=== frame_tx ===
**frame_tx: placed standard cells**

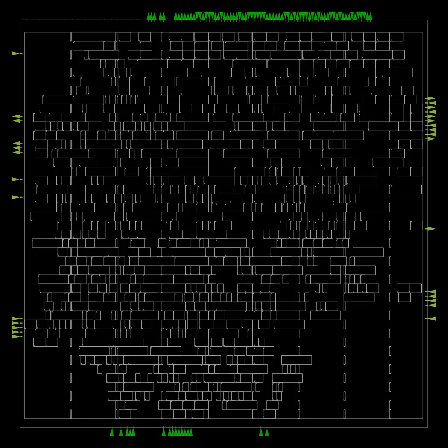

$ cat src/rtl/frame_tx.sv
// frame_tx: raster frame reader. Walks a frame_h x frame_w pixel memory in
// raster order, optionally pausing (hold) and idling row_gap cycles between
// rows, and streams the returned pixels out with start/valid/done strobes.
// Ports:
//   clk, reset          clock, async active-high reset
//   frame_h/w, row_gap  frame geometry and inter-row idle, sampled on start
//   start, hold         frame request, read pause
//   rd_en, rd_addr      memory read strobe and raster address
//   rd_data             memory data, one cycle after rd_en
//   frame_start         first pixel of the frame on dout
//   dout_vld, dout      output pixel stream
//   busy, done          frame in progress, end-of-frame pulse
module frame_tx #(
    parameter int FRAME_H_MAX = 224,
    parameter int FRAME_W_MAX = 224,
    parameter int DIN_WIDTH   = 8,
    parameter int CH_NUM      = 4,
    parameter int GAP_WIDTH   = 8
) (
    input  logic                                 clk,
    input  logic                                 reset,
    input  logic [$clog2(FRAME_H_MAX):0]         frame_h,
    input  logic [$clog2(FRAME_W_MAX):0]         frame_w,
    input  logic [GAP_WIDTH-1:0]                 row_gap,
    input  logic                                 start,
    input  logic                                 hold,
    output logic                                 rd_en,
    output logic [$clog2(FRAME_H_MAX*FRAME_W_MAX)-1:0] rd_addr,
    input  logic [CH_NUM*DIN_WIDTH-1:0]          rd_data,
    output logic                                 frame_start,
    output logic                                 dout_vld,
    output logic [CH_NUM-1:0][DIN_WIDTH-1:0]     dout,
    output logic                                 busy,
    output logic                                 done
);

    localparam int HW = $clog2(FRAME_H_MAX) + 1;
    localparam int WW = $clog2(FRAME_W_MAX) + 1;
    localparam int AW = $clog2(FRAME_H_MAX * FRAME_W_MAX);

    localparam logic [HW-1:0]        ONE_H = 1;
    localparam logic [WW-1:0]        ONE_W = 1;
    localparam logic [AW-1:0]        ONE_A = 1;
    localparam logic [GAP_WIDTH-1:0] ONE_G = 1;

    typedef enum logic [1:0] {
        IDLE,
        ROW,
        GAP,
        DRAIN
    } state_t;

    state_t                        state_q, state_d;
    logic [HW-1:0]                 h_q, h_d;
    logic [WW-1:0]                 w_q, w_d;
    logic [GAP_WIDTH-1:0]          gap_q, gap_d;
    logic [HW-1:0]                 row_q, row_d;
    logic [WW-1:0]                 col_q, col_d;
    logic [AW-1:0]                 addr_q, addr_d;
    logic [GAP_WIDTH-1:0]          gcnt_q, gcnt_d;
    // Stage 1: a read was issued last cycle, rd_data is valid now.
    logic                          v1_q, v1_d;
    logic                          f1_q, f1_d;
    logic                          l1_q, l1_d;
    // Stage 2: registered output pixel and strobes.
    logic                          vld_q, vld_d;
    logic                          fs_q, fs_d;
    logic                          done_q, done_d;
    logic [CH_NUM*DIN_WIDTH-1:0]   dout_q, dout_d;
    logic                          rd_en_c;

    always_comb begin
        state_d = state_q;
        h_d     = h_q;
        w_d     = w_q;
        gap_d   = gap_q;
        row_d   = row_q;
        col_d   = col_q;
        addr_d  = addr_q;
        gcnt_d  = gcnt_q;
        rd_en_c = 1'b0;
        v1_d    = 1'b0;
        f1_d    = 1'b0;
        l1_d    = 1'b0;
        vld_d   = v1_q;
        fs_d    = f1_q;
        done_d  = l1_q;
        dout_d  = v1_q ? rd_data : dout_q;

        unique case (state_q)
            IDLE: begin
                if (start && frame_h != '0 && frame_w != '0) begin
                    h_d     = frame_h;
                    w_d     = frame_w;
                    gap_d   = row_gap;
                    row_d   = '0;
                    col_d   = '0;
                    addr_d  = '0;
                    state_d = ROW;
                end
            end
            ROW: begin
                if (!hold) begin
                    rd_en_c = 1'b1;
                    v1_d    = 1'b1;
                    f1_d    = (addr_q == '0);
                    addr_d  = addr_q + ONE_A;
                    if (col_q == w_q - ONE_W) begin
                        if (row_q == h_q - ONE_H) begin
                            l1_d    = 1'b1;
                            state_d = DRAIN;
                        end else begin
                            row_d = row_q + ONE_H;
                            col_d = '0;
                            if (gap_q != '0) begin
                                gcnt_d  = gap_q - ONE_G;
                                state_d = GAP;
                            end
                        end
                    end else begin
                        col_d = col_q + ONE_W;
                    end
                end
            end
            GAP: begin
                if (gcnt_q == '0) begin
                    state_d = ROW;
                end else begin
                    gcnt_d = gcnt_q - ONE_G;
                end
            end
            DRAIN: begin
                // done_q marks the last pixel's output cycle
                if (done_q) begin
                    state_d = IDLE;
                end
            end
            default: state_d = IDLE;
        endcase
    end

    always_ff @(posedge clk or posedge reset) begin
        if (reset) begin
            state_q <= IDLE;
            h_q     <= '0;
            w_q     <= '0;
            gap_q   <= '0;
            row_q   <= '0;
            col_q   <= '0;
            addr_q  <= '0;
            gcnt_q  <= '0;
            v1_q    <= 1'b0;
            f1_q    <= 1'b0;
            l1_q    <= 1'b0;
            vld_q   <= 1'b0;
            fs_q    <= 1'b0;
            done_q  <= 1'b0;
            dout_q  <= '0;
        end else begin
            state_q <= state_d;
            h_q     <= h_d;
            w_q     <= w_d;
            gap_q   <= gap_d;
            row_q   <= row_d;
            col_q   <= col_d;
            addr_q  <= addr_d;
            gcnt_q  <= gcnt_d;
            v1_q    <= v1_d;
            f1_q    <= f1_d;
            l1_q    <= l1_d;
            vld_q   <= vld_d;
            fs_q    <= fs_d;
            done_q  <= done_d;
            dout_q  <= dout_d;
        end
    end

    assign rd_en       = rd_en_c;
    assign rd_addr     = addr_q;
    assign frame_start = fs_q;
    assign dout_vld    = vld_q;
    assign dout        = dout_q;
    assign busy        = (state_q != IDLE);
    assign done        = done_q;

endmodule
$ cat config.mk
export PLATFORM = sky130hd
export DESIGN_NAME = frame_tx
export DESIGN_NICKNAME = d
export VERILOG_FILES = /design/src/rtl/frame_tx.sv
export SDC_FILE = /design/constraint.sdc
export NUM_CORES = 1
export LEC_CHECK = 0
export CORE_UTILIZATION = 39
export CTS_BUF_LIST = sky130_fd_sc_hd__clkbuf_8
export DETAILED_ROUTE_END_ITERATION = 10
export GPL_TIMING_DRIVEN = 0
export PLACE_DENSITY_LB_ADDON = 0.3
export SKIP_CTS_REPAIR_TIMING = 1
export SLEW_MARGIN = 10
export SYNTH_ARGS = -nofsm -noshare
export SYNTH_HDL_FRONTEND = slang
export SYNTH_SLANG_ARGS = --single-unit
$ cat constraint.sdc
create_clock -name clk -period 5 [get_ports clk]
set_input_delay 1 -clock clk [delete_from_list [all_inputs] [get_ports clk]]
set_output_delay 1 -clock clk [all_outputs]
set_load 0.05 [all_outputs]
=== imem_loader ===
File: src/rtl/imem_pkg.sv
// Shared instruction-memory definitions: address width, memory size and loader states.
package imem_pkg;

    localparam int IMEM_AW    = 12;
    localparam int IMEM_BYTES = 4096;

    typedef enum logic [2:0] {
        ST_IDLE   = 3'd0,
        ST_LEN_LO = 3'd1,
        ST_LEN_HI = 3'd2,
        ST_DATA   = 3'd3,
        ST_CHECK  = 3'd4,
        ST_DONE   = 3'd5,
        ST_ERR    = 3'd6
    } ld_state_e;

endpackage

File: src/rtl/imem_xsum.sv
// 8-bit XOR accumulator with synchronous clear and enable; used by imem_loader
// only when IMEM_LOADER_CHECKSUM_EN is defined.
module imem_xsum (
    input  logic       clk,
    input  logic       rst,
    input  logic       clr,
    input  logic       en,
    input  logic [7:0] din,
    output logic [7:0] xsum
);

    // Running XOR of every enabled byte since the last clear.
    always_ff @(posedge clk) begin
        if (rst || clr) begin
            xsum <= 8'h00;
        end else if (en) begin
            xsum <= xsum ^ din;
        end else begin
            xsum <= xsum;
        end
    end

endmodule

File: src/rtl/imem_loader.sv
// Byte-stream instruction-memory loader: little-endian 16-bit length header,
// then payload bytes written to BASE_ADDR upward. Optional trailing XOR
// checksum byte is enabled by defining IMEM_LOADER_CHECKSUM_EN.
module imem_loader
    import imem_pkg::*;
#(
    parameter int MEM_BYTES = IMEM_BYTES,
    parameter int BASE_ADDR = 0
) (
    input  logic               clk,
    input  logic               rst,
    input  logic               start,
    input  logic               in_valid,
    input  logic [7:0]         in_data,
    output logic               in_ready,
    output logic               mem_we,
    output logic [IMEM_AW-1:0] mem_addr,
    output logic [7:0]         mem_wdata,
    output logic               busy,
    output logic               done,
    output logic               error,
    output logic               core_hold
);

    localparam logic [IMEM_AW-1:0] BASE  = IMEM_AW'(BASE_ADDR);
    localparam logic [16:0]        LIMIT = 17'(MEM_BYTES - BASE_ADDR);

`ifdef IMEM_LOADER_CHECKSUM_EN
    localparam ld_state_e AFTER_PAYLOAD = ST_CHECK;
`else
    localparam ld_state_e AFTER_PAYLOAD = ST_DONE;
`endif

    ld_state_e   state_r;
    ld_state_e   state_s;
    logic [7:0]  len_lo_r;
    logic [15:0] len_r;
    logic [15:0] cnt_r;
    logic [15:0] len_full_s;
    logic        hs_s;
    logic        last_s;
    logic        start_ok_s;

    assign hs_s       = in_valid && in_ready;
    assign len_full_s = {in_data, len_lo_r};
    assign last_s     = (cnt_r == (len_r - 16'd1));
    assign start_ok_s = start && (state_r inside {ST_IDLE, ST_DONE, ST_ERR});

`ifdef IMEM_LOADER_CHECKSUM_EN
    logic [7:0] xsum_s;

    imem_xsum u_xsum (
        .clk  (clk),
        .rst  (rst),
        .clr  (start_ok_s),
        .en   (hs_s && (state_r == ST_DATA)),
        .din  (in_data),
        .xsum (xsum_s)
    );
`endif

    // State register.
    always_ff @(posedge clk) begin
        if (rst) begin
            state_r <= ST_IDLE;
        end else begin
            state_r <= state_s;
        end
    end

    // Next-state logic.
    always_comb begin
        state_s = state_r;
        case (state_r)
            ST_IDLE, ST_DONE, ST_ERR: begin
                if (start) state_s = ST_LEN_LO;
                else       state_s = state_r;
            end
            ST_LEN_LO: begin
                if (hs_s) state_s = ST_LEN_HI;
                else      state_s = state_r;
            end
            ST_LEN_HI: begin
                if (!hs_s)                         state_s = state_r;
                else if (len_full_s == 16'd0)      state_s = AFTER_PAYLOAD;
                else if ({1'b0, len_full_s} > LIMIT) state_s = ST_ERR;
                else                               state_s = ST_DATA;
            end
            ST_DATA: begin
                if (hs_s && last_s) state_s = AFTER_PAYLOAD;
                else                state_s = state_r;
            end
            ST_CHECK: begin
`ifdef IMEM_LOADER_CHECKSUM_EN
                if (!hs_s)                  state_s = state_r;
                else if (in_data == xsum_s) state_s = ST_DONE;
                else                        state_s = ST_ERR;
`else
                state_s = ST_ERR;
`endif
            end
            default: state_s = ST_IDLE;
        endcase
    end

    // Status outputs decoded from the registered state.
    always_comb begin
        in_ready = 1'b0;
        busy     = 1'b0;
        done     = 1'b0;
        error    = 1'b0;
        case (state_r)
            ST_LEN_LO, ST_LEN_HI, ST_DATA, ST_CHECK: begin
                in_ready = 1'b1;
                busy     = 1'b1;
            end
            ST_DONE: done  = 1'b1;
            ST_ERR:  error = 1'b1;
            default: begin
                in_ready = 1'b0;
                busy     = 1'b0;
            end
        endcase
        core_hold = !(done || error);
    end

    // Header capture, payload counter and the registered write port.
    always_ff @(posedge clk) begin
        if (rst) begin
            len_lo_r  <= 8'h00;
            len_r     <= 16'h0000;
            cnt_r     <= 16'h0000;
            mem_we    <= 1'b0;
            mem_addr  <= {IMEM_AW{1'b0}};
            mem_wdata <= 8'h00;
        end else begin
            mem_we <= 1'b0;
            case (state_r)
                ST_LEN_LO: begin
                    if (hs_s) len_lo_r <= in_data;
                    else      len_lo_r <= len_lo_r;
                end
                ST_LEN_HI: begin
                    if (hs_s) begin
                        len_r <= len_full_s;
                        cnt_r <= 16'h0000;
                    end else begin
                        len_r <= len_r;
                    end
                end
                ST_DATA: begin
                    if (hs_s) begin
                        mem_we    <= 1'b1;
                        mem_addr  <= BASE + cnt_r[IMEM_AW-1:0];
                        mem_wdata <= in_data;
                        cnt_r     <= cnt_r + 16'd1;
                    end else begin
                        cnt_r <= cnt_r;
                    end
                end
                default: begin
                    cnt_r <= cnt_r;
                end
            endcase
        end
    end

endmodule

File: config.mk
export PLATFORM = sky130hd
export DESIGN_NAME = imem_loader
export DESIGN_NICKNAME = d
export VERILOG_FILES = /design/src/rtl/imem_pkg.sv /design/src/rtl/imem_xsum.sv /design/src/rtl/imem_loader.sv
export SDC_FILE = /design/constraint.sdc
export NUM_CORES = 1
export LEC_CHECK = 0
export ABC_CLOCK_PERIOD_IN_PS = 3900
export CORE_MARGIN = 1
export CORE_UTILIZATION = 40
export DETAILED_ROUTE_END_ITERATION = 8
export SYNTH_ARGS = -nofsm -noshare
export SYNTH_HDL_FRONTEND = slang
export SYNTH_SLANG_ARGS = --single-unit
export TNS_END_PERCENT = 10
File: constraint.sdc
create_clock -name clk -period 3.9 [get_ports clk]
set_input_delay 0.78 -clock clk [delete_from_list [all_inputs] [get_ports clk]]
set_output_delay 0.78 -clock clk [all_outputs]
set_load 0.005 [all_outputs]
=== ray_point_pipe_flat ===
File: config.mk
export PLATFORM = sky130hd
export DESIGN_NAME = ray_point_pipe_flat
export DESIGN_NICKNAME = d
export VERILOG_FILES = /design/src/rtl/ray_pkg.sv /design/src/rtl/ray_point_pipe_if.sv /design/src/rtl/ray_axis_mac.sv /design/src/rtl/ray_point_pipe.sv /design/src/flat_wrapper.sv
export SDC_FILE = /design/constraint.sdc
export NUM_CORES = 1
export LEC_CHECK = 0
export ABC_AREA = 1
export CORE_ASPECT_RATIO = 1.5
export CORE_MARGIN = 10
export CORE_UTILIZATION = 55
export DETAILED_ROUTE_END_ITERATION = 10
export PLACE_DENSITY_LB_ADDON = 0.05
export SLEW_MARGIN = 15
export SYNTH_ARGS = -nofsm -noshare
export SYNTH_HDL_FRONTEND = slang
export SYNTH_SLANG_ARGS = --single-unit
File: constraint.sdc
create_clock -name clk -period 6.4 [get_ports clk]
set_clock_uncertainty 0.1 [all_clocks]
set_input_delay 0.96 -clock clk [delete_from_list [all_inputs] [get_ports clk]]
set_output_delay 0.96 -clock clk [all_outputs]
set_load 0.02 [all_outputs]
File: src/rtl/ray_pkg.sv
// rtl/ray_pkg.sv - shared widths and constants for the ray sample-point pipeline
package ray_pkg;
    localparam int ORI_W_D     = 11;
    localparam int DIR_W_D     = 10;
    localparam int FRAC_D      = 8;
    localparam int T_W_D       = 19;
    localparam int T_VALID_W_D = 10;
    localparam int POS_W_D     = 12;
    localparam int TAG_W_D     = 8;

    // Coordinate reported for a ray whose distance is out of range (-1 at any width).
    localparam logic [63:0] MISS_COORD = '1;
endpackage

File: src/rtl/ray_point_pipe_if.sv
// rtl/ray_point_pipe_if.sv - request/result handshake bundle of ray_point_pipe
interface ray_point_pipe_if import ray_pkg::*; #(
    parameter int ORI_W     = ORI_W_D,
    parameter int DIR_W     = DIR_W_D,
    parameter int T_W       = T_W_D,
    parameter int T_VALID_W = T_VALID_W_D,
    parameter int POS_W     = POS_W_D,
    parameter int TAG_W     = TAG_W_D
);
    logic                        in_valid;
    logic                        in_ready;
    logic [T_W-1:0]              in_t;
    logic signed [ORI_W-1:0]     in_ori_x, in_ori_y, in_ori_z;
    logic signed [DIR_W-1:0]     in_dir_x, in_dir_y, in_dir_z;
    logic [TAG_W-1:0]            in_tag;
    logic                        out_valid;
    logic                        out_ready;
    logic signed [POS_W-1:0]     out_x, out_y, out_z;
    logic [T_VALID_W-1:0]        out_t;
    logic                        out_miss;
    logic                        out_sat;
    logic [TAG_W-1:0]            out_tag;

    modport master (
        output in_valid, in_t, in_ori_x, in_ori_y, in_ori_z,
               in_dir_x, in_dir_y, in_dir_z, in_tag, out_ready,
        input  in_ready, out_valid, out_x, out_y, out_z, out_t,
               out_miss, out_sat, out_tag
    );

    modport slave (
        input  in_valid, in_t, in_ori_x, in_ori_y, in_ori_z,
               in_dir_x, in_dir_y, in_dir_z, in_tag, out_ready,
        output in_ready, out_valid, out_x, out_y, out_z, out_t,
               out_miss, out_sat, out_tag
    );
endinterface

File: src/rtl/ray_axis_mac.sv
// rtl/ray_axis_mac.sv - one axis: registered dir*t product, then offset, round and saturate
module ray_axis_mac import ray_pkg::*; #(
    parameter int ORI_W     = ORI_W_D,
    parameter int DIR_W     = DIR_W_D,
    parameter int FRAC      = FRAC_D,
    parameter int T_VALID_W = T_VALID_W_D,
    parameter int POS_W     = POS_W_D,
    parameter int ROUND     = 0
) (
    input  logic                    clk,
    input  logic                    rst_n,
    input  logic                    load,
    input  logic signed [ORI_W-1:0] ori,
    input  logic signed [DIR_W-1:0] dir,
    input  logic [T_VALID_W-1:0]    t_low,
    output logic signed [POS_W-1:0] res,
    output logic                    sat
);
    localparam int PROD_W = DIR_W + T_VALID_W + 1;
    localparam int OFS_W  = ORI_W + FRAC;
    localparam int SUM_W  = ((PROD_W > OFS_W) ? PROD_W : OFS_W) + 2;

    localparam logic signed [SUM_W-1:0] RND     = (ROUND != 0) ? SUM_W'(1 << (FRAC - 1)) : '0;
    localparam logic signed [SUM_W-1:0] POS_MAX = {{(SUM_W-POS_W+1){1'b0}}, {(POS_W-1){1'b1}}};
    localparam logic signed [SUM_W-1:0] POS_MIN = {{(SUM_W-POS_W+1){1'b1}}, {(POS_W-1){1'b0}}};

    logic signed [PROD_W-1:0] prod_q;
    logic signed [ORI_W-1:0]  ori_q;
    logic signed [SUM_W-1:0]  sum;
    logic signed [SUM_W-1:0]  shifted;

    always_ff @(posedge clk or negedge rst_n) begin
        if (!rst_n) begin
            prod_q <= '0;
            ori_q  <= '0;
        end else if (load) begin
            prod_q <= PROD_W'(dir) * PROD_W'($signed({1'b0, t_low}));
            ori_q  <= ori;
        end
    end

    // Sum is wide enough that neither the offset nor the rounding bias can wrap.
    always_comb begin
        sum     = (SUM_W'(ori_q) <<< FRAC) + SUM_W'(prod_q) + RND;
        shifted = sum >>> FRAC;
        sat     = 1'b0;
        res     = shifted[POS_W-1:0];
        if (shifted > POS_MAX) begin
            res = POS_MAX[POS_W-1:0];
            sat = 1'b1;
        end else if (shifted < POS_MIN) begin
            res = POS_MIN[POS_W-1:0];
            sat = 1'b1;
        end
    end
endmodule

File: src/rtl/ray_point_pipe.sv
// rtl/ray_point_pipe.sv - two-stage P = ORI + DIR*t evaluator with valid/ready flow control
module ray_point_pipe import ray_pkg::*; #(
    parameter int ORI_W     = ORI_W_D,
    parameter int DIR_W     = DIR_W_D,
    parameter int FRAC      = FRAC_D,
    parameter int T_W       = T_W_D,
    parameter int T_VALID_W = T_VALID_W_D,
    parameter int POS_W     = POS_W_D,
    parameter int TAG_W     = TAG_W_D,
    parameter int ROUND     = 0
) (
    input  logic         clk,
    input  logic         rst_n,
    ray_point_pipe_if.slave io
);
    generate
        if (T_VALID_W > T_W) begin : g_bad_t
            $error("ray_point_pipe: T_VALID_W must not exceed T_W");
        end
        if (ROUND != 0 && FRAC < 1) begin : g_bad_round
            $error("ray_point_pipe: rounding needs FRAC >= 1");
        end
    endgenerate

    logic                 s1_valid;
    logic                 s1_miss;
    logic [T_VALID_W-1:0] s1_t;
    logic [TAG_W-1:0]     s1_tag;
    logic                 s1_load;
    logic                 s2_advance;
    logic signed [POS_W-1:0] res_x, res_y, res_z;
    logic                 sat_x, sat_y, sat_z;

    assign s2_advance  = !io.out_valid || io.out_ready;
    assign io.in_ready = !s1_valid || s2_advance;
    assign s1_load     = io.in_valid && io.in_ready;

    always_ff @(posedge clk or negedge rst_n) begin
        if (!rst_n) begin
            s1_valid <= 1'b0;
            s1_miss  <= 1'b0;
            s1_t     <= '0;
            s1_tag   <= '0;
        end else if (s1_load) begin
            s1_valid <= 1'b1;
            s1_miss  <= |io.in_t[T_W-1:T_VALID_W];
            s1_t     <= io.in_t[T_VALID_W-1:0];
            s1_tag   <= io.in_tag;
        end else if (s2_advance) begin
            s1_valid <= 1'b0;
        end
    end

    ray_axis_mac #(.ORI_W(ORI_W), .DIR_W(DIR_W), .FRAC(FRAC), .T_VALID_W(T_VALID_W),
                   .POS_W(POS_W), .ROUND(ROUND)) u_mac_x (
        .clk(clk), .rst_n(rst_n), .load(s1_load), .ori(io.in_ori_x), .dir(io.in_dir_x),
        .t_low(io.in_t[T_VALID_W-1:0]), .res(res_x), .sat(sat_x));
    ray_axis_mac #(.ORI_W(ORI_W), .DIR_W(DIR_W), .FRAC(FRAC), .T_VALID_W(T_VALID_W),
                   .POS_W(POS_W), .ROUND(ROUND)) u_mac_y (
        .clk(clk), .rst_n(rst_n), .load(s1_load), .ori(io.in_ori_y), .dir(io.in_dir_y),
        .t_low(io.in_t[T_VALID_W-1:0]), .res(res_y), .sat(sat_y));
    ray_axis_mac #(.ORI_W(ORI_W), .DIR_W(DIR_W), .FRAC(FRAC), .T_VALID_W(T_VALID_W),
                   .POS_W(POS_W), .ROUND(ROUND)) u_mac_z (
        .clk(clk), .rst_n(rst_n), .load(s1_load), .ori(io.in_ori_z), .dir(io.in_dir_z),
        .t_low(io.in_t[T_VALID_W-1:0]), .res(res_z), .sat(sat_z));

    // A miss overrides the arithmetic entirely: coordinates and distance go all-ones.
    always_ff @(posedge clk or negedge rst_n) begin
        if (!rst_n) begin
            io.out_valid <= 1'b0;
            io.out_x     <= '0;
            io.out_y     <= '0;
            io.out_z     <= '0;
            io.out_t     <= '0;
            io.out_miss  <= 1'b0;
            io.out_sat   <= 1'b0;
            io.out_tag   <= '0;
        end else if (s2_advance) begin
            io.out_valid <= s1_valid;
            if (s1_valid) begin
                io.out_x    <= s1_miss ? MISS_COORD[POS_W-1:0] : res_x;
                io.out_y    <= s1_miss ? MISS_COORD[POS_W-1:0] : res_y;
                io.out_z    <= s1_miss ? MISS_COORD[POS_W-1:0] : res_z;
                io.out_t    <= s1_miss ? '1 : s1_t;
                io.out_miss <= s1_miss;
                io.out_sat  <= !s1_miss && (sat_x || sat_y || sat_z);
                io.out_tag  <= s1_tag;
            end
        end
    end
endmodule

File: src/flat_wrapper.sv
// flat-port wrapper written by rule: the top's interface ports become plain ports
module ray_point_pipe_flat import ray_pkg::*;
#(
    parameter int ORI_W     = ORI_W_D,
    parameter int DIR_W     = DIR_W_D,
    parameter int FRAC      = FRAC_D,
    parameter int T_W       = T_W_D,
    parameter int T_VALID_W = T_VALID_W_D,
    parameter int POS_W     = POS_W_D,
    parameter int TAG_W     = TAG_W_D,
    parameter int ROUND     = 0
)
  (clk, rst_n, io_in_valid, io_in_t, io_in_ori_x, io_in_ori_y, io_in_ori_z, io_in_dir_x, io_in_dir_y, io_in_dir_z, io_in_tag, io_out_ready, io_in_ready, io_out_valid, io_out_x, io_out_y, io_out_z, io_out_t, io_out_miss, io_out_sat, io_out_tag);
  ray_point_pipe_if #(.ORI_W(ORI_W), .DIR_W(DIR_W), .T_W(T_W), .T_VALID_W(T_VALID_W), .POS_W(POS_W), .TAG_W(TAG_W)) io_i ();
  input  logic clk;
  input  logic rst_n;
  input wire logic [$bits(io_i.in_valid)-1:0] io_in_valid;
  input wire logic [$bits(io_i.in_t)-1:0] io_in_t;
  input wire logic [$bits(io_i.in_ori_x)-1:0] io_in_ori_x;
  input wire logic [$bits(io_i.in_ori_y)-1:0] io_in_ori_y;
  input wire logic [$bits(io_i.in_ori_z)-1:0] io_in_ori_z;
  input wire logic [$bits(io_i.in_dir_x)-1:0] io_in_dir_x;
  input wire logic [$bits(io_i.in_dir_y)-1:0] io_in_dir_y;
  input wire logic [$bits(io_i.in_dir_z)-1:0] io_in_dir_z;
  input wire logic [$bits(io_i.in_tag)-1:0] io_in_tag;
  input wire logic [$bits(io_i.out_ready)-1:0] io_out_ready;
  output wire logic [$bits(io_i.in_ready)-1:0] io_in_ready;
  output wire logic [$bits(io_i.out_valid)-1:0] io_out_valid;
  output wire logic [$bits(io_i.out_x)-1:0] io_out_x;
  output wire logic [$bits(io_i.out_y)-1:0] io_out_y;
  output wire logic [$bits(io_i.out_z)-1:0] io_out_z;
  output wire logic [$bits(io_i.out_t)-1:0] io_out_t;
  output wire logic [$bits(io_i.out_miss)-1:0] io_out_miss;
  output wire logic [$bits(io_i.out_sat)-1:0] io_out_sat;
  output wire logic [$bits(io_i.out_tag)-1:0] io_out_tag;
  assign io_i.in_valid = io_in_valid;
  assign io_i.in_t = io_in_t;
  assign io_i.in_ori_x = io_in_ori_x;
  assign io_i.in_ori_y = io_in_ori_y;
  assign io_i.in_ori_z = io_in_ori_z;
  assign io_i.in_dir_x = io_in_dir_x;
  assign io_i.in_dir_y = io_in_dir_y;
  assign io_i.in_dir_z = io_in_dir_z;
  assign io_i.in_tag = io_in_tag;
  assign io_i.out_ready = io_out_ready;
  assign io_in_ready = io_i.in_ready;
  assign io_out_valid = io_i.out_valid;
  assign io_out_x = io_i.out_x;
  assign io_out_y = io_i.out_y;
  assign io_out_z = io_i.out_z;
  assign io_out_t = io_i.out_t;
  assign io_out_miss = io_i.out_miss;
  assign io_out_sat = io_i.out_sat;
  assign io_out_tag = io_i.out_tag;
  ray_point_pipe #(.ORI_W(ORI_W), .DIR_W(DIR_W), .FRAC(FRAC), .T_W(T_W), .T_VALID_W(T_VALID_W), .POS_W(POS_W), .TAG_W(TAG_W), .ROUND(ROUND)) u_core (.clk(clk), .rst_n(rst_n), .io(io_i));
endmodule
=== pc_sequencer ===
<file path="config.mk">
export PLATFORM = sky130hd
export DESIGN_NAME = pc_sequencer
export DESIGN_NICKNAME = d
export VERILOG_FILES = /design/src/rtl/pc_seq_pkg.sv /design/src/rtl/pc_sequencer_ret_stack.sv /design/src/rtl/pc_sequencer.sv
export SDC_FILE = /design/constraint.sdc
export NUM_CORES = 1
export LEC_CHECK = 0
export CORE_ASPECT_RATIO = 0.9
export CORE_MARGIN = 8
export CORE_UTILIZATION = 40
export CTS_CLUSTER_DIAMETER = 60
export DETAILED_ROUTE_END_ITERATION = 6
export HOLD_SLACK_MARGIN = 0.15
export PLACE_DENSITY = 0.75
export SLEW_MARGIN = 20
export SYNTH_ARGS = -nofsm -noshare
export SYNTH_HDL_FRONTEND = slang
export SYNTH_HIERARCHICAL = 1
export SYNTH_SLANG_ARGS = --single-unit
</file>
<file path="constraint.sdc">
create_clock -name clk -period 2.1 [get_ports clk]
set_input_delay 0.21 -clock clk [delete_from_list [all_inputs] [get_ports clk]]
set_output_delay 0.21 -clock clk [all_outputs]
set_load 0.01 [all_outputs]
</file>
<file path="src/rtl/pc_seq_pkg.sv">
// Shared definitions for the program-counter sequencer.
//   state_t           : sequencer FSM states (IDLE, RUN, HALTED)
//   PC_W_DEF          : default program-counter width in bits
//   RSTACK_DEPTH_DEF  : default number of return-stack entries
package pc_seq_pkg;

    typedef enum logic [1:0] {
        IDLE   = 2'd0,
        RUN    = 2'd1,
        HALTED = 2'd2
    } state_t;

    localparam int PC_W_DEF         = 10;
    localparam int RSTACK_DEPTH_DEF = 4;

endpackage

</file>
<file path="src/rtl/pc_sequencer_ret_stack.sv">
// Return-address stack for the program-counter sequencer (LIFO).
// Only instantiated when PC_SEQ_RET_STACK_EN is defined.
// Ports:
//   clk       in   rising-edge clock
//   Reset     in   synchronous active-high reset, empties the stack
//   clear     in   synchronous empty request (restart from HALTED/IDLE)
//   push      in   write push_data as the new top (ignored when full)
//   pop       in   discard the top entry (ignored when empty)
//   push_data in   A-bit return address to push
//   full      out  DEPTH entries held
//   empty     out  no entries held
//   top       out  current top entry (undefined while empty)
module pc_ret_stack #(
    parameter int A     = 10,
    parameter int DEPTH = 4
) (
    input  logic         clk,
    input  logic         Reset,
    input  logic         clear,
    input  logic         push,
    input  logic         pop,
    input  logic [A-1:0] push_data,
    output logic         full,
    output logic         empty,
    output logic [A-1:0] top
);

    localparam int PW = $clog2(DEPTH);

    logic [A-1:0] r_mem [DEPTH];
    logic [PW:0]  r_cnt;
    logic [PW-1:0] w_wr_idx;
    logic [PW-1:0] w_top_idx;

    // The count has one extra bit so that "full" is distinguishable from
    // "empty"; the low bits double as the write slot.
    assign w_wr_idx  = r_cnt[PW-1:0];
    assign w_top_idx = r_cnt[PW-1:0] - PW'(1);
    assign full      = (r_cnt == (PW+1)'(DEPTH));
    assign empty     = (r_cnt == '0);
    assign top       = r_mem[w_top_idx];

    always_ff @(posedge clk) begin
        if (Reset || clear) begin
            r_cnt <= '0;
        end else if (push && !full) begin
            r_cnt <= r_cnt + (PW+1)'(1);
        end else if (pop && !empty) begin
            r_cnt <= r_cnt - (PW+1)'(1);
        end
    end

    // Storage carries data only; it is never reset, the count decides validity.
    always_ff @(posedge clk) begin
        if (push && !full) begin
            r_mem[w_wr_idx] <= push_data;
        end
    end

endmodule

</file>
<file path="src/rtl/pc_sequencer.sv">
// Program-counter sequencer: IDLE/RUN/HALTED FSM that advances a registered
// PC by increment, branch, jump, call and return.
// Optional feature macro: PC_SEQ_RET_STACK_EN
//   defined   : call/ret use a DEPTH-entry return stack; overflow/underflow
//               sets the sticky stack_err and halts with PC held.
//   undefined : call acts as jump, ret acts as increment, stack_err = 0.
// Ports:
//   clk       in   rising-edge clock
//   Reset     in   synchronous active-high reset
//   start     in   begin execution at PC 0 (IDLE/HALTED only)
//   halt_op   in   decoded halt
//   br_op     in   decoded conditional branch
//   br_cond   in   branch condition, valid with br_op
//   jmp_op    in   decoded unconditional jump
//   call_op   in   decoded call
//   ret_op    in   decoded return
//   Target    in   A-bit absolute target
//   ProgCtr   out  registered program counter
//   running   out  high while in RUN
//   done      out  high while in HALTED
//   stack_err out  sticky return-stack overflow/underflow flag
module pc_sequencer
    import pc_seq_pkg::*;
#(
    parameter int A     = PC_W_DEF,
    parameter int DEPTH = RSTACK_DEPTH_DEF
) (
    input  logic         clk,
    input  logic         Reset,
    input  logic         start,
    input  logic         halt_op,
    input  logic         br_op,
    input  logic         br_cond,
    input  logic         jmp_op,
    input  logic         call_op,
    input  logic         ret_op,
    input  logic [A-1:0] Target,
    output logic [A-1:0] ProgCtr,
    output logic         running,
    output logic         done,
    output logic         stack_err
);

    if (DEPTH < 2 || (DEPTH & (DEPTH - 1)) != 0) begin : g_depth_chk
        $error("pc_sequencer: DEPTH must be a power of two >= 2");
    end

    state_t       r_state;
    state_t       w_state_nxt;
    logic [A-1:0] r_pc;
    logic [A-1:0] w_pc_nxt;
    logic [A-1:0] w_pc_inc;
    logic         r_running;
    logic         r_done;

    // Increment wraps naturally at 2^A.
    assign w_pc_inc = r_pc + A'(1);

`ifdef PC_SEQ_RET_STACK_EN
    logic         r_err;
    logic         w_err_nxt;
    logic         w_push;
    logic         w_pop;
    logic         w_clear;
    logic         w_full;
    logic         w_empty;
    logic [A-1:0] w_top;

    pc_ret_stack #(
        .A     (A),
        .DEPTH (DEPTH)
    ) u_ret_stack (
        .clk       (clk),
        .Reset     (Reset),
        .clear     (w_clear),
        .push      (w_push),
        .pop       (w_pop),
        .push_data (w_pc_inc),
        .full      (w_full),
        .empty     (w_empty),
        .top       (w_top)
    );
`endif

    always_ff @(posedge clk) begin
        if (Reset) begin
            r_state   <= IDLE;
            r_pc      <= '0;
            r_running <= 1'b0;
            r_done    <= 1'b0;
`ifdef PC_SEQ_RET_STACK_EN
            r_err     <= 1'b0;
`endif
        end else begin
            r_state   <= w_state_nxt;
            r_pc      <= w_pc_nxt;
            r_running <= (w_state_nxt == RUN);
            r_done    <= (w_state_nxt == HALTED);
`ifdef PC_SEQ_RET_STACK_EN
            r_err     <= w_err_nxt;
`endif
        end
    end

    always_comb begin
        w_state_nxt = r_state;
        w_pc_nxt    = r_pc;
`ifdef PC_SEQ_RET_STACK_EN
        w_err_nxt   = r_err;
        w_push      = 1'b0;
        w_pop       = 1'b0;
        w_clear     = 1'b0;
`endif
        case (r_state)
            IDLE, HALTED: begin
                // Decode inputs are ignored here; only start matters.
                if (start) begin
                    w_state_nxt = RUN;
                    w_pc_nxt    = '0;
`ifdef PC_SEQ_RET_STACK_EN
                    w_clear     = 1'b1;
`endif
                end
            end
            RUN: begin
                if (halt_op) begin
                    w_state_nxt = HALTED;
                end else if (ret_op) begin
`ifdef PC_SEQ_RET_STACK_EN
                    if (w_empty) begin
                        w_err_nxt   = 1'b1;
                        w_state_nxt = HALTED;
                    end else begin
                        w_pop    = 1'b1;
                        w_pc_nxt = w_top;
                    end
`else
                    w_pc_nxt = w_pc_inc;
`endif
                end else if (call_op) begin
`ifdef PC_SEQ_RET_STACK_EN
                    if (w_full) begin
                        w_err_nxt   = 1'b1;
                        w_state_nxt = HALTED;
                    end else begin
                        w_push   = 1'b1;
                        w_pc_nxt = Target;
                    end
`else
                    w_pc_nxt = Target;
`endif
                end else if (jmp_op || (br_op && br_cond)) begin
                    w_pc_nxt = Target;
                end else begin
                    w_pc_nxt = w_pc_inc;
                end
            end
            default: begin
                w_state_nxt = IDLE;
            end
        endcase
    end

    assign ProgCtr = r_pc;
    assign running = r_running;
    assign done    = r_done;
`ifdef PC_SEQ_RET_STACK_EN
    assign stack_err = r_err;
`else
    assign stack_err = 1'b0;
`endif

endmodule

</file>
**frame_tx: register map, names as in the netlist**

Other sequential cells in the stronger grey, the rest of the logic in the fainter grey.
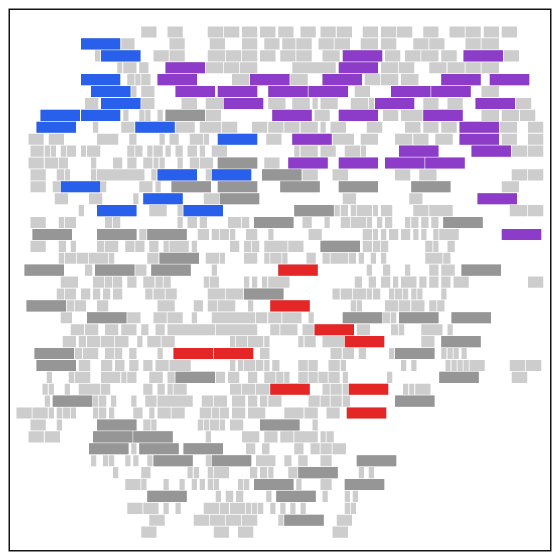
- red: row_q (placed flops 9)
- blue: rd_addr (placed flops 16; where north-west)
- purple: dout (placed flops 32)
- not coloured: 51

**frame_tx: metal 2**

The bar under the picture is 20 um long.
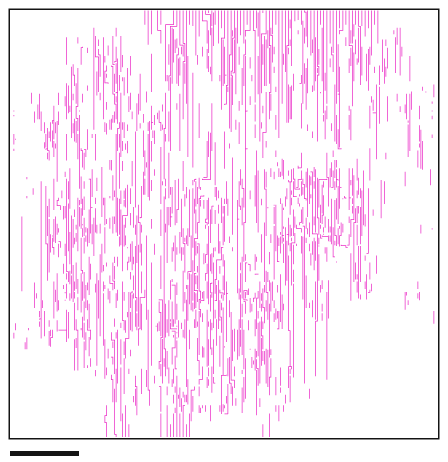
- main direction: vertical
- longest straight run: 47.9 um

## Picture notes: 'placed standard cells' of frame_tx
core footprint: 0.01410 mm^2
row count: 43

==> flow_summary.toml, frame_tx <==
# implementation run metrics
[yosys]
synth_flops = 108
xor_share = 0.05577
ys_seq_share = 0.4706
syn_avg_cell_area_um2 = 9.767
topCombFamilyByArea = "simple AND/OR/NAND/NOR gates"
mux_area_frac = 0.07996
aoi_share = 0.1244

[cells_and_area]
final_cells = 899
clkbuf_count = 9
final_core_util = 0.5220
flops = 108
dominant-cell-class = "combinational gates"

[timing]
whs_ps = 376.9
setup_viol = 0

[worst_setup_path]
cp-start-kind = "input pin"
crit_path_frequent_cell = "clkdlybuf4s50_1"
path_cells = "clkdlybuf4s50_1 -> nor2_1 -> clkdlybuf4s50_1"

[place]
globalplace.congestion = 0.8760

[global_routing]
grt_pass1_wl_um = 24310
grt_usage = 0.2052
met3_usage = 0.04705

[floorplanning]
fp.dieArea_mm2 = 0.01522

[pwr]
swShare = 0.2690
seq-power_uw = 933

[outcome]
outcome = "complete, no violations"
[frame_tx: worst max path at each step]
stage          start  endpoint  slack, ps
6_report        hold     rd_en        790
3_5_place_dp    hold     rd_en        780
2_1_floorplan  reset  col_q[0]       1150
3_3_place_gp   reset    w_q[7]       -410
5_1_grt         hold     rd_en        620
4_1_cts         hold     rd_en        780
[frame_tx: cells in the final DEF (no fill, tap or decap), drive strengths merged, types with 18 or more instances in the layout]
cell type	instances
nand3	22
a21oi	19
xor2	19
clkdlybuf4s50	114
inv	26
nand2	94
clkbuf	24
mux2	36
or4	18
o21ai	23
nor2	44
dfrtp	108
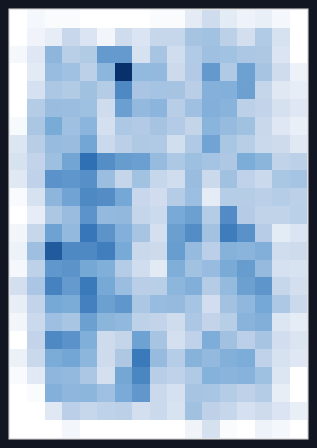
**Above:** ray_point_pipe_flat (wire density map).
17 x 24 tiles, from white (low) to dark blue (high), scaled to the fullest tile. Values are wire area over tile area, all layers added.
- fullest tile: 0.55
- nearly empty tiles: 7.4%
- densest ninth of the die: west
- tiles over half the peak: 15%
- mean over tiles: 0.17

**ray_point_pipe_flat: metal 2**

The bar under the picture is 50 um long.
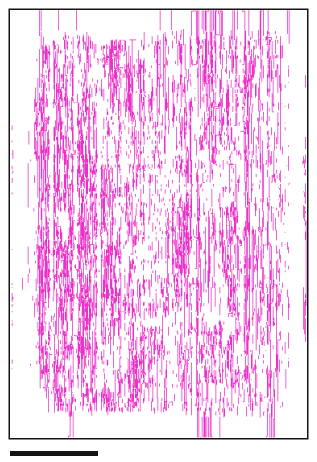
- longest straight run: 96.2 um
- nets with wire on the layer: 2,453
- wire length on this layer: 22.2 mm
- main direction: vertical
- share of all routed wire: 49%

==> flow_summary.toml, ray_point_pipe_flat <==
# implementation run metrics
[cells_and_area]
bufAreaShareNonClock = 0.08858
mostFrequentLayoutCell = "nand2_1"
mostFrequentLayoutCells = "787 x nand2_1, 459 x inv_1, 228 x ha_1"
seq_area_mm2 = 0.003729
final_cells = 3001

[pwr]
comb_power_mw = 5.45
power_frac_clock = 0.135

[clocking]
clk_pin_slew_ps = 60
cts_max_level = 4

[global_routing]
grt-ovfl-total = 0
grt_pass1_wl_um = 76430

[yosys]
mux_area_frac = 0
ys_top_cells_by_count = "788 x nand2_1, 459 x inv_1, 228 x ha_1"

[outcome]
outcome = "complete, no violations"

[timing]
tns_ps = 0
max_freq_mhz = 173.1

[drt]
ant_nets = 0
## ray_point_pipe_flat: cell families after synthesis
logic type,count (synthesis)
AND/OR/NAND/NOR,1078
buffers and inverters,557
adder cells (fa/ha/maj),417
AND-OR/OR-AND,212
flip-flops,149
XOR/XNOR,39
## ray_point_pipe_flat: worst max-delay path, delay by kind of cell
kind	cells	cell delay (ps)
AND-OR/OR-AND	3	620
adder cells (fa/ha/maj)	6	2710
buffers and inverters	6	1210
AND/OR/NAND/NOR	6	520
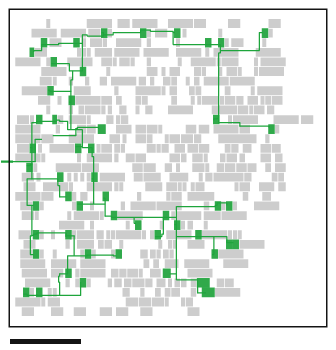
**Above:** imem_loader (wires at chosen ports, followed through buffers).
The bar under the picture is 20 um long.
- green: rst (bits 1; direction input; edge west; end cells 51; buffers 2; wire 485 um)

==> flow_summary.toml, imem_loader <==
# implementation run metrics
[timing]
tightest_slew_ps = 783.9
slew_headroom = 0.4774

[floorplanning]
fp.dieArea_mm2 = 0.008011
io_pins = 38

[yosys]
synth.cellmix.adderShare = 0.008170
syn_avg_cell_area_um2 = 7.754
syn-num-nets = 409

[outcome]
outcome = "complete, no violations"

[worst_setup_path]
endpoint = "in_ready"
r2r_slack_ps = 1360

[drt]
drt_wl_total_um = 7224
wire_per_inst_um = 13.68
dr_wl_met3_um = 228
top_layer = "met4"
drt_first_pass_iters = 4

[clocking]
post_cts_resized = 0
cts_buffers = 9

[min_path]
min_to = "mem_addr[7]"

[cells_and_area]
inverters_excl_clock = 6

[pwr]
total_leakage_power_nw = 1.256
imem_loader: per-stage QoR:
stage / setup slack, ps / power (mW) / hold slack [ps] / cells
floorplan: 1678 / 1.012 / 444.8 / 395
global placement: 1084 / 1.137 / 442.8 / 512
detailed placement: 991.2 / 1.140 / 445.3 / 512
CTS: 1111 / 1.712 / 454.5 / 528
global route: 1032 / 1.784 / 475.0 / 528
finish: 1138 / 1.696 / 453.7 / 528
imem_loader: critical path: stages (launching register included):
cell,delay (ps)
dfxtp_1,650
nor2_1,120
xnor2_1,310
clkdlybuf4s50_1,570
**pc_sequencer: register map, names as in the netlist**

Other sequential cells in the stronger grey, the rest of the logic in the fainter grey.
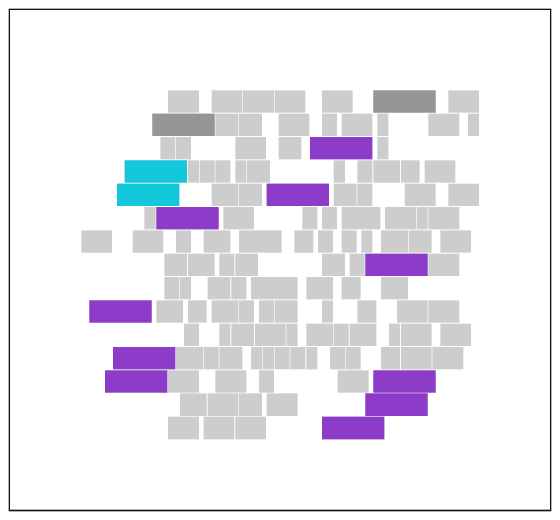
- cyan: r_state (placed flops 2)
- purple: ProgCtr (placed flops 10)

**pc_sequencer: wiring by layer**

Only two layers are drawn.
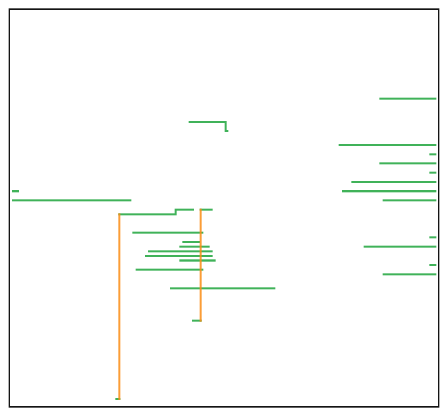
- orange: M4 (wire length 43.5 um)
- green: M3 (wire length 189 um)

==> flow_summary.toml, pc_sequencer <==
# implementation run metrics
[clocking]
post_cts_resized = 0
clock_path_buffers = 2
clk_latency_ps = 290
cts_buffers = 3

[timing]
period_minus_slack_ps = 1601
setup_viol = 0
whs_ps = 515.6

[cells_and_area]
final_cells = 154
buffers = 33
bufAreaShareNonClock = 0.2780

[global_routing]
grt_pass1_vias = 824
antenna_found_initial = 0

[worst_setup_path]
cpMaxStageDelayCell = "or4_1"
critical_path.top_delay_family = "simple AND/OR/NAND/NOR gates"

[yosys]
synth.cellmix.adderShare = 0.01575

[min_path]
min_to = "ProgCtr[1]"

[drt]
via_per_inst = 5.656

[outcome]
outcome = "complete, no violations"
[pc_sequencer: report_power, final]
part | internal (mW) | leakage, nW | total (mW) | switching (mW)
Combinational | 0.0617 | 0.269 | 0.109 | 0.0475
Clock | 0.106 | 0.0210 | 0.206 | 0.101
Sequential | 0.273 | 0.114 | 0.280 | 0.00728
Total | 0.441 | 0.403 | 0.596 | 0.155
[pc_sequencer: sequential cells by signal, summed over array words and instances, names as in the netlist]
name,cells
ProgCtr,10
done,1
r_state,2
running,1

=== imem_prefetch_buf ===
`src/rtl/imem_prefetch_buf.sv`:
```
// Instruction prefetch buffer: streams word reads from imem into a {pc, instr} FIFO for IF.
// Define IMEM_PF_PERF_EN to add pf_drop_cnt_o, a wrapping count of discarded memory acks.
package imem_pf_pkg;
  typedef struct packed {
    logic        req;
    logic [31:0] addr;
  } type_if2imem_s;

  typedef struct packed {
    logic        ack;
    logic [31:0] r_data;
  } type_imem2if_s;
endpackage

module imem_prefetch_buf
  import imem_pf_pkg::*;
#(
  parameter int unsigned DEPTH    = 4,
  parameter logic [31:0] RESET_PC = 32'h8000_0000
) (
  input  logic          clk,
  input  logic          rst,
  output type_if2imem_s if2imem_o,
  input  type_imem2if_s imem2if_i,
  input  logic          redirect_i,
  input  logic [31:0]   redirect_pc_i,
  output logic          instr_valid_o,
  output logic [31:0]   instr_o,
  output logic [31:0]   pc_o,
  input  logic          instr_ready_i
`ifdef IMEM_PF_PERF_EN
  ,
  output logic [31:0]   pf_drop_cnt_o
`endif
);

  localparam int PW = $clog2(DEPTH);
  localparam int CW = PW + 1;
  localparam logic [CW-1:0] COUNT_FULL = CW'(DEPTH);
  localparam logic [CW:0]   OCC_LIMIT  = {1'b0, COUNT_FULL};

  typedef enum logic {RUN, FLUSH} state_e;

  state_e        r_state, w_state_next;
  logic [31:0]   r_issue_pc, w_issue_pc_next;
  logic          r_req_q;
  logic [31:0]   r_addr_q;
  logic [PW-1:0] r_rd_ptr, r_wr_ptr;
  logic [CW-1:0] r_count, w_count_next;
  logic [31:0]   r_pc_mem    [DEPTH];
  logic [31:0]   r_instr_mem [DEPTH];

  logic          w_req, w_push, w_pop, w_lost;
  logic [CW:0]   w_occupancy;
  logic [31:0]   w_redirect_pc;

  // In-flight request reserves a slot, so a returning ack always has room.
  assign w_occupancy   = {1'b0, r_count} + {{CW{1'b0}}, r_req_q};
  assign w_req         = ~rst & (r_state == RUN) & (w_occupancy < OCC_LIMIT);
  assign w_lost        = (r_state == RUN) & r_req_q & ~imem2if_i.ack;
  assign w_push        = (r_state == RUN) & r_req_q & imem2if_i.ack & ~redirect_i;
  assign w_pop         = instr_valid_o & instr_ready_i & ~redirect_i;
  assign w_redirect_pc = redirect_pc_i & 32'hFFFF_FFFC;

  always_comb begin
    w_state_next    = r_state;
    w_issue_pc_next = r_issue_pc;
    w_count_next    = r_count;
    if (redirect_i) begin
      w_state_next    = FLUSH;
      w_issue_pc_next = w_redirect_pc;
      w_count_next    = '0;
    end else begin
      if (w_lost) begin
        // Buffered entries precede addr_q, so only the fetch stream restarts.
        w_state_next    = FLUSH;
        w_issue_pc_next = r_addr_q;
      end else begin
        w_state_next = RUN;
        if (w_req) begin
          w_issue_pc_next = r_issue_pc + 32'd4;
        end
      end
      w_count_next = r_count + CW'(w_push) - CW'(w_pop);
    end
  end

  always_ff @(posedge clk) begin
    if (rst) begin
      r_state    <= RUN;
      r_issue_pc <= RESET_PC;
      r_req_q    <= 1'b0;
      r_addr_q   <= '0;
      r_rd_ptr   <= '0;
      r_wr_ptr   <= '0;
      r_count    <= '0;
    end else begin
      r_state    <= w_state_next;
      r_issue_pc <= w_issue_pc_next;
      r_count    <= w_count_next;
      r_req_q    <= w_req;
      if (w_req) begin
        r_addr_q <= r_issue_pc;
      end
      if (redirect_i) begin
        r_rd_ptr <= '0;
        r_wr_ptr <= '0;
      end else begin
        if (w_push) r_wr_ptr <= r_wr_ptr + 1'b1;
        if (w_pop)  r_rd_ptr <= r_rd_ptr + 1'b1;
      end
    end
  end

  always_ff @(posedge clk) begin
    if (w_push) begin
      r_pc_mem[r_wr_ptr]    <= r_addr_q;
      r_instr_mem[r_wr_ptr] <= imem2if_i.r_data;
    end
  end

  assign if2imem_o.req  = w_req;
  assign if2imem_o.addr = r_issue_pc;
  assign instr_valid_o  = (r_count != '0);
  assign instr_o        = r_instr_mem[r_rd_ptr];
  assign pc_o           = r_pc_mem[r_rd_ptr];

  a_no_push_when_full: assert property (@(posedge clk) disable iff (rst)
    !(w_push && (r_count == COUNT_FULL)));

`ifdef IMEM_PF_PERF_EN
  logic        w_drop;
  logic [31:0] r_drop_cnt;

  assign w_drop = imem2if_i.ack & ((r_state == FLUSH) | (redirect_i & r_req_q));

  always_ff @(posedge clk) begin
    if (rst) begin
      r_drop_cnt <= '0;
    end else if (w_drop) begin
      r_drop_cnt <= r_drop_cnt + 32'd1;
    end
  end

  assign pf_drop_cnt_o = r_drop_cnt;
`endif

endmodule

```
`config.mk`:
```
export PLATFORM = sky130hd
export DESIGN_NAME = imem_prefetch_buf
export DESIGN_NICKNAME = d
export VERILOG_FILES = /design/src/rtl/imem_prefetch_buf.sv
export SDC_FILE = /design/constraint.sdc
export NUM_CORES = 1
export LEC_CHECK = 0
export ABC_CLOCK_PERIOD_IN_PS = 6050
export CAP_MARGIN = 40
export CORE_MARGIN = 5
export CORE_UTILIZATION = 35
export CTS_CLUSTER_SIZE = 20
export DETAILED_ROUTE_END_ITERATION = 10
export PLACE_DENSITY_LB_ADDON = 0.2
export SLEW_MARGIN = 20
export SYNTH_ARGS = -nofsm -noshare
export SYNTH_HDL_FRONTEND = slang
export SYNTH_SLANG_ARGS = --single-unit
```
`constraint.sdc`:
```
create_clock -name clk -period 6.05 [get_ports clk]
set_input_delay 0.9075 -clock clk [delete_from_list [all_inputs] [get_ports clk]]
set_output_delay 0.9075 -clock clk [all_outputs]
set_load 0.02 [all_outputs]
```
=== pc_unit ===
==> src/rtl/pc_unit.sv <==
// Registered program counter with sequential/branch/jump/call/return/trap
// next-PC selection, stall hold and a circular return-address stack.
//
// Ports:
//   CLK, RST         clock, asynchronous active-high reset
//   STALL            hold PC, RAS and flags this cycle
//   BR_TAKEN         PC-relative branch by BR_OFFSET
//   JMP, CALL        absolute jump to JMP_TARGET (CALL also pushes PC+STEP)
//   RET              pop RAS and jump to the popped address
//   TRAP             jump to TRAP_VECTOR
//   PC, PC_PLUS      current PC and PC+STEP link value
//   RAS_EMPTY/FULL   RAS occupancy status
//   RAS_OFLOW/UFLOW  sticky overflow/underflow flags
//   MISALIGN         low PC bits are not zero
module pc_unit #(
    parameter int               WIDTH        = 32,
    parameter logic [WIDTH-1:0] RESET_VECTOR = 32'h0000_0000,
    parameter logic [WIDTH-1:0] TRAP_VECTOR  = 32'h0000_0080,
    parameter int               STEP         = 4,
    parameter int               ALIGN_BITS   = 2,
    parameter int               RAS_DEPTH    = 4
) (
    input  logic             CLK,
    input  logic             RST,
    input  logic             STALL,
    input  logic             BR_TAKEN,
    input  logic [WIDTH-1:0] BR_OFFSET,
    input  logic             JMP,
    input  logic             CALL,
    input  logic [WIDTH-1:0] JMP_TARGET,
    input  logic             RET,
    input  logic             TRAP,
    output logic [WIDTH-1:0] PC,
    output logic [WIDTH-1:0] PC_PLUS,
    output logic             RAS_EMPTY,
    output logic             RAS_FULL,
    output logic             RAS_OFLOW,
    output logic             RAS_UFLOW,
    output logic             MISALIGN
);

    localparam int PW = (RAS_DEPTH > 1) ? $clog2(RAS_DEPTH) : 1;
    localparam int CW = $clog2(RAS_DEPTH + 1);
    localparam logic [PW-1:0] PMAX = PW'(RAS_DEPTH - 1);
    localparam logic [CW-1:0] CMAX = CW'(RAS_DEPTH);

    logic [WIDTH-1:0] pc_q;
    logic [WIDTH-1:0] pc_d;
    logic [WIDTH-1:0] pc_plus;
    logic [WIDTH-1:0] ras [RAS_DEPTH];
    logic [PW-1:0]    top_q;
    logic [PW-1:0]    top_d;
    logic [PW-1:0]    top_inc;
    logic [PW-1:0]    top_dec;
    logic [CW-1:0]    cnt_q;
    logic [CW-1:0]    cnt_d;
    logic             oflow_q;
    logic             oflow_d;
    logic             uflow_q;
    logic             uflow_d;
    logic             push;
    logic             empty;
    logic             full;

    assign pc_plus = pc_q + WIDTH'(STEP);
    assign empty   = (cnt_q == '0);
    assign full    = (cnt_q == CMAX);

    // Pointer arithmetic wraps explicitly so non-power-of-two depths work.
    assign top_inc = (top_q == PMAX) ? '0 : top_q + PW'(1);
    assign top_dec = (top_q == '0) ? PMAX : top_q - PW'(1);

    always_comb begin
        pc_d    = pc_q;
        top_d   = top_q;
        cnt_d   = cnt_q;
        oflow_d = oflow_q;
        uflow_d = uflow_q;
        push    = 1'b0;
        if (!STALL) begin
            if (TRAP) begin
                pc_d = TRAP_VECTOR;
            end else if (RET) begin
                if (!empty) begin
                    pc_d  = ras[top_q];
                    cnt_d = cnt_q - CW'(1);
                    top_d = top_dec;
                end else begin
                    pc_d    = pc_plus;
                    uflow_d = 1'b1;
                end
            end else if (CALL) begin
                // When full, the slot after top is the oldest entry,
                // so the push overwrites it and the count saturates.
                pc_d  = JMP_TARGET;
                push  = 1'b1;
                top_d = top_inc;
                if (full) begin
                    oflow_d = 1'b1;
                end else begin
                    cnt_d = cnt_q + CW'(1);
                end
            end else if (JMP) begin
                pc_d = JMP_TARGET;
            end else if (BR_TAKEN) begin
                pc_d = pc_q + BR_OFFSET;
            end else begin
                pc_d = pc_plus;
            end
        end
    end

    always_ff @(posedge CLK or posedge RST) begin
        if (RST) begin
            pc_q    <= RESET_VECTOR;
            top_q   <= '0;
            cnt_q   <= '0;
            oflow_q <= 1'b0;
            uflow_q <= 1'b0;
        end else begin
            pc_q    <= pc_d;
            top_q   <= top_d;
            cnt_q   <= cnt_d;
            oflow_q <= oflow_d;
            uflow_q <= uflow_d;
        end
    end

    always_ff @(posedge CLK) begin
        if (push && !RST) begin
            ras[top_inc] <= pc_plus;
        end
    end

    assign PC        = pc_q;
    assign PC_PLUS   = pc_plus;
    assign RAS_EMPTY = empty;
    assign RAS_FULL  = full;
    assign RAS_OFLOW = oflow_q;
    assign RAS_UFLOW = uflow_q;
    assign MISALIGN  = |pc_q[ALIGN_BITS-1:0];

endmodule

==> config.mk <==
export PLATFORM = sky130hd
export DESIGN_NAME = pc_unit
export DESIGN_NICKNAME = d
export VERILOG_FILES = /design/src/rtl/pc_unit.sv
export SDC_FILE = /design/constraint.sdc
export NUM_CORES = 1
export LEC_CHECK = 0
export CAP_MARGIN = 20
export CELL_PAD_IN_SITES_DETAIL_PLACEMENT = 0
export CELL_PAD_IN_SITES_GLOBAL_PLACEMENT = 1
export CORE_ASPECT_RATIO = 1.25
export CORE_MARGIN = 1
export CORE_UTILIZATION = 25
export CTS_BUF_LIST = sky130_fd_sc_hd__clkbuf_16
export CTS_CLUSTER_SIZE = 30
export DETAILED_ROUTE_END_ITERATION = 10
export PLACE_DENSITY_LB_ADDON = 0.1
export SLEW_MARGIN = 20
export SYNTH_ARGS = -nofsm -noshare
export SYNTH_HDL_FRONTEND = slang
export SYNTH_SLANG_ARGS = --single-unit
==> constraint.sdc <==
create_clock -name CLK -period 2.7 [get_ports CLK]
set_clock_uncertainty 0.05 [all_clocks]
set_input_delay 0.54 -clock CLK [delete_from_list [all_inputs] [get_ports CLK]]
set_output_delay 0.54 -clock CLK [all_outputs]
set_load 0.02 [all_outputs]
=== ext_mem_arbiter_flat ===
$ cat src/rtl/ext_mem_arbiter_pkg.sv
// Shared types and defaults for the external-memory port arbiter.
package ext_mem_pkg;

  localparam int EXT_ADDR_WIDTH = 20;
  localparam int EXT_DATA_WIDTH = 32;
  localparam int NB_REQ_DEF     = 2;

  typedef logic [EXT_ADDR_WIDTH-1:0]     ext_addr_t;
  typedef logic [EXT_DATA_WIDTH-1:0]     ext_data_t;
  typedef logic [$clog2(NB_REQ_DEF)-1:0] req_id_t;

  // Width of a requester index; never zero, even for a single requester.
  function automatic int id_width(input int n);
    return (n > 1) ? $clog2(n) : 1;
  endfunction

endpackage

$ cat src/rtl/ext_mem_arbiter_if.sv
// Requester-side and memory-side bus of the external-memory arbiter.
//
// Handshake: requester i transfers a request in the cycle where
// req_valid[i] && req_ready[i]. req_ready is combinational from req_valid,
// req_we and the arbiter pointers, so a requester must hold its request
// stable until it sees ready. Responses (rsp_valid one-hot) have no
// back-pressure: requesters always accept them.
interface ext_mem_arbiter_if #(
  parameter int NB_REQ     = ext_mem_pkg::NB_REQ_DEF,
  parameter int ADDR_WIDTH = ext_mem_pkg::EXT_ADDR_WIDTH,
  parameter int DATA_WIDTH = ext_mem_pkg::EXT_DATA_WIDTH
) ();

  logic [NB_REQ-1:0]            req_valid;
  logic [NB_REQ-1:0]            req_ready;
  logic [NB_REQ-1:0]            req_we;
  logic [NB_REQ*ADDR_WIDTH-1:0] req_addr;
  logic [NB_REQ*DATA_WIDTH-1:0] req_wdata;
  logic [NB_REQ-1:0]            rsp_valid;
  logic [DATA_WIDTH-1:0]        rsp_data;
  logic [ADDR_WIDTH-1:0]        ext_mem_read_addr;
  logic                         ext_mem_read_en;
  logic [DATA_WIDTH-1:0]        ext_mem_qout;
  logic [ADDR_WIDTH-1:0]        ext_mem_write_addr;
  logic [DATA_WIDTH-1:0]        ext_mem_din;
  logic                         ext_mem_write_en;

  // Arbiter view.
  modport slave (
    input  req_valid, req_we, req_addr, req_wdata, ext_mem_qout,
    output req_ready, rsp_valid, rsp_data,
           ext_mem_read_addr, ext_mem_read_en,
           ext_mem_write_addr, ext_mem_din, ext_mem_write_en
  );

  // Requesters plus memory view.
  modport master (
    output req_valid, req_we, req_addr, req_wdata, ext_mem_qout,
    input  req_ready, rsp_valid, rsp_data,
           ext_mem_read_addr, ext_mem_read_en,
           ext_mem_write_addr, ext_mem_din, ext_mem_write_en
  );

endinterface

$ cat src/rtl/ext_mem_arbiter_rr_arbiter.sv
// Round-robin arbiter: grants the first requester at or after the pointer,
// then moves the pointer just past the winner.
module rr_arbiter import ext_mem_pkg::*; #(
  parameter int NB_REQ = NB_REQ_DEF
) (
  input  logic                        clk,
  input  logic                        arst_n_in,
  input  logic [NB_REQ-1:0]           req_i,
  input  logic                        advance_i,
  output logic [NB_REQ-1:0]           gnt_o,
  output logic [id_width(NB_REQ)-1:0] gnt_id_o
);

  localparam int ID_W = id_width(NB_REQ);

  logic [ID_W-1:0] ptr_q, ptr_d;
  logic            found;
  int              idx;

  // Scan upward from the pointer, wrapping modulo NB_REQ.
  always_comb begin
    gnt_o    = '0;
    gnt_id_o = '0;
    found    = 1'b0;
    idx      = 0;
    for (int i = 0; i < NB_REQ; i++) begin
      idx = int'(ptr_q) + i;
      if (idx >= NB_REQ) idx = idx - NB_REQ;
      if (!found && req_i[idx]) begin
        found      = 1'b1;
        gnt_o[idx] = 1'b1;
        gnt_id_o   = ID_W'(idx);
      end
    end
  end

  // Pointer moves one past the winner; holds when nothing is granted.
  always_comb begin
    ptr_d = ptr_q;
    if (advance_i && found) begin
      if (gnt_id_o == ID_W'(NB_REQ - 1)) ptr_d = '0;
      else                               ptr_d = gnt_id_o + 1'b1;
    end
  end

  // Priority pointer register.
  always_ff @(posedge clk or negedge arst_n_in) begin
    if (!arst_n_in) ptr_q <= '0;
    else            ptr_q <= ptr_d;
  end

endmodule

$ cat src/rtl/ext_mem_arbiter.sv
// Shares one external-memory read port and one write port between NB_REQ
// requesters. Ports are arbitrated independently; memory-side signals are
// registered and read data returns two cycles after accept.
module ext_mem_arbiter import ext_mem_pkg::*; #(
  parameter int NB_REQ     = NB_REQ_DEF,
  parameter int ADDR_WIDTH = EXT_ADDR_WIDTH,
  parameter int DATA_WIDTH = EXT_DATA_WIDTH
) (
  input logic              clk,
  input logic              arst_n_in,
  ext_mem_arbiter_if.slave bus
);

  localparam int ID_W = id_width(NB_REQ);

  logic [NB_REQ-1:0]     rd_req, wr_req, rd_gnt, wr_gnt;
  logic [ID_W-1:0]       rd_id, wr_id;
  logic [ADDR_WIDTH-1:0] rd_addr_sel, wr_addr_sel;
  logic [DATA_WIDTH-1:0] wr_data_sel;

  logic                  rd_en_q, rd_en_d, wr_en_q, wr_en_d;
  logic [ADDR_WIDTH-1:0] rd_addr_q, rd_addr_d, wr_addr_q, wr_addr_d;
  logic [DATA_WIDTH-1:0] din_q, din_d;
  // Response pipeline: stage 1 valid is rd_en_q itself.
  logic [ID_W-1:0]       rsp_id1_q, rsp_id1_d, rsp_id2_q, rsp_id2_d;
  logic                  rsp_v2_q, rsp_v2_d;

  assign rd_req = bus.req_valid & ~bus.req_we;
  assign wr_req = bus.req_valid &  bus.req_we;

  rr_arbiter #(.NB_REQ(NB_REQ)) u_rd_arb (
    .clk       (clk),
    .arst_n_in (arst_n_in),
    .req_i     (rd_req),
    .advance_i (1'b1),
    .gnt_o     (rd_gnt),
    .gnt_id_o  (rd_id)
  );

  rr_arbiter #(.NB_REQ(NB_REQ)) u_wr_arb (
    .clk       (clk),
    .arst_n_in (arst_n_in),
    .req_i     (wr_req),
    .advance_i (1'b1),
    .gnt_o     (wr_gnt),
    .gnt_id_o  (wr_id)
  );

  // A requester issues one kind of request per cycle, so the grants never collide.
  assign bus.req_ready = rd_gnt | wr_gnt;

  // Select the granted requester's address/data via the one-hot grants.
  always_comb begin
    rd_addr_sel = '0;
    wr_addr_sel = '0;
    wr_data_sel = '0;
    for (int i = 0; i < NB_REQ; i++) begin
      if (rd_gnt[i]) rd_addr_sel = bus.req_addr[i*ADDR_WIDTH +: ADDR_WIDTH];
      if (wr_gnt[i]) begin
        wr_addr_sel = bus.req_addr[i*ADDR_WIDTH +: ADDR_WIDTH];
        wr_data_sel = bus.req_wdata[i*DATA_WIDTH +: DATA_WIDTH];
      end
    end
  end

  // Issue and response next-state: addresses/data hold when idle.
  always_comb begin
    rd_en_d   = |rd_gnt;
    rd_addr_d = (|rd_gnt) ? rd_addr_sel : rd_addr_q;
    wr_en_d   = |wr_gnt;
    wr_addr_d = (|wr_gnt) ? wr_addr_sel : wr_addr_q;
    din_d     = (|wr_gnt) ? wr_data_sel : din_q;
    rsp_id1_d = rd_id;
    rsp_v2_d  = rd_en_q;
    rsp_id2_d = rsp_id1_q;
  end

  // Issue registers and response shift register; reset drops in-flight reads.
  always_ff @(posedge clk or negedge arst_n_in) begin
    if (!arst_n_in) begin
      rd_en_q   <= 1'b0;
      rd_addr_q <= '0;
      wr_en_q   <= 1'b0;
      wr_addr_q <= '0;
      din_q     <= '0;
      rsp_id1_q <= '0;
      rsp_v2_q  <= 1'b0;
      rsp_id2_q <= '0;
    end else begin
      rd_en_q   <= rd_en_d;
      rd_addr_q <= rd_addr_d;
      wr_en_q   <= wr_en_d;
      wr_addr_q <= wr_addr_d;
      din_q     <= din_d;
      rsp_id1_q <= rsp_id1_d;
      rsp_v2_q  <= rsp_v2_d;
      rsp_id2_q <= rsp_id2_d;
    end
  end

  // Decode the returning read's requester id into the one-hot strobe.
  always_comb begin
    bus.rsp_valid = '0;
    for (int i = 0; i < NB_REQ; i++) begin
      bus.rsp_valid[i] = rsp_v2_q && (rsp_id2_q == ID_W'(i));
    end
  end

  assign bus.rsp_data           = bus.ext_mem_qout;
  assign bus.ext_mem_read_en    = rd_en_q;
  assign bus.ext_mem_read_addr  = rd_addr_q;
  assign bus.ext_mem_write_en   = wr_en_q;
  assign bus.ext_mem_write_addr = wr_addr_q;
  assign bus.ext_mem_din        = din_q;

endmodule
$ cat src/flat_wrapper.sv
// flat-port wrapper written by rule: the top's interface ports become plain ports
module ext_mem_arbiter_flat import ext_mem_pkg::*;
#(
  parameter int NB_REQ     = NB_REQ_DEF,
  parameter int ADDR_WIDTH = EXT_ADDR_WIDTH,
  parameter int DATA_WIDTH = EXT_DATA_WIDTH
)
  (clk, arst_n_in, bus_req_valid, bus_req_we, bus_req_addr, bus_req_wdata, bus_ext_mem_qout, bus_req_ready, bus_rsp_valid, bus_rsp_data, bus_ext_mem_read_addr, bus_ext_mem_read_en, bus_ext_mem_write_addr, bus_ext_mem_din, bus_ext_mem_write_en);
  ext_mem_arbiter_if #(.NB_REQ(NB_REQ), .ADDR_WIDTH(ADDR_WIDTH), .DATA_WIDTH(DATA_WIDTH)) bus_i ();
  input logic clk;
  input logic arst_n_in;
  input wire logic [$bits(bus_i.req_valid)-1:0] bus_req_valid;
  input wire logic [$bits(bus_i.req_we)-1:0] bus_req_we;
  input wire logic [$bits(bus_i.req_addr)-1:0] bus_req_addr;
  input wire logic [$bits(bus_i.req_wdata)-1:0] bus_req_wdata;
  input wire logic [$bits(bus_i.ext_mem_qout)-1:0] bus_ext_mem_qout;
  output wire logic [$bits(bus_i.req_ready)-1:0] bus_req_ready;
  output wire logic [$bits(bus_i.rsp_valid)-1:0] bus_rsp_valid;
  output wire logic [$bits(bus_i.rsp_data)-1:0] bus_rsp_data;
  output wire logic [$bits(bus_i.ext_mem_read_addr)-1:0] bus_ext_mem_read_addr;
  output wire logic [$bits(bus_i.ext_mem_read_en)-1:0] bus_ext_mem_read_en;
  output wire logic [$bits(bus_i.ext_mem_write_addr)-1:0] bus_ext_mem_write_addr;
  output wire logic [$bits(bus_i.ext_mem_din)-1:0] bus_ext_mem_din;
  output wire logic [$bits(bus_i.ext_mem_write_en)-1:0] bus_ext_mem_write_en;
  assign bus_i.req_valid = bus_req_valid;
  assign bus_i.req_we = bus_req_we;
  assign bus_i.req_addr = bus_req_addr;
  assign bus_i.req_wdata = bus_req_wdata;
  assign bus_i.ext_mem_qout = bus_ext_mem_qout;
  assign bus_req_ready = bus_i.req_ready;
  assign bus_rsp_valid = bus_i.rsp_valid;
  assign bus_rsp_data = bus_i.rsp_data;
  assign bus_ext_mem_read_addr = bus_i.ext_mem_read_addr;
  assign bus_ext_mem_read_en = bus_i.ext_mem_read_en;
  assign bus_ext_mem_write_addr = bus_i.ext_mem_write_addr;
  assign bus_ext_mem_din = bus_i.ext_mem_din;
  assign bus_ext_mem_write_en = bus_i.ext_mem_write_en;
  ext_mem_arbiter #(.NB_REQ(NB_REQ), .ADDR_WIDTH(ADDR_WIDTH), .DATA_WIDTH(DATA_WIDTH)) u_core (.clk(clk), .arst_n_in(arst_n_in), .bus(bus_i));
endmodule
$ cat config.mk
export PLATFORM = sky130hd
export DESIGN_NAME = ext_mem_arbiter_flat
export DESIGN_NICKNAME = d
export VERILOG_FILES = /design/src/rtl/ext_mem_arbiter_pkg.sv /design/src/rtl/ext_mem_arbiter_if.sv /design/src/rtl/ext_mem_arbiter_rr_arbiter.sv /design/src/rtl/ext_mem_arbiter.sv /design/src/flat_wrapper.sv
export SDC_FILE = /design/constraint.sdc
export NUM_CORES = 1
export LEC_CHECK = 0
export CORE_UTILIZATION = 36
export CTS_CLUSTER_SIZE = 30
export DETAILED_ROUTE_END_ITERATION = 8
export GPL_TIMING_DRIVEN = 0
export PLACE_DENSITY = 0.78
export SLEW_MARGIN = 20
export SYNTH_ARGS = -nofsm -noshare
export SYNTH_HDL_FRONTEND = slang
export SYNTH_SLANG_ARGS = --single-unit
$ cat constraint.sdc
create_clock -name clk -period 1.4 [get_ports clk]
set_input_delay 0.28 -clock clk [delete_from_list [all_inputs] [get_ports clk]]
set_output_delay 0.28 -clock clk [all_outputs]
set_load 0.05 [all_outputs]
=== pcap_wr_ctrl ===
===== config.mk =====
export PLATFORM = sky130hd
export DESIGN_NAME = pcap_wr_ctrl
export DESIGN_NICKNAME = d
export VERILOG_FILES = /design/src/rtl/pcap_wr_ctrl.sv
export SDC_FILE = /design/constraint.sdc
export NUM_CORES = 1
export LEC_CHECK = 0
export CAP_MARGIN = 20
export CELL_PAD_IN_SITES_DETAIL_PLACEMENT = 1
export CELL_PAD_IN_SITES_GLOBAL_PLACEMENT = 1
export CORE_MARGIN = 1
export CORE_UTILIZATION = 40
export DETAILED_ROUTE_END_ITERATION = 8
export PLACE_DENSITY_LB_ADDON = 0.1
export SLEW_MARGIN = 20
export SYNTH_ARGS = -nofsm -noshare
export SYNTH_HDL_FRONTEND = slang
export SYNTH_SLANG_ARGS = --single-unit
export TNS_END_PERCENT = 1

===== constraint.sdc =====
create_clock -name clk -period 11.3 [get_ports clk]
set_input_delay 2.26 -clock clk [delete_from_list [all_inputs] [get_ports clk]]
set_output_delay 2.26 -clock clk [all_outputs]
set_load 0.05 [all_outputs]

===== src/rtl/pcap_wr_ctrl.sv =====
// pcap_wr_ctrl: packet-capture write controller.
// Writes an optional 4-word pcap record header (seconds, nanoseconds, len, len)
// followed by ceil(len/4) packet words from a show-ahead FIFO into a circular
// capture buffer over an Avalon-MM bursting master. Bursts never cross the
// buffer end; the write cursor wraps to the buffer base there.
// Build option: define PCAP_WR_CTRL_HDR_EN to emit the record header.
// Without it only data words are written and the timestamp is not latched.
module pcap_wr_ctrl #(
    parameter int MAX_BURST = 8
) (
    input  logic        clk,
    input  logic        reset,
    input  logic        wr_ctrl,
    input  logic [31:0] control,
    input  logic [31:0] pkt_begin,
    input  logic [31:0] pkt_end,
    input  logic [31:0] capt_buf_start,
    input  logic [31:0] capt_buf_size,
    input  logic [31:0] last_write_addr_in,
    input  logic        empty,
    input  logic [8:0]  usedw,
    input  logic [31:0] fifo_out,
    output logic        rd_from_fifo,
    input  logic [31:0] seconds,
    input  logic [31:0] nanoseconds,
    output logic        wr_ctrl_rdy,
    output logic [31:0] last_write_addr_out,
    output logic        capt_buf_wrap,
    output logic [31:0] address,
    output logic [31:0] writedata,
    output logic        write,
    output logic [15:0] burstcount,
    input  logic        waitrequest
);

    localparam logic [31:0] MAX_BURST_W = 32'(MAX_BURST);

    typedef enum logic [2:0] {
        S_IDLE,
        S_HDR,
        S_DATA_WAIT,
        S_DATA_BURST,
        S_DONE
    } state_t;

    state_t      state_q;
    logic [31:0] addr_q;        // byte address of the next beat to write
    logic [31:0] buf_start_q;
    logic [31:0] buf_end_q;
    logic [31:0] words_rem_q;   // data words still to write
    logic [15:0] beats_q;       // beats left in the current burst
    logic        write_q;
    logic [31:0] address_q;
    logic [15:0] burstcount_q;
    logic        wrap_q;
    logic [31:0] last_addr_q;
    logic        rdy_q;

`ifdef PCAP_WR_CTRL_HDR_EN
    logic [31:0] sec_q;
    logic [31:0] nsec_q;
    logic [31:0] len_q;
    logic [2:0]  hdr_cnt_q;     // header words already accepted
    logic [31:0] hdr_word;
`endif

    logic [31:0] len_w;
    logic [31:0] start_w;
    logic [31:0] nwords_w;
    logic [31:0] to_end_w;
    logic [31:0] rem_w;
    logic [31:0] n_w;
    logic [31:0] addr_inc_w;
    logic [31:0] addr_next_w;
    logic        wrap_now_w;
    logic        accept_w;
    logic        unused_ok;

`ifdef PCAP_WR_CTRL_HDR_EN
    assign unused_ok = ^control;
`else
    assign unused_ok = ^{control, seconds, nanoseconds};
`endif

    // Record setup values, burst sizing and the wrapping write cursor.
    always_comb begin
        len_w    = pkt_end - pkt_begin;
        // A stale/out-of-range host pointer restarts the buffer at its base.
        start_w  = ((last_write_addr_in - capt_buf_start) < capt_buf_size) ?
                   last_write_addr_in : capt_buf_start;
        nwords_w = {2'b00, len_w[31:2]} + {31'd0, |len_w[1:0]};
        to_end_w = (buf_end_q - addr_q) >> 2;
`ifdef PCAP_WR_CTRL_HDR_EN
        rem_w    = (state_q == S_HDR) ? {29'd0, 3'd4 - hdr_cnt_q} : words_rem_q;
`else
        rem_w    = words_rem_q;
`endif
        n_w = rem_w;
        if (to_end_w < n_w)    n_w = to_end_w;
        if (MAX_BURST_W < n_w) n_w = MAX_BURST_W;
        addr_inc_w  = addr_q + 32'd4;
        wrap_now_w  = (addr_inc_w == buf_end_q);
        addr_next_w = wrap_now_w ? buf_start_q : addr_inc_w;
        accept_w    = write_q && !waitrequest;
    end

`ifdef PCAP_WR_CTRL_HDR_EN
    // Header word for the current header beat; constant while the beat stalls.
    always_comb begin
        case (hdr_cnt_q)
            3'd0:    hdr_word = sec_q;
            3'd1:    hdr_word = nsec_q;
            default: hdr_word = len_q;
        endcase
    end
    assign writedata = (state_q == S_DATA_BURST) ? fifo_out :
                       (state_q == S_HDR)        ? hdr_word : 32'd0;
`else
    assign writedata = (state_q == S_DATA_BURST) ? fifo_out : 32'd0;
`endif

    // Pop exactly when a data beat is taken by the interconnect.
    assign rd_from_fifo        = (state_q == S_DATA_BURST) && accept_w;
    assign write               = write_q;
    assign address             = address_q;
    assign burstcount          = burstcount_q;
    assign capt_buf_wrap       = wrap_q;
    assign last_write_addr_out = last_addr_q;
    assign wr_ctrl_rdy         = rdy_q;

    // Record sequencer: header, data bursts gated on FIFO fill, then report.
    always_ff @(posedge clk or negedge reset) begin
        if (!reset) begin
            state_q      <= S_IDLE;
            addr_q       <= 32'd0;
            buf_start_q  <= 32'd0;
            buf_end_q    <= 32'd0;
            words_rem_q  <= 32'd0;
            beats_q      <= 16'd0;
            write_q      <= 1'b0;
            address_q    <= 32'd0;
            burstcount_q <= 16'd0;
            wrap_q       <= 1'b0;
            last_addr_q  <= 32'd0;
            rdy_q        <= 1'b1;
`ifdef PCAP_WR_CTRL_HDR_EN
            sec_q        <= 32'd0;
            nsec_q       <= 32'd0;
            len_q        <= 32'd0;
            hdr_cnt_q    <= 3'd0;
`endif
        end else begin
            case (state_q)
                S_IDLE: begin
                    if (wr_ctrl) begin
                        rdy_q       <= 1'b0;
                        wrap_q      <= 1'b0;
                        addr_q      <= start_w;
                        buf_start_q <= capt_buf_start;
                        buf_end_q   <= capt_buf_start + capt_buf_size;
                        words_rem_q <= nwords_w;
`ifdef PCAP_WR_CTRL_HDR_EN
                        sec_q       <= seconds;
                        nsec_q      <= nanoseconds;
                        len_q       <= len_w;
                        hdr_cnt_q   <= 3'd0;
                        state_q     <= S_HDR;
`else
                        state_q     <= (nwords_w == 32'd0) ? S_DONE : S_DATA_WAIT;
`endif
                    end
                end
`ifdef PCAP_WR_CTRL_HDR_EN
                S_HDR: begin
                    if (!write_q) begin
                        // Header words are always available, so issue at once.
                        write_q      <= 1'b1;
                        address_q    <= addr_q;
                        burstcount_q <= n_w[15:0];
                        beats_q      <= n_w[15:0];
                    end else if (!waitrequest) begin
                        addr_q    <= addr_next_w;
                        if (wrap_now_w) wrap_q <= 1'b1;
                        hdr_cnt_q <= hdr_cnt_q + 3'd1;
                        beats_q   <= beats_q - 16'd1;
                        if (beats_q == 16'd1) begin
                            write_q <= 1'b0;
                            if (hdr_cnt_q == 3'd3)
                                state_q <= (words_rem_q == 32'd0) ? S_DONE : S_DATA_WAIT;
                        end
                    end
                end
`endif
                S_DATA_WAIT: begin
                    // Only start a burst the FIFO can feed without gaps.
                    if (!empty && ({23'd0, usedw} >= n_w)) begin
                        write_q      <= 1'b1;
                        address_q    <= addr_q;
                        burstcount_q <= n_w[15:0];
                        beats_q      <= n_w[15:0];
                        state_q      <= S_DATA_BURST;
                    end
                end
                S_DATA_BURST: begin
                    if (accept_w) begin
                        addr_q      <= addr_next_w;
                        if (wrap_now_w) wrap_q <= 1'b1;
                        words_rem_q <= words_rem_q - 32'd1;
                        beats_q     <= beats_q - 16'd1;
                        if (beats_q == 16'd1) begin
                            write_q <= 1'b0;
                            state_q <= (words_rem_q == 32'd1) ? S_DONE : S_DATA_WAIT;
                        end
                    end
                end
                S_DONE: begin
                    last_addr_q <= addr_q;
                    rdy_q       <= 1'b1;
                    state_q     <= S_IDLE;
                end
                default: state_q <= S_IDLE;
            endcase
        end
    end

endmodule



==> notes/layouts.md <==
Pictures saved along the way, in no particular order.

Placed standard cells.
image #1
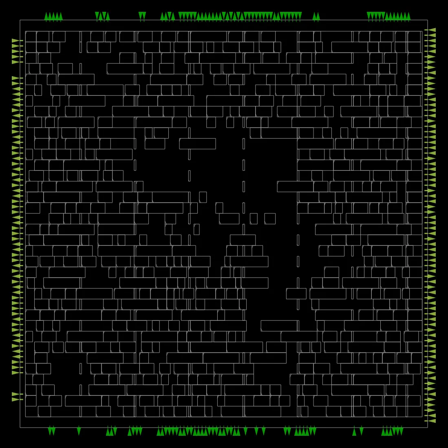
image #2
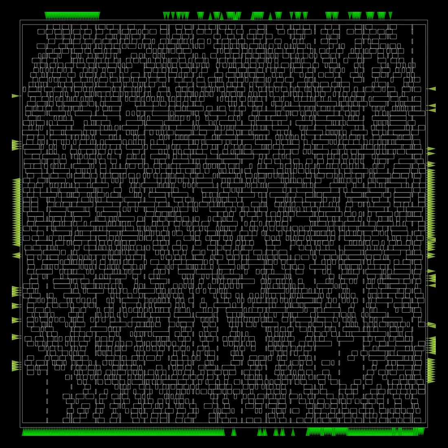
image #3
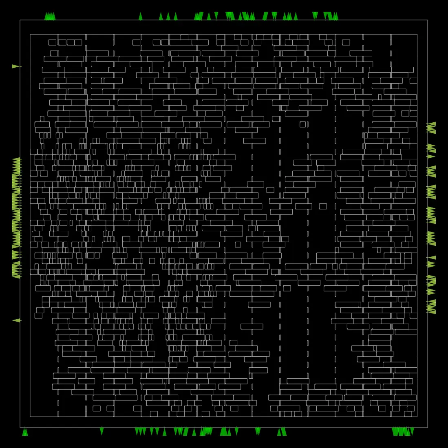
image #4
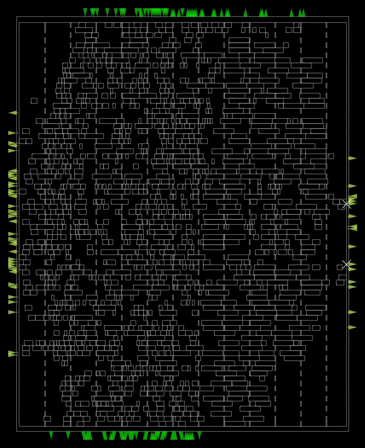
- fewest sequential cells: image #1
- most cells: image #2
Image #1 comes from ext_mem_arbiter_flat.
Image #2 comes from pcap_wr_ctrl.
Image #3 comes from imem_prefetch_buf.
Image #4 comes from pc_unit.

**pc_unit: wires at chosen ports, followed through buffers**

The bar under the picture is 50 um long.
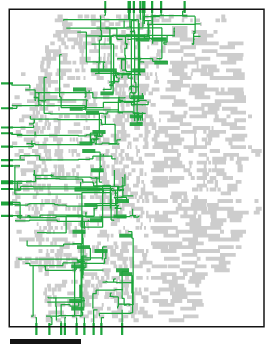
- green: PC (bits 32; direction output; edge 13 west, 10 north, 9 south; end cells 32; buffers 68; wire 4,270 um)

==> flow_summary.toml, pc_unit <==
# implementation run metrics
[worst_setup_path]
max_stage_delay_ps = 340
ff2ff_path_depth = 12

[outcome]
violations = "design-rule violations, negative setup slack"
outcome = "complete, but fails checks"

[yosys]
yosys-top-cells-area = "edfxtp_1 39%, dfrtp_1 9.9%, mux4_2 7.3%"
xor_share = 0.04627
top_area_cell = "edfxtp_1"
syn-num-nets = 978

[cells_and_area]
clockNetworkAreaShare = 0.03992

[drt]
drc = 4
via_per_inst = 4.773
wire_per_inst_um = 21.48

[global_routing]
gr-usage-met1 = 0.2795
grt_max_degree = 41

[clocking]
cts_max_level = 4

[timing]
setup_ws_ps = -150.1
setup_viol = 21

[place]
port_buffers = 140
pre_cts_slack_ps = -705.1

[floorplanning]
fp_util = 0.2554
## pc_unit: sequential cells by signal (all words and copies together) (netlist names)
name       count
PC            32
RAS_UFLOW      1
cnt_q          3
RAS_OFLOW      1
ras          128
top_q          2
## pc_unit: report_power, final
| group | switching [mW] | leakage (nW) | internal [mW] | total [mW] |
|---|---|---|---|---|
| Combinational | 3.26 | 4.30 | 3.09 | 6.35 |
| Sequential | 0.242 | 1.64 | 3.08 | 3.33 |
| Clock | 1.11 | 0.305 | 1.48 | 2.59 |
| Total | 4.61 | 6.25 | 7.66 | 12.3 |
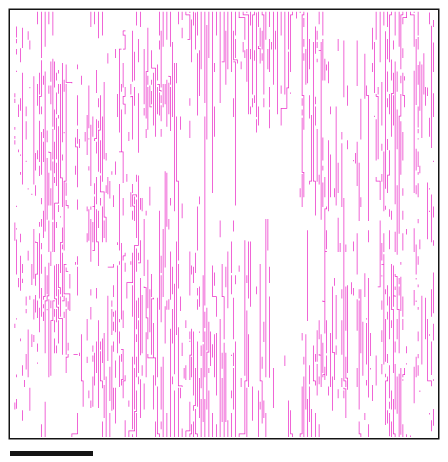
**Above:** ext_mem_arbiter_flat (metal 2).
The bar under the picture is 20 um long.
- share of all routed wire: 50%
- longest straight run: 45.6 um

**ext_mem_arbiter_flat: wires at chosen ports, followed through buffers**

The bar under the picture is 20 um long.
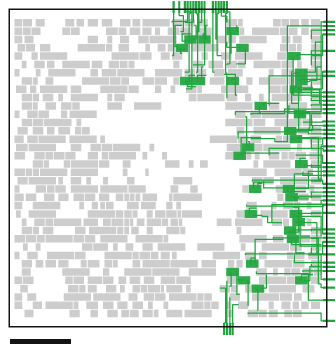
- green: bus_req_wdata (bits 64; direction input; edge 44 east, 16 north, 4 south; end cells 32; buffers 64; wire 1,580 um)

==> flow_summary.toml, ext_mem_arbiter_flat <==
# implementation run metrics
[clocking]
cts_buffers = 9

[yosys]
synth_flops = 79
top_area_cell = "dfrtp_1"
edf_count = 0
aoi_share = 0.2203
ys_types = 21
syn-num-nets = 444
synth_stat.cells = 302

[timing]
final_max_slew_viol_count = 0
setup_viol = 20
setup_ws_ps = -259.9

[outcome]
violations = "negative setup slack"
outcome = "complete, but fails checks"

[pwr]
comb_power_mw = 3.09

[floorplanning]
fp-row-count = 36

[global_routing]
antenna_found_initial = 0

[worst_setup_path]
r2r_slack_ps = -20

[drt]
vias = 3463
drt_wl_total_um = 12350
==> ext_mem_arbiter_flat: registers in the layout (all words and copies together), names as in the netlist, named ones only <==
signal                         flops
u_core.bus.ext_mem_read_addr      20
u_core.bus.ext_mem_din            32
u_core.bus.ext_mem_write_en        1
u_core.rsp_id1_q                   1
u_core.rsp_id2_q                   1
u_core.bus.ext_mem_read_en         1
u_core.rsp_v2_q                    1
u_core.bus.ext_mem_write_addr     20
u_core.u_rd_arb.ptr_q              1
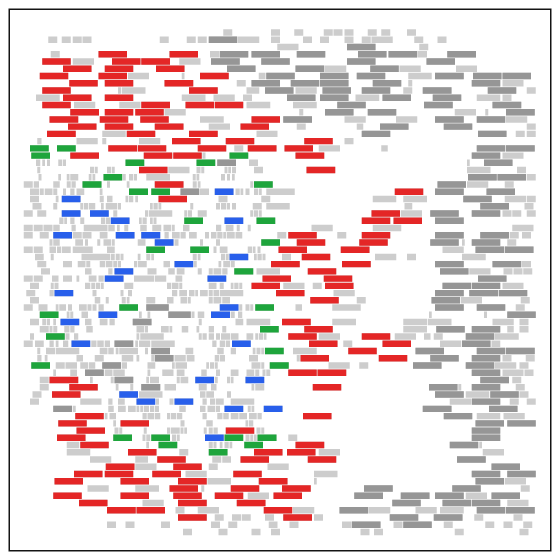
**Above:** imem_prefetch_buf (register map, names as in the netlist).
Other sequential cells in the stronger grey, the rest of the logic in the fainter grey.
- blue: r_issue_pc (placed flops 30)
- green: r_addr_q (placed flops 32)
- red: r_pc_mem (placed flops 128)
- not coloured: 141

==> flow_summary.toml, imem_prefetch_buf <==
# implementation run metrics
[outcome]
outcome = "complete, no violations"

[worst_setup_path]
cp-start-kind = "register"
ff2ff_path_depth = 7
worstPathMaxFanout = 27
max_stage_delay_ps = 640

[timing]
tns_ps = 0
clock_skew_ps = 17.00
max_freq_mhz = 261.4
setup_viol = 0
rsz0062_at_grt = "false"
slew_headroom = 0.4800

[floorplanning]
fp_util = 0.3551
die_w_um = 203.0

[yosys]
mux_area_frac = 0.1121
synth_warnings = 0
synth_flops = 331
edf_count = 256

[pwr]
seqPwrFrac = 0.497
powerDensity_mw_per_mm2 = 309.0

[min_path]
worstHoldPathType = "reg -> reg"
whs_path_depth = 2

[drt]
drt_first_pass_iters = 7
via_per_inst = 5.178

[place]
globalplace.congestion = 0.7962

[clocking]
clk_pin_slew_ps = 60
clockRootBuffer = "clkbuf_16"

[cells_and_area]
drive_above_1_share = 0.1469
-- imem_prefetch_buf: area by class of cell --
class | instances | share of cell area
Multi-Input combinational cell | 444 | 0.2196
Inverter | 12 | 0.002742
Sequential cell | 331 | 0.5598
Clock buffer | 47 | 0.06306
Tap cell | 468 | 0.03564
Clock inverter | 22 | 0.01264
Timing Repair Buffer | 179 | 0.1065
-- imem_prefetch_buf: per-layer routing --
metal  track usage  vias up  part of all wire
met5             0        -                 0
met4       0.03880        0             0.018
met3       0.03610       43             0.061
met2        0.2542      238              0.48
met1        0.2105     3905              0.44
li1              -     3596                 -
**pcap_wr_ctrl: wire density map**

23 x 23 tiles, from white (low) to dark blue (high), scaled to the fullest tile. Values are wire area over tile area, all layers added.
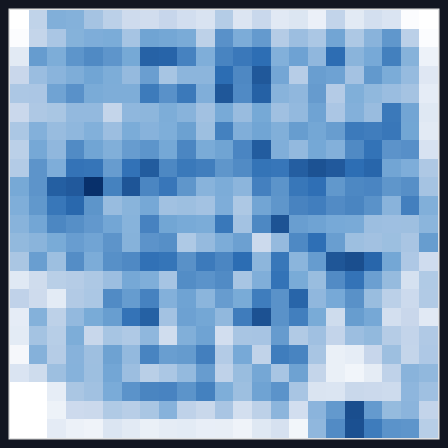
- tiles over half the peak: 41%
- nearly empty tiles: 2.1%
- mean over tiles: 0.21
- fullest tile: 0.45
- emptiest ninth of the die: south-west

**pcap_wr_ctrl: metal 2**

The bar under the picture is 50 um long.
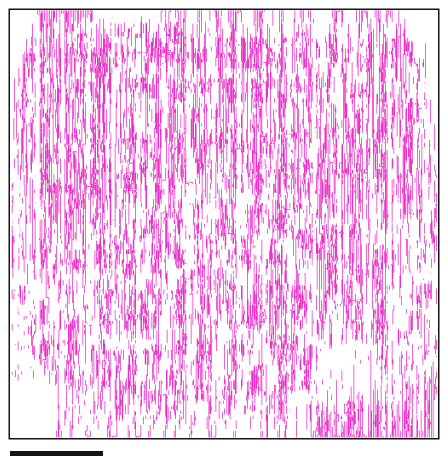
- nets with wire on the layer: 2,942
- main direction: vertical
- longest straight run: 65.3 um
- share of all routed wire: 48%
- wire length on this layer: 34.7 mm

==> flow_summary.toml, pcap_wr_ctrl <==
# implementation run metrics
[outcome]
outcome = "complete, no violations"

[yosys]
async_flop_share = 1.000
synth_warnings = 0
yosys_area_mm2 = 0.02099
ff_type = "dfrtp_1"
xor_share = 0.07761
synth_flops = 230
syn_avg_cell_area_um2 = 8.181

[worst_setup_path]
cp.depth = 35
endpoint = "beats_q[0]"
crit_start = "addr_q[2]"

[timing]
setup_ws_ps = 1689
tns_ps = 0
min_period_over_period = 0.8506
rsz0062_at_grt = "false"

[job]
log.warning_count = 127

[drt]
met1Wirelength_um = 33580
drc = 0
via_per_inst = 5.688
ant_nets = 0

[pwr]
seqPwrFrac = 0.233
swShare = 0.4855

[cells_and_area]
final_core_util = 0.4994
syn_to_final_growth_pct = 22.78

[global_routing]
grt-ovfl-total = 0

[min_path]
min_to = "buf_start_q[31]"
[pcap_wr_ctrl: power groups by stage]
stage               clock network (mW)  logic (mW)  registers, mW
floorplan                            0        2.03           1.39
global placement                     0        3.07           1.28
detailed placement                   0        3.20           1.29
CTS                              0.992        3.23           1.28
global route                      1.02        3.55           1.31
finish                           0.976        3.24           1.28
[pcap_wr_ctrl: sequential cells by signal, indices dropped and copies added (netlist names), 16 cells and up]
name and cells:
rem_w 32, address 32, beats_q 16, addr_q 32
burstcount 16, buf_end_q 32, buf_start_q 32, last_write_addr_out 32


## Gallery

Placed standard cells.
shot_01.png
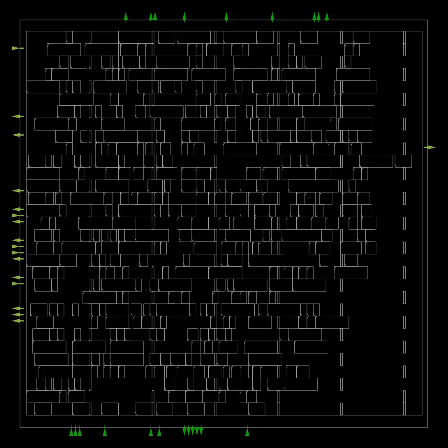
shot_02.png
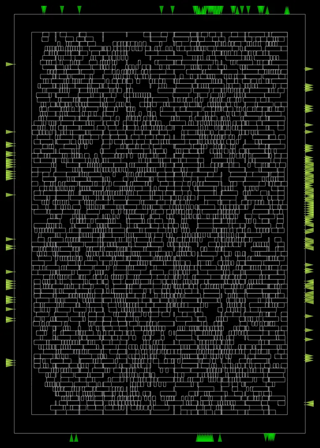
shot_03.png
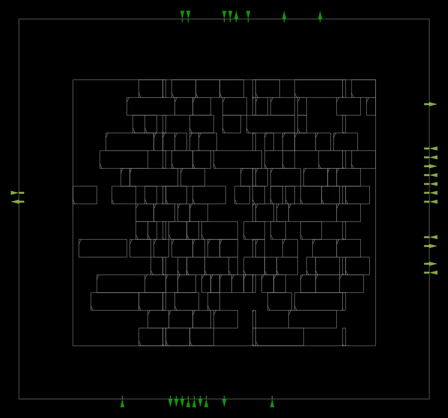
shot_02.png is ray_point_pipe_flat.
shot_01.png is imem_loader.
shot_03.png is pc_sequencer.


==> gallery <==
Metal 2.
Plate I
The bar under the picture is 50 um long.
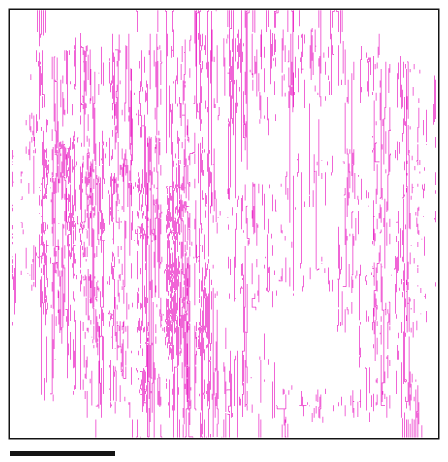
Plate II
The bar under the picture is 20 um long.
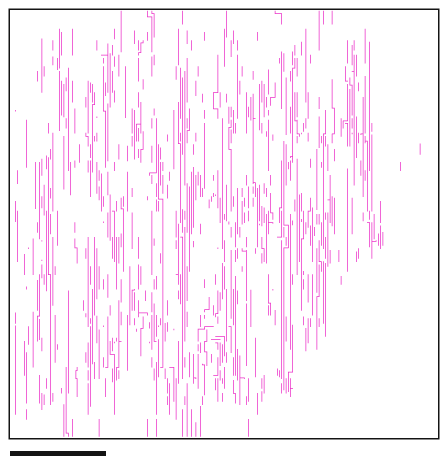
Plate III
The bar under the picture is 50 um long.
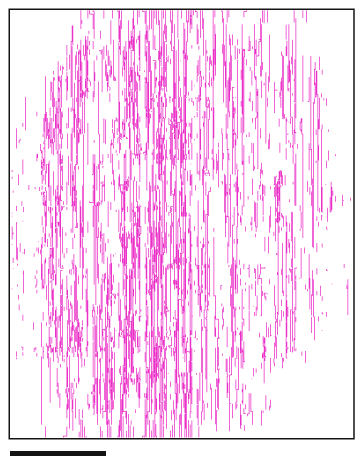
Plate IV
The bar under the picture is 20 um long.
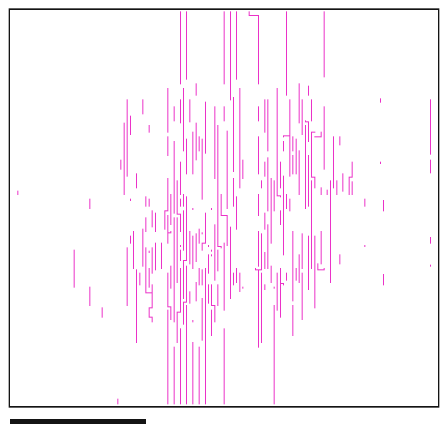
- imem_prefetch_buf = Plate I
- pc_unit = Plate III
- pc_sequencer = Plate IV
- imem_loader = Plate II
The one with the smallest die is Plate IV.

Key to Plate I:
- nets with wire on the layer: 901
- wire length on this layer: 15,800 um
- share of all routed wire: 48%

Power is estimated from default activity; no workload was simulated.
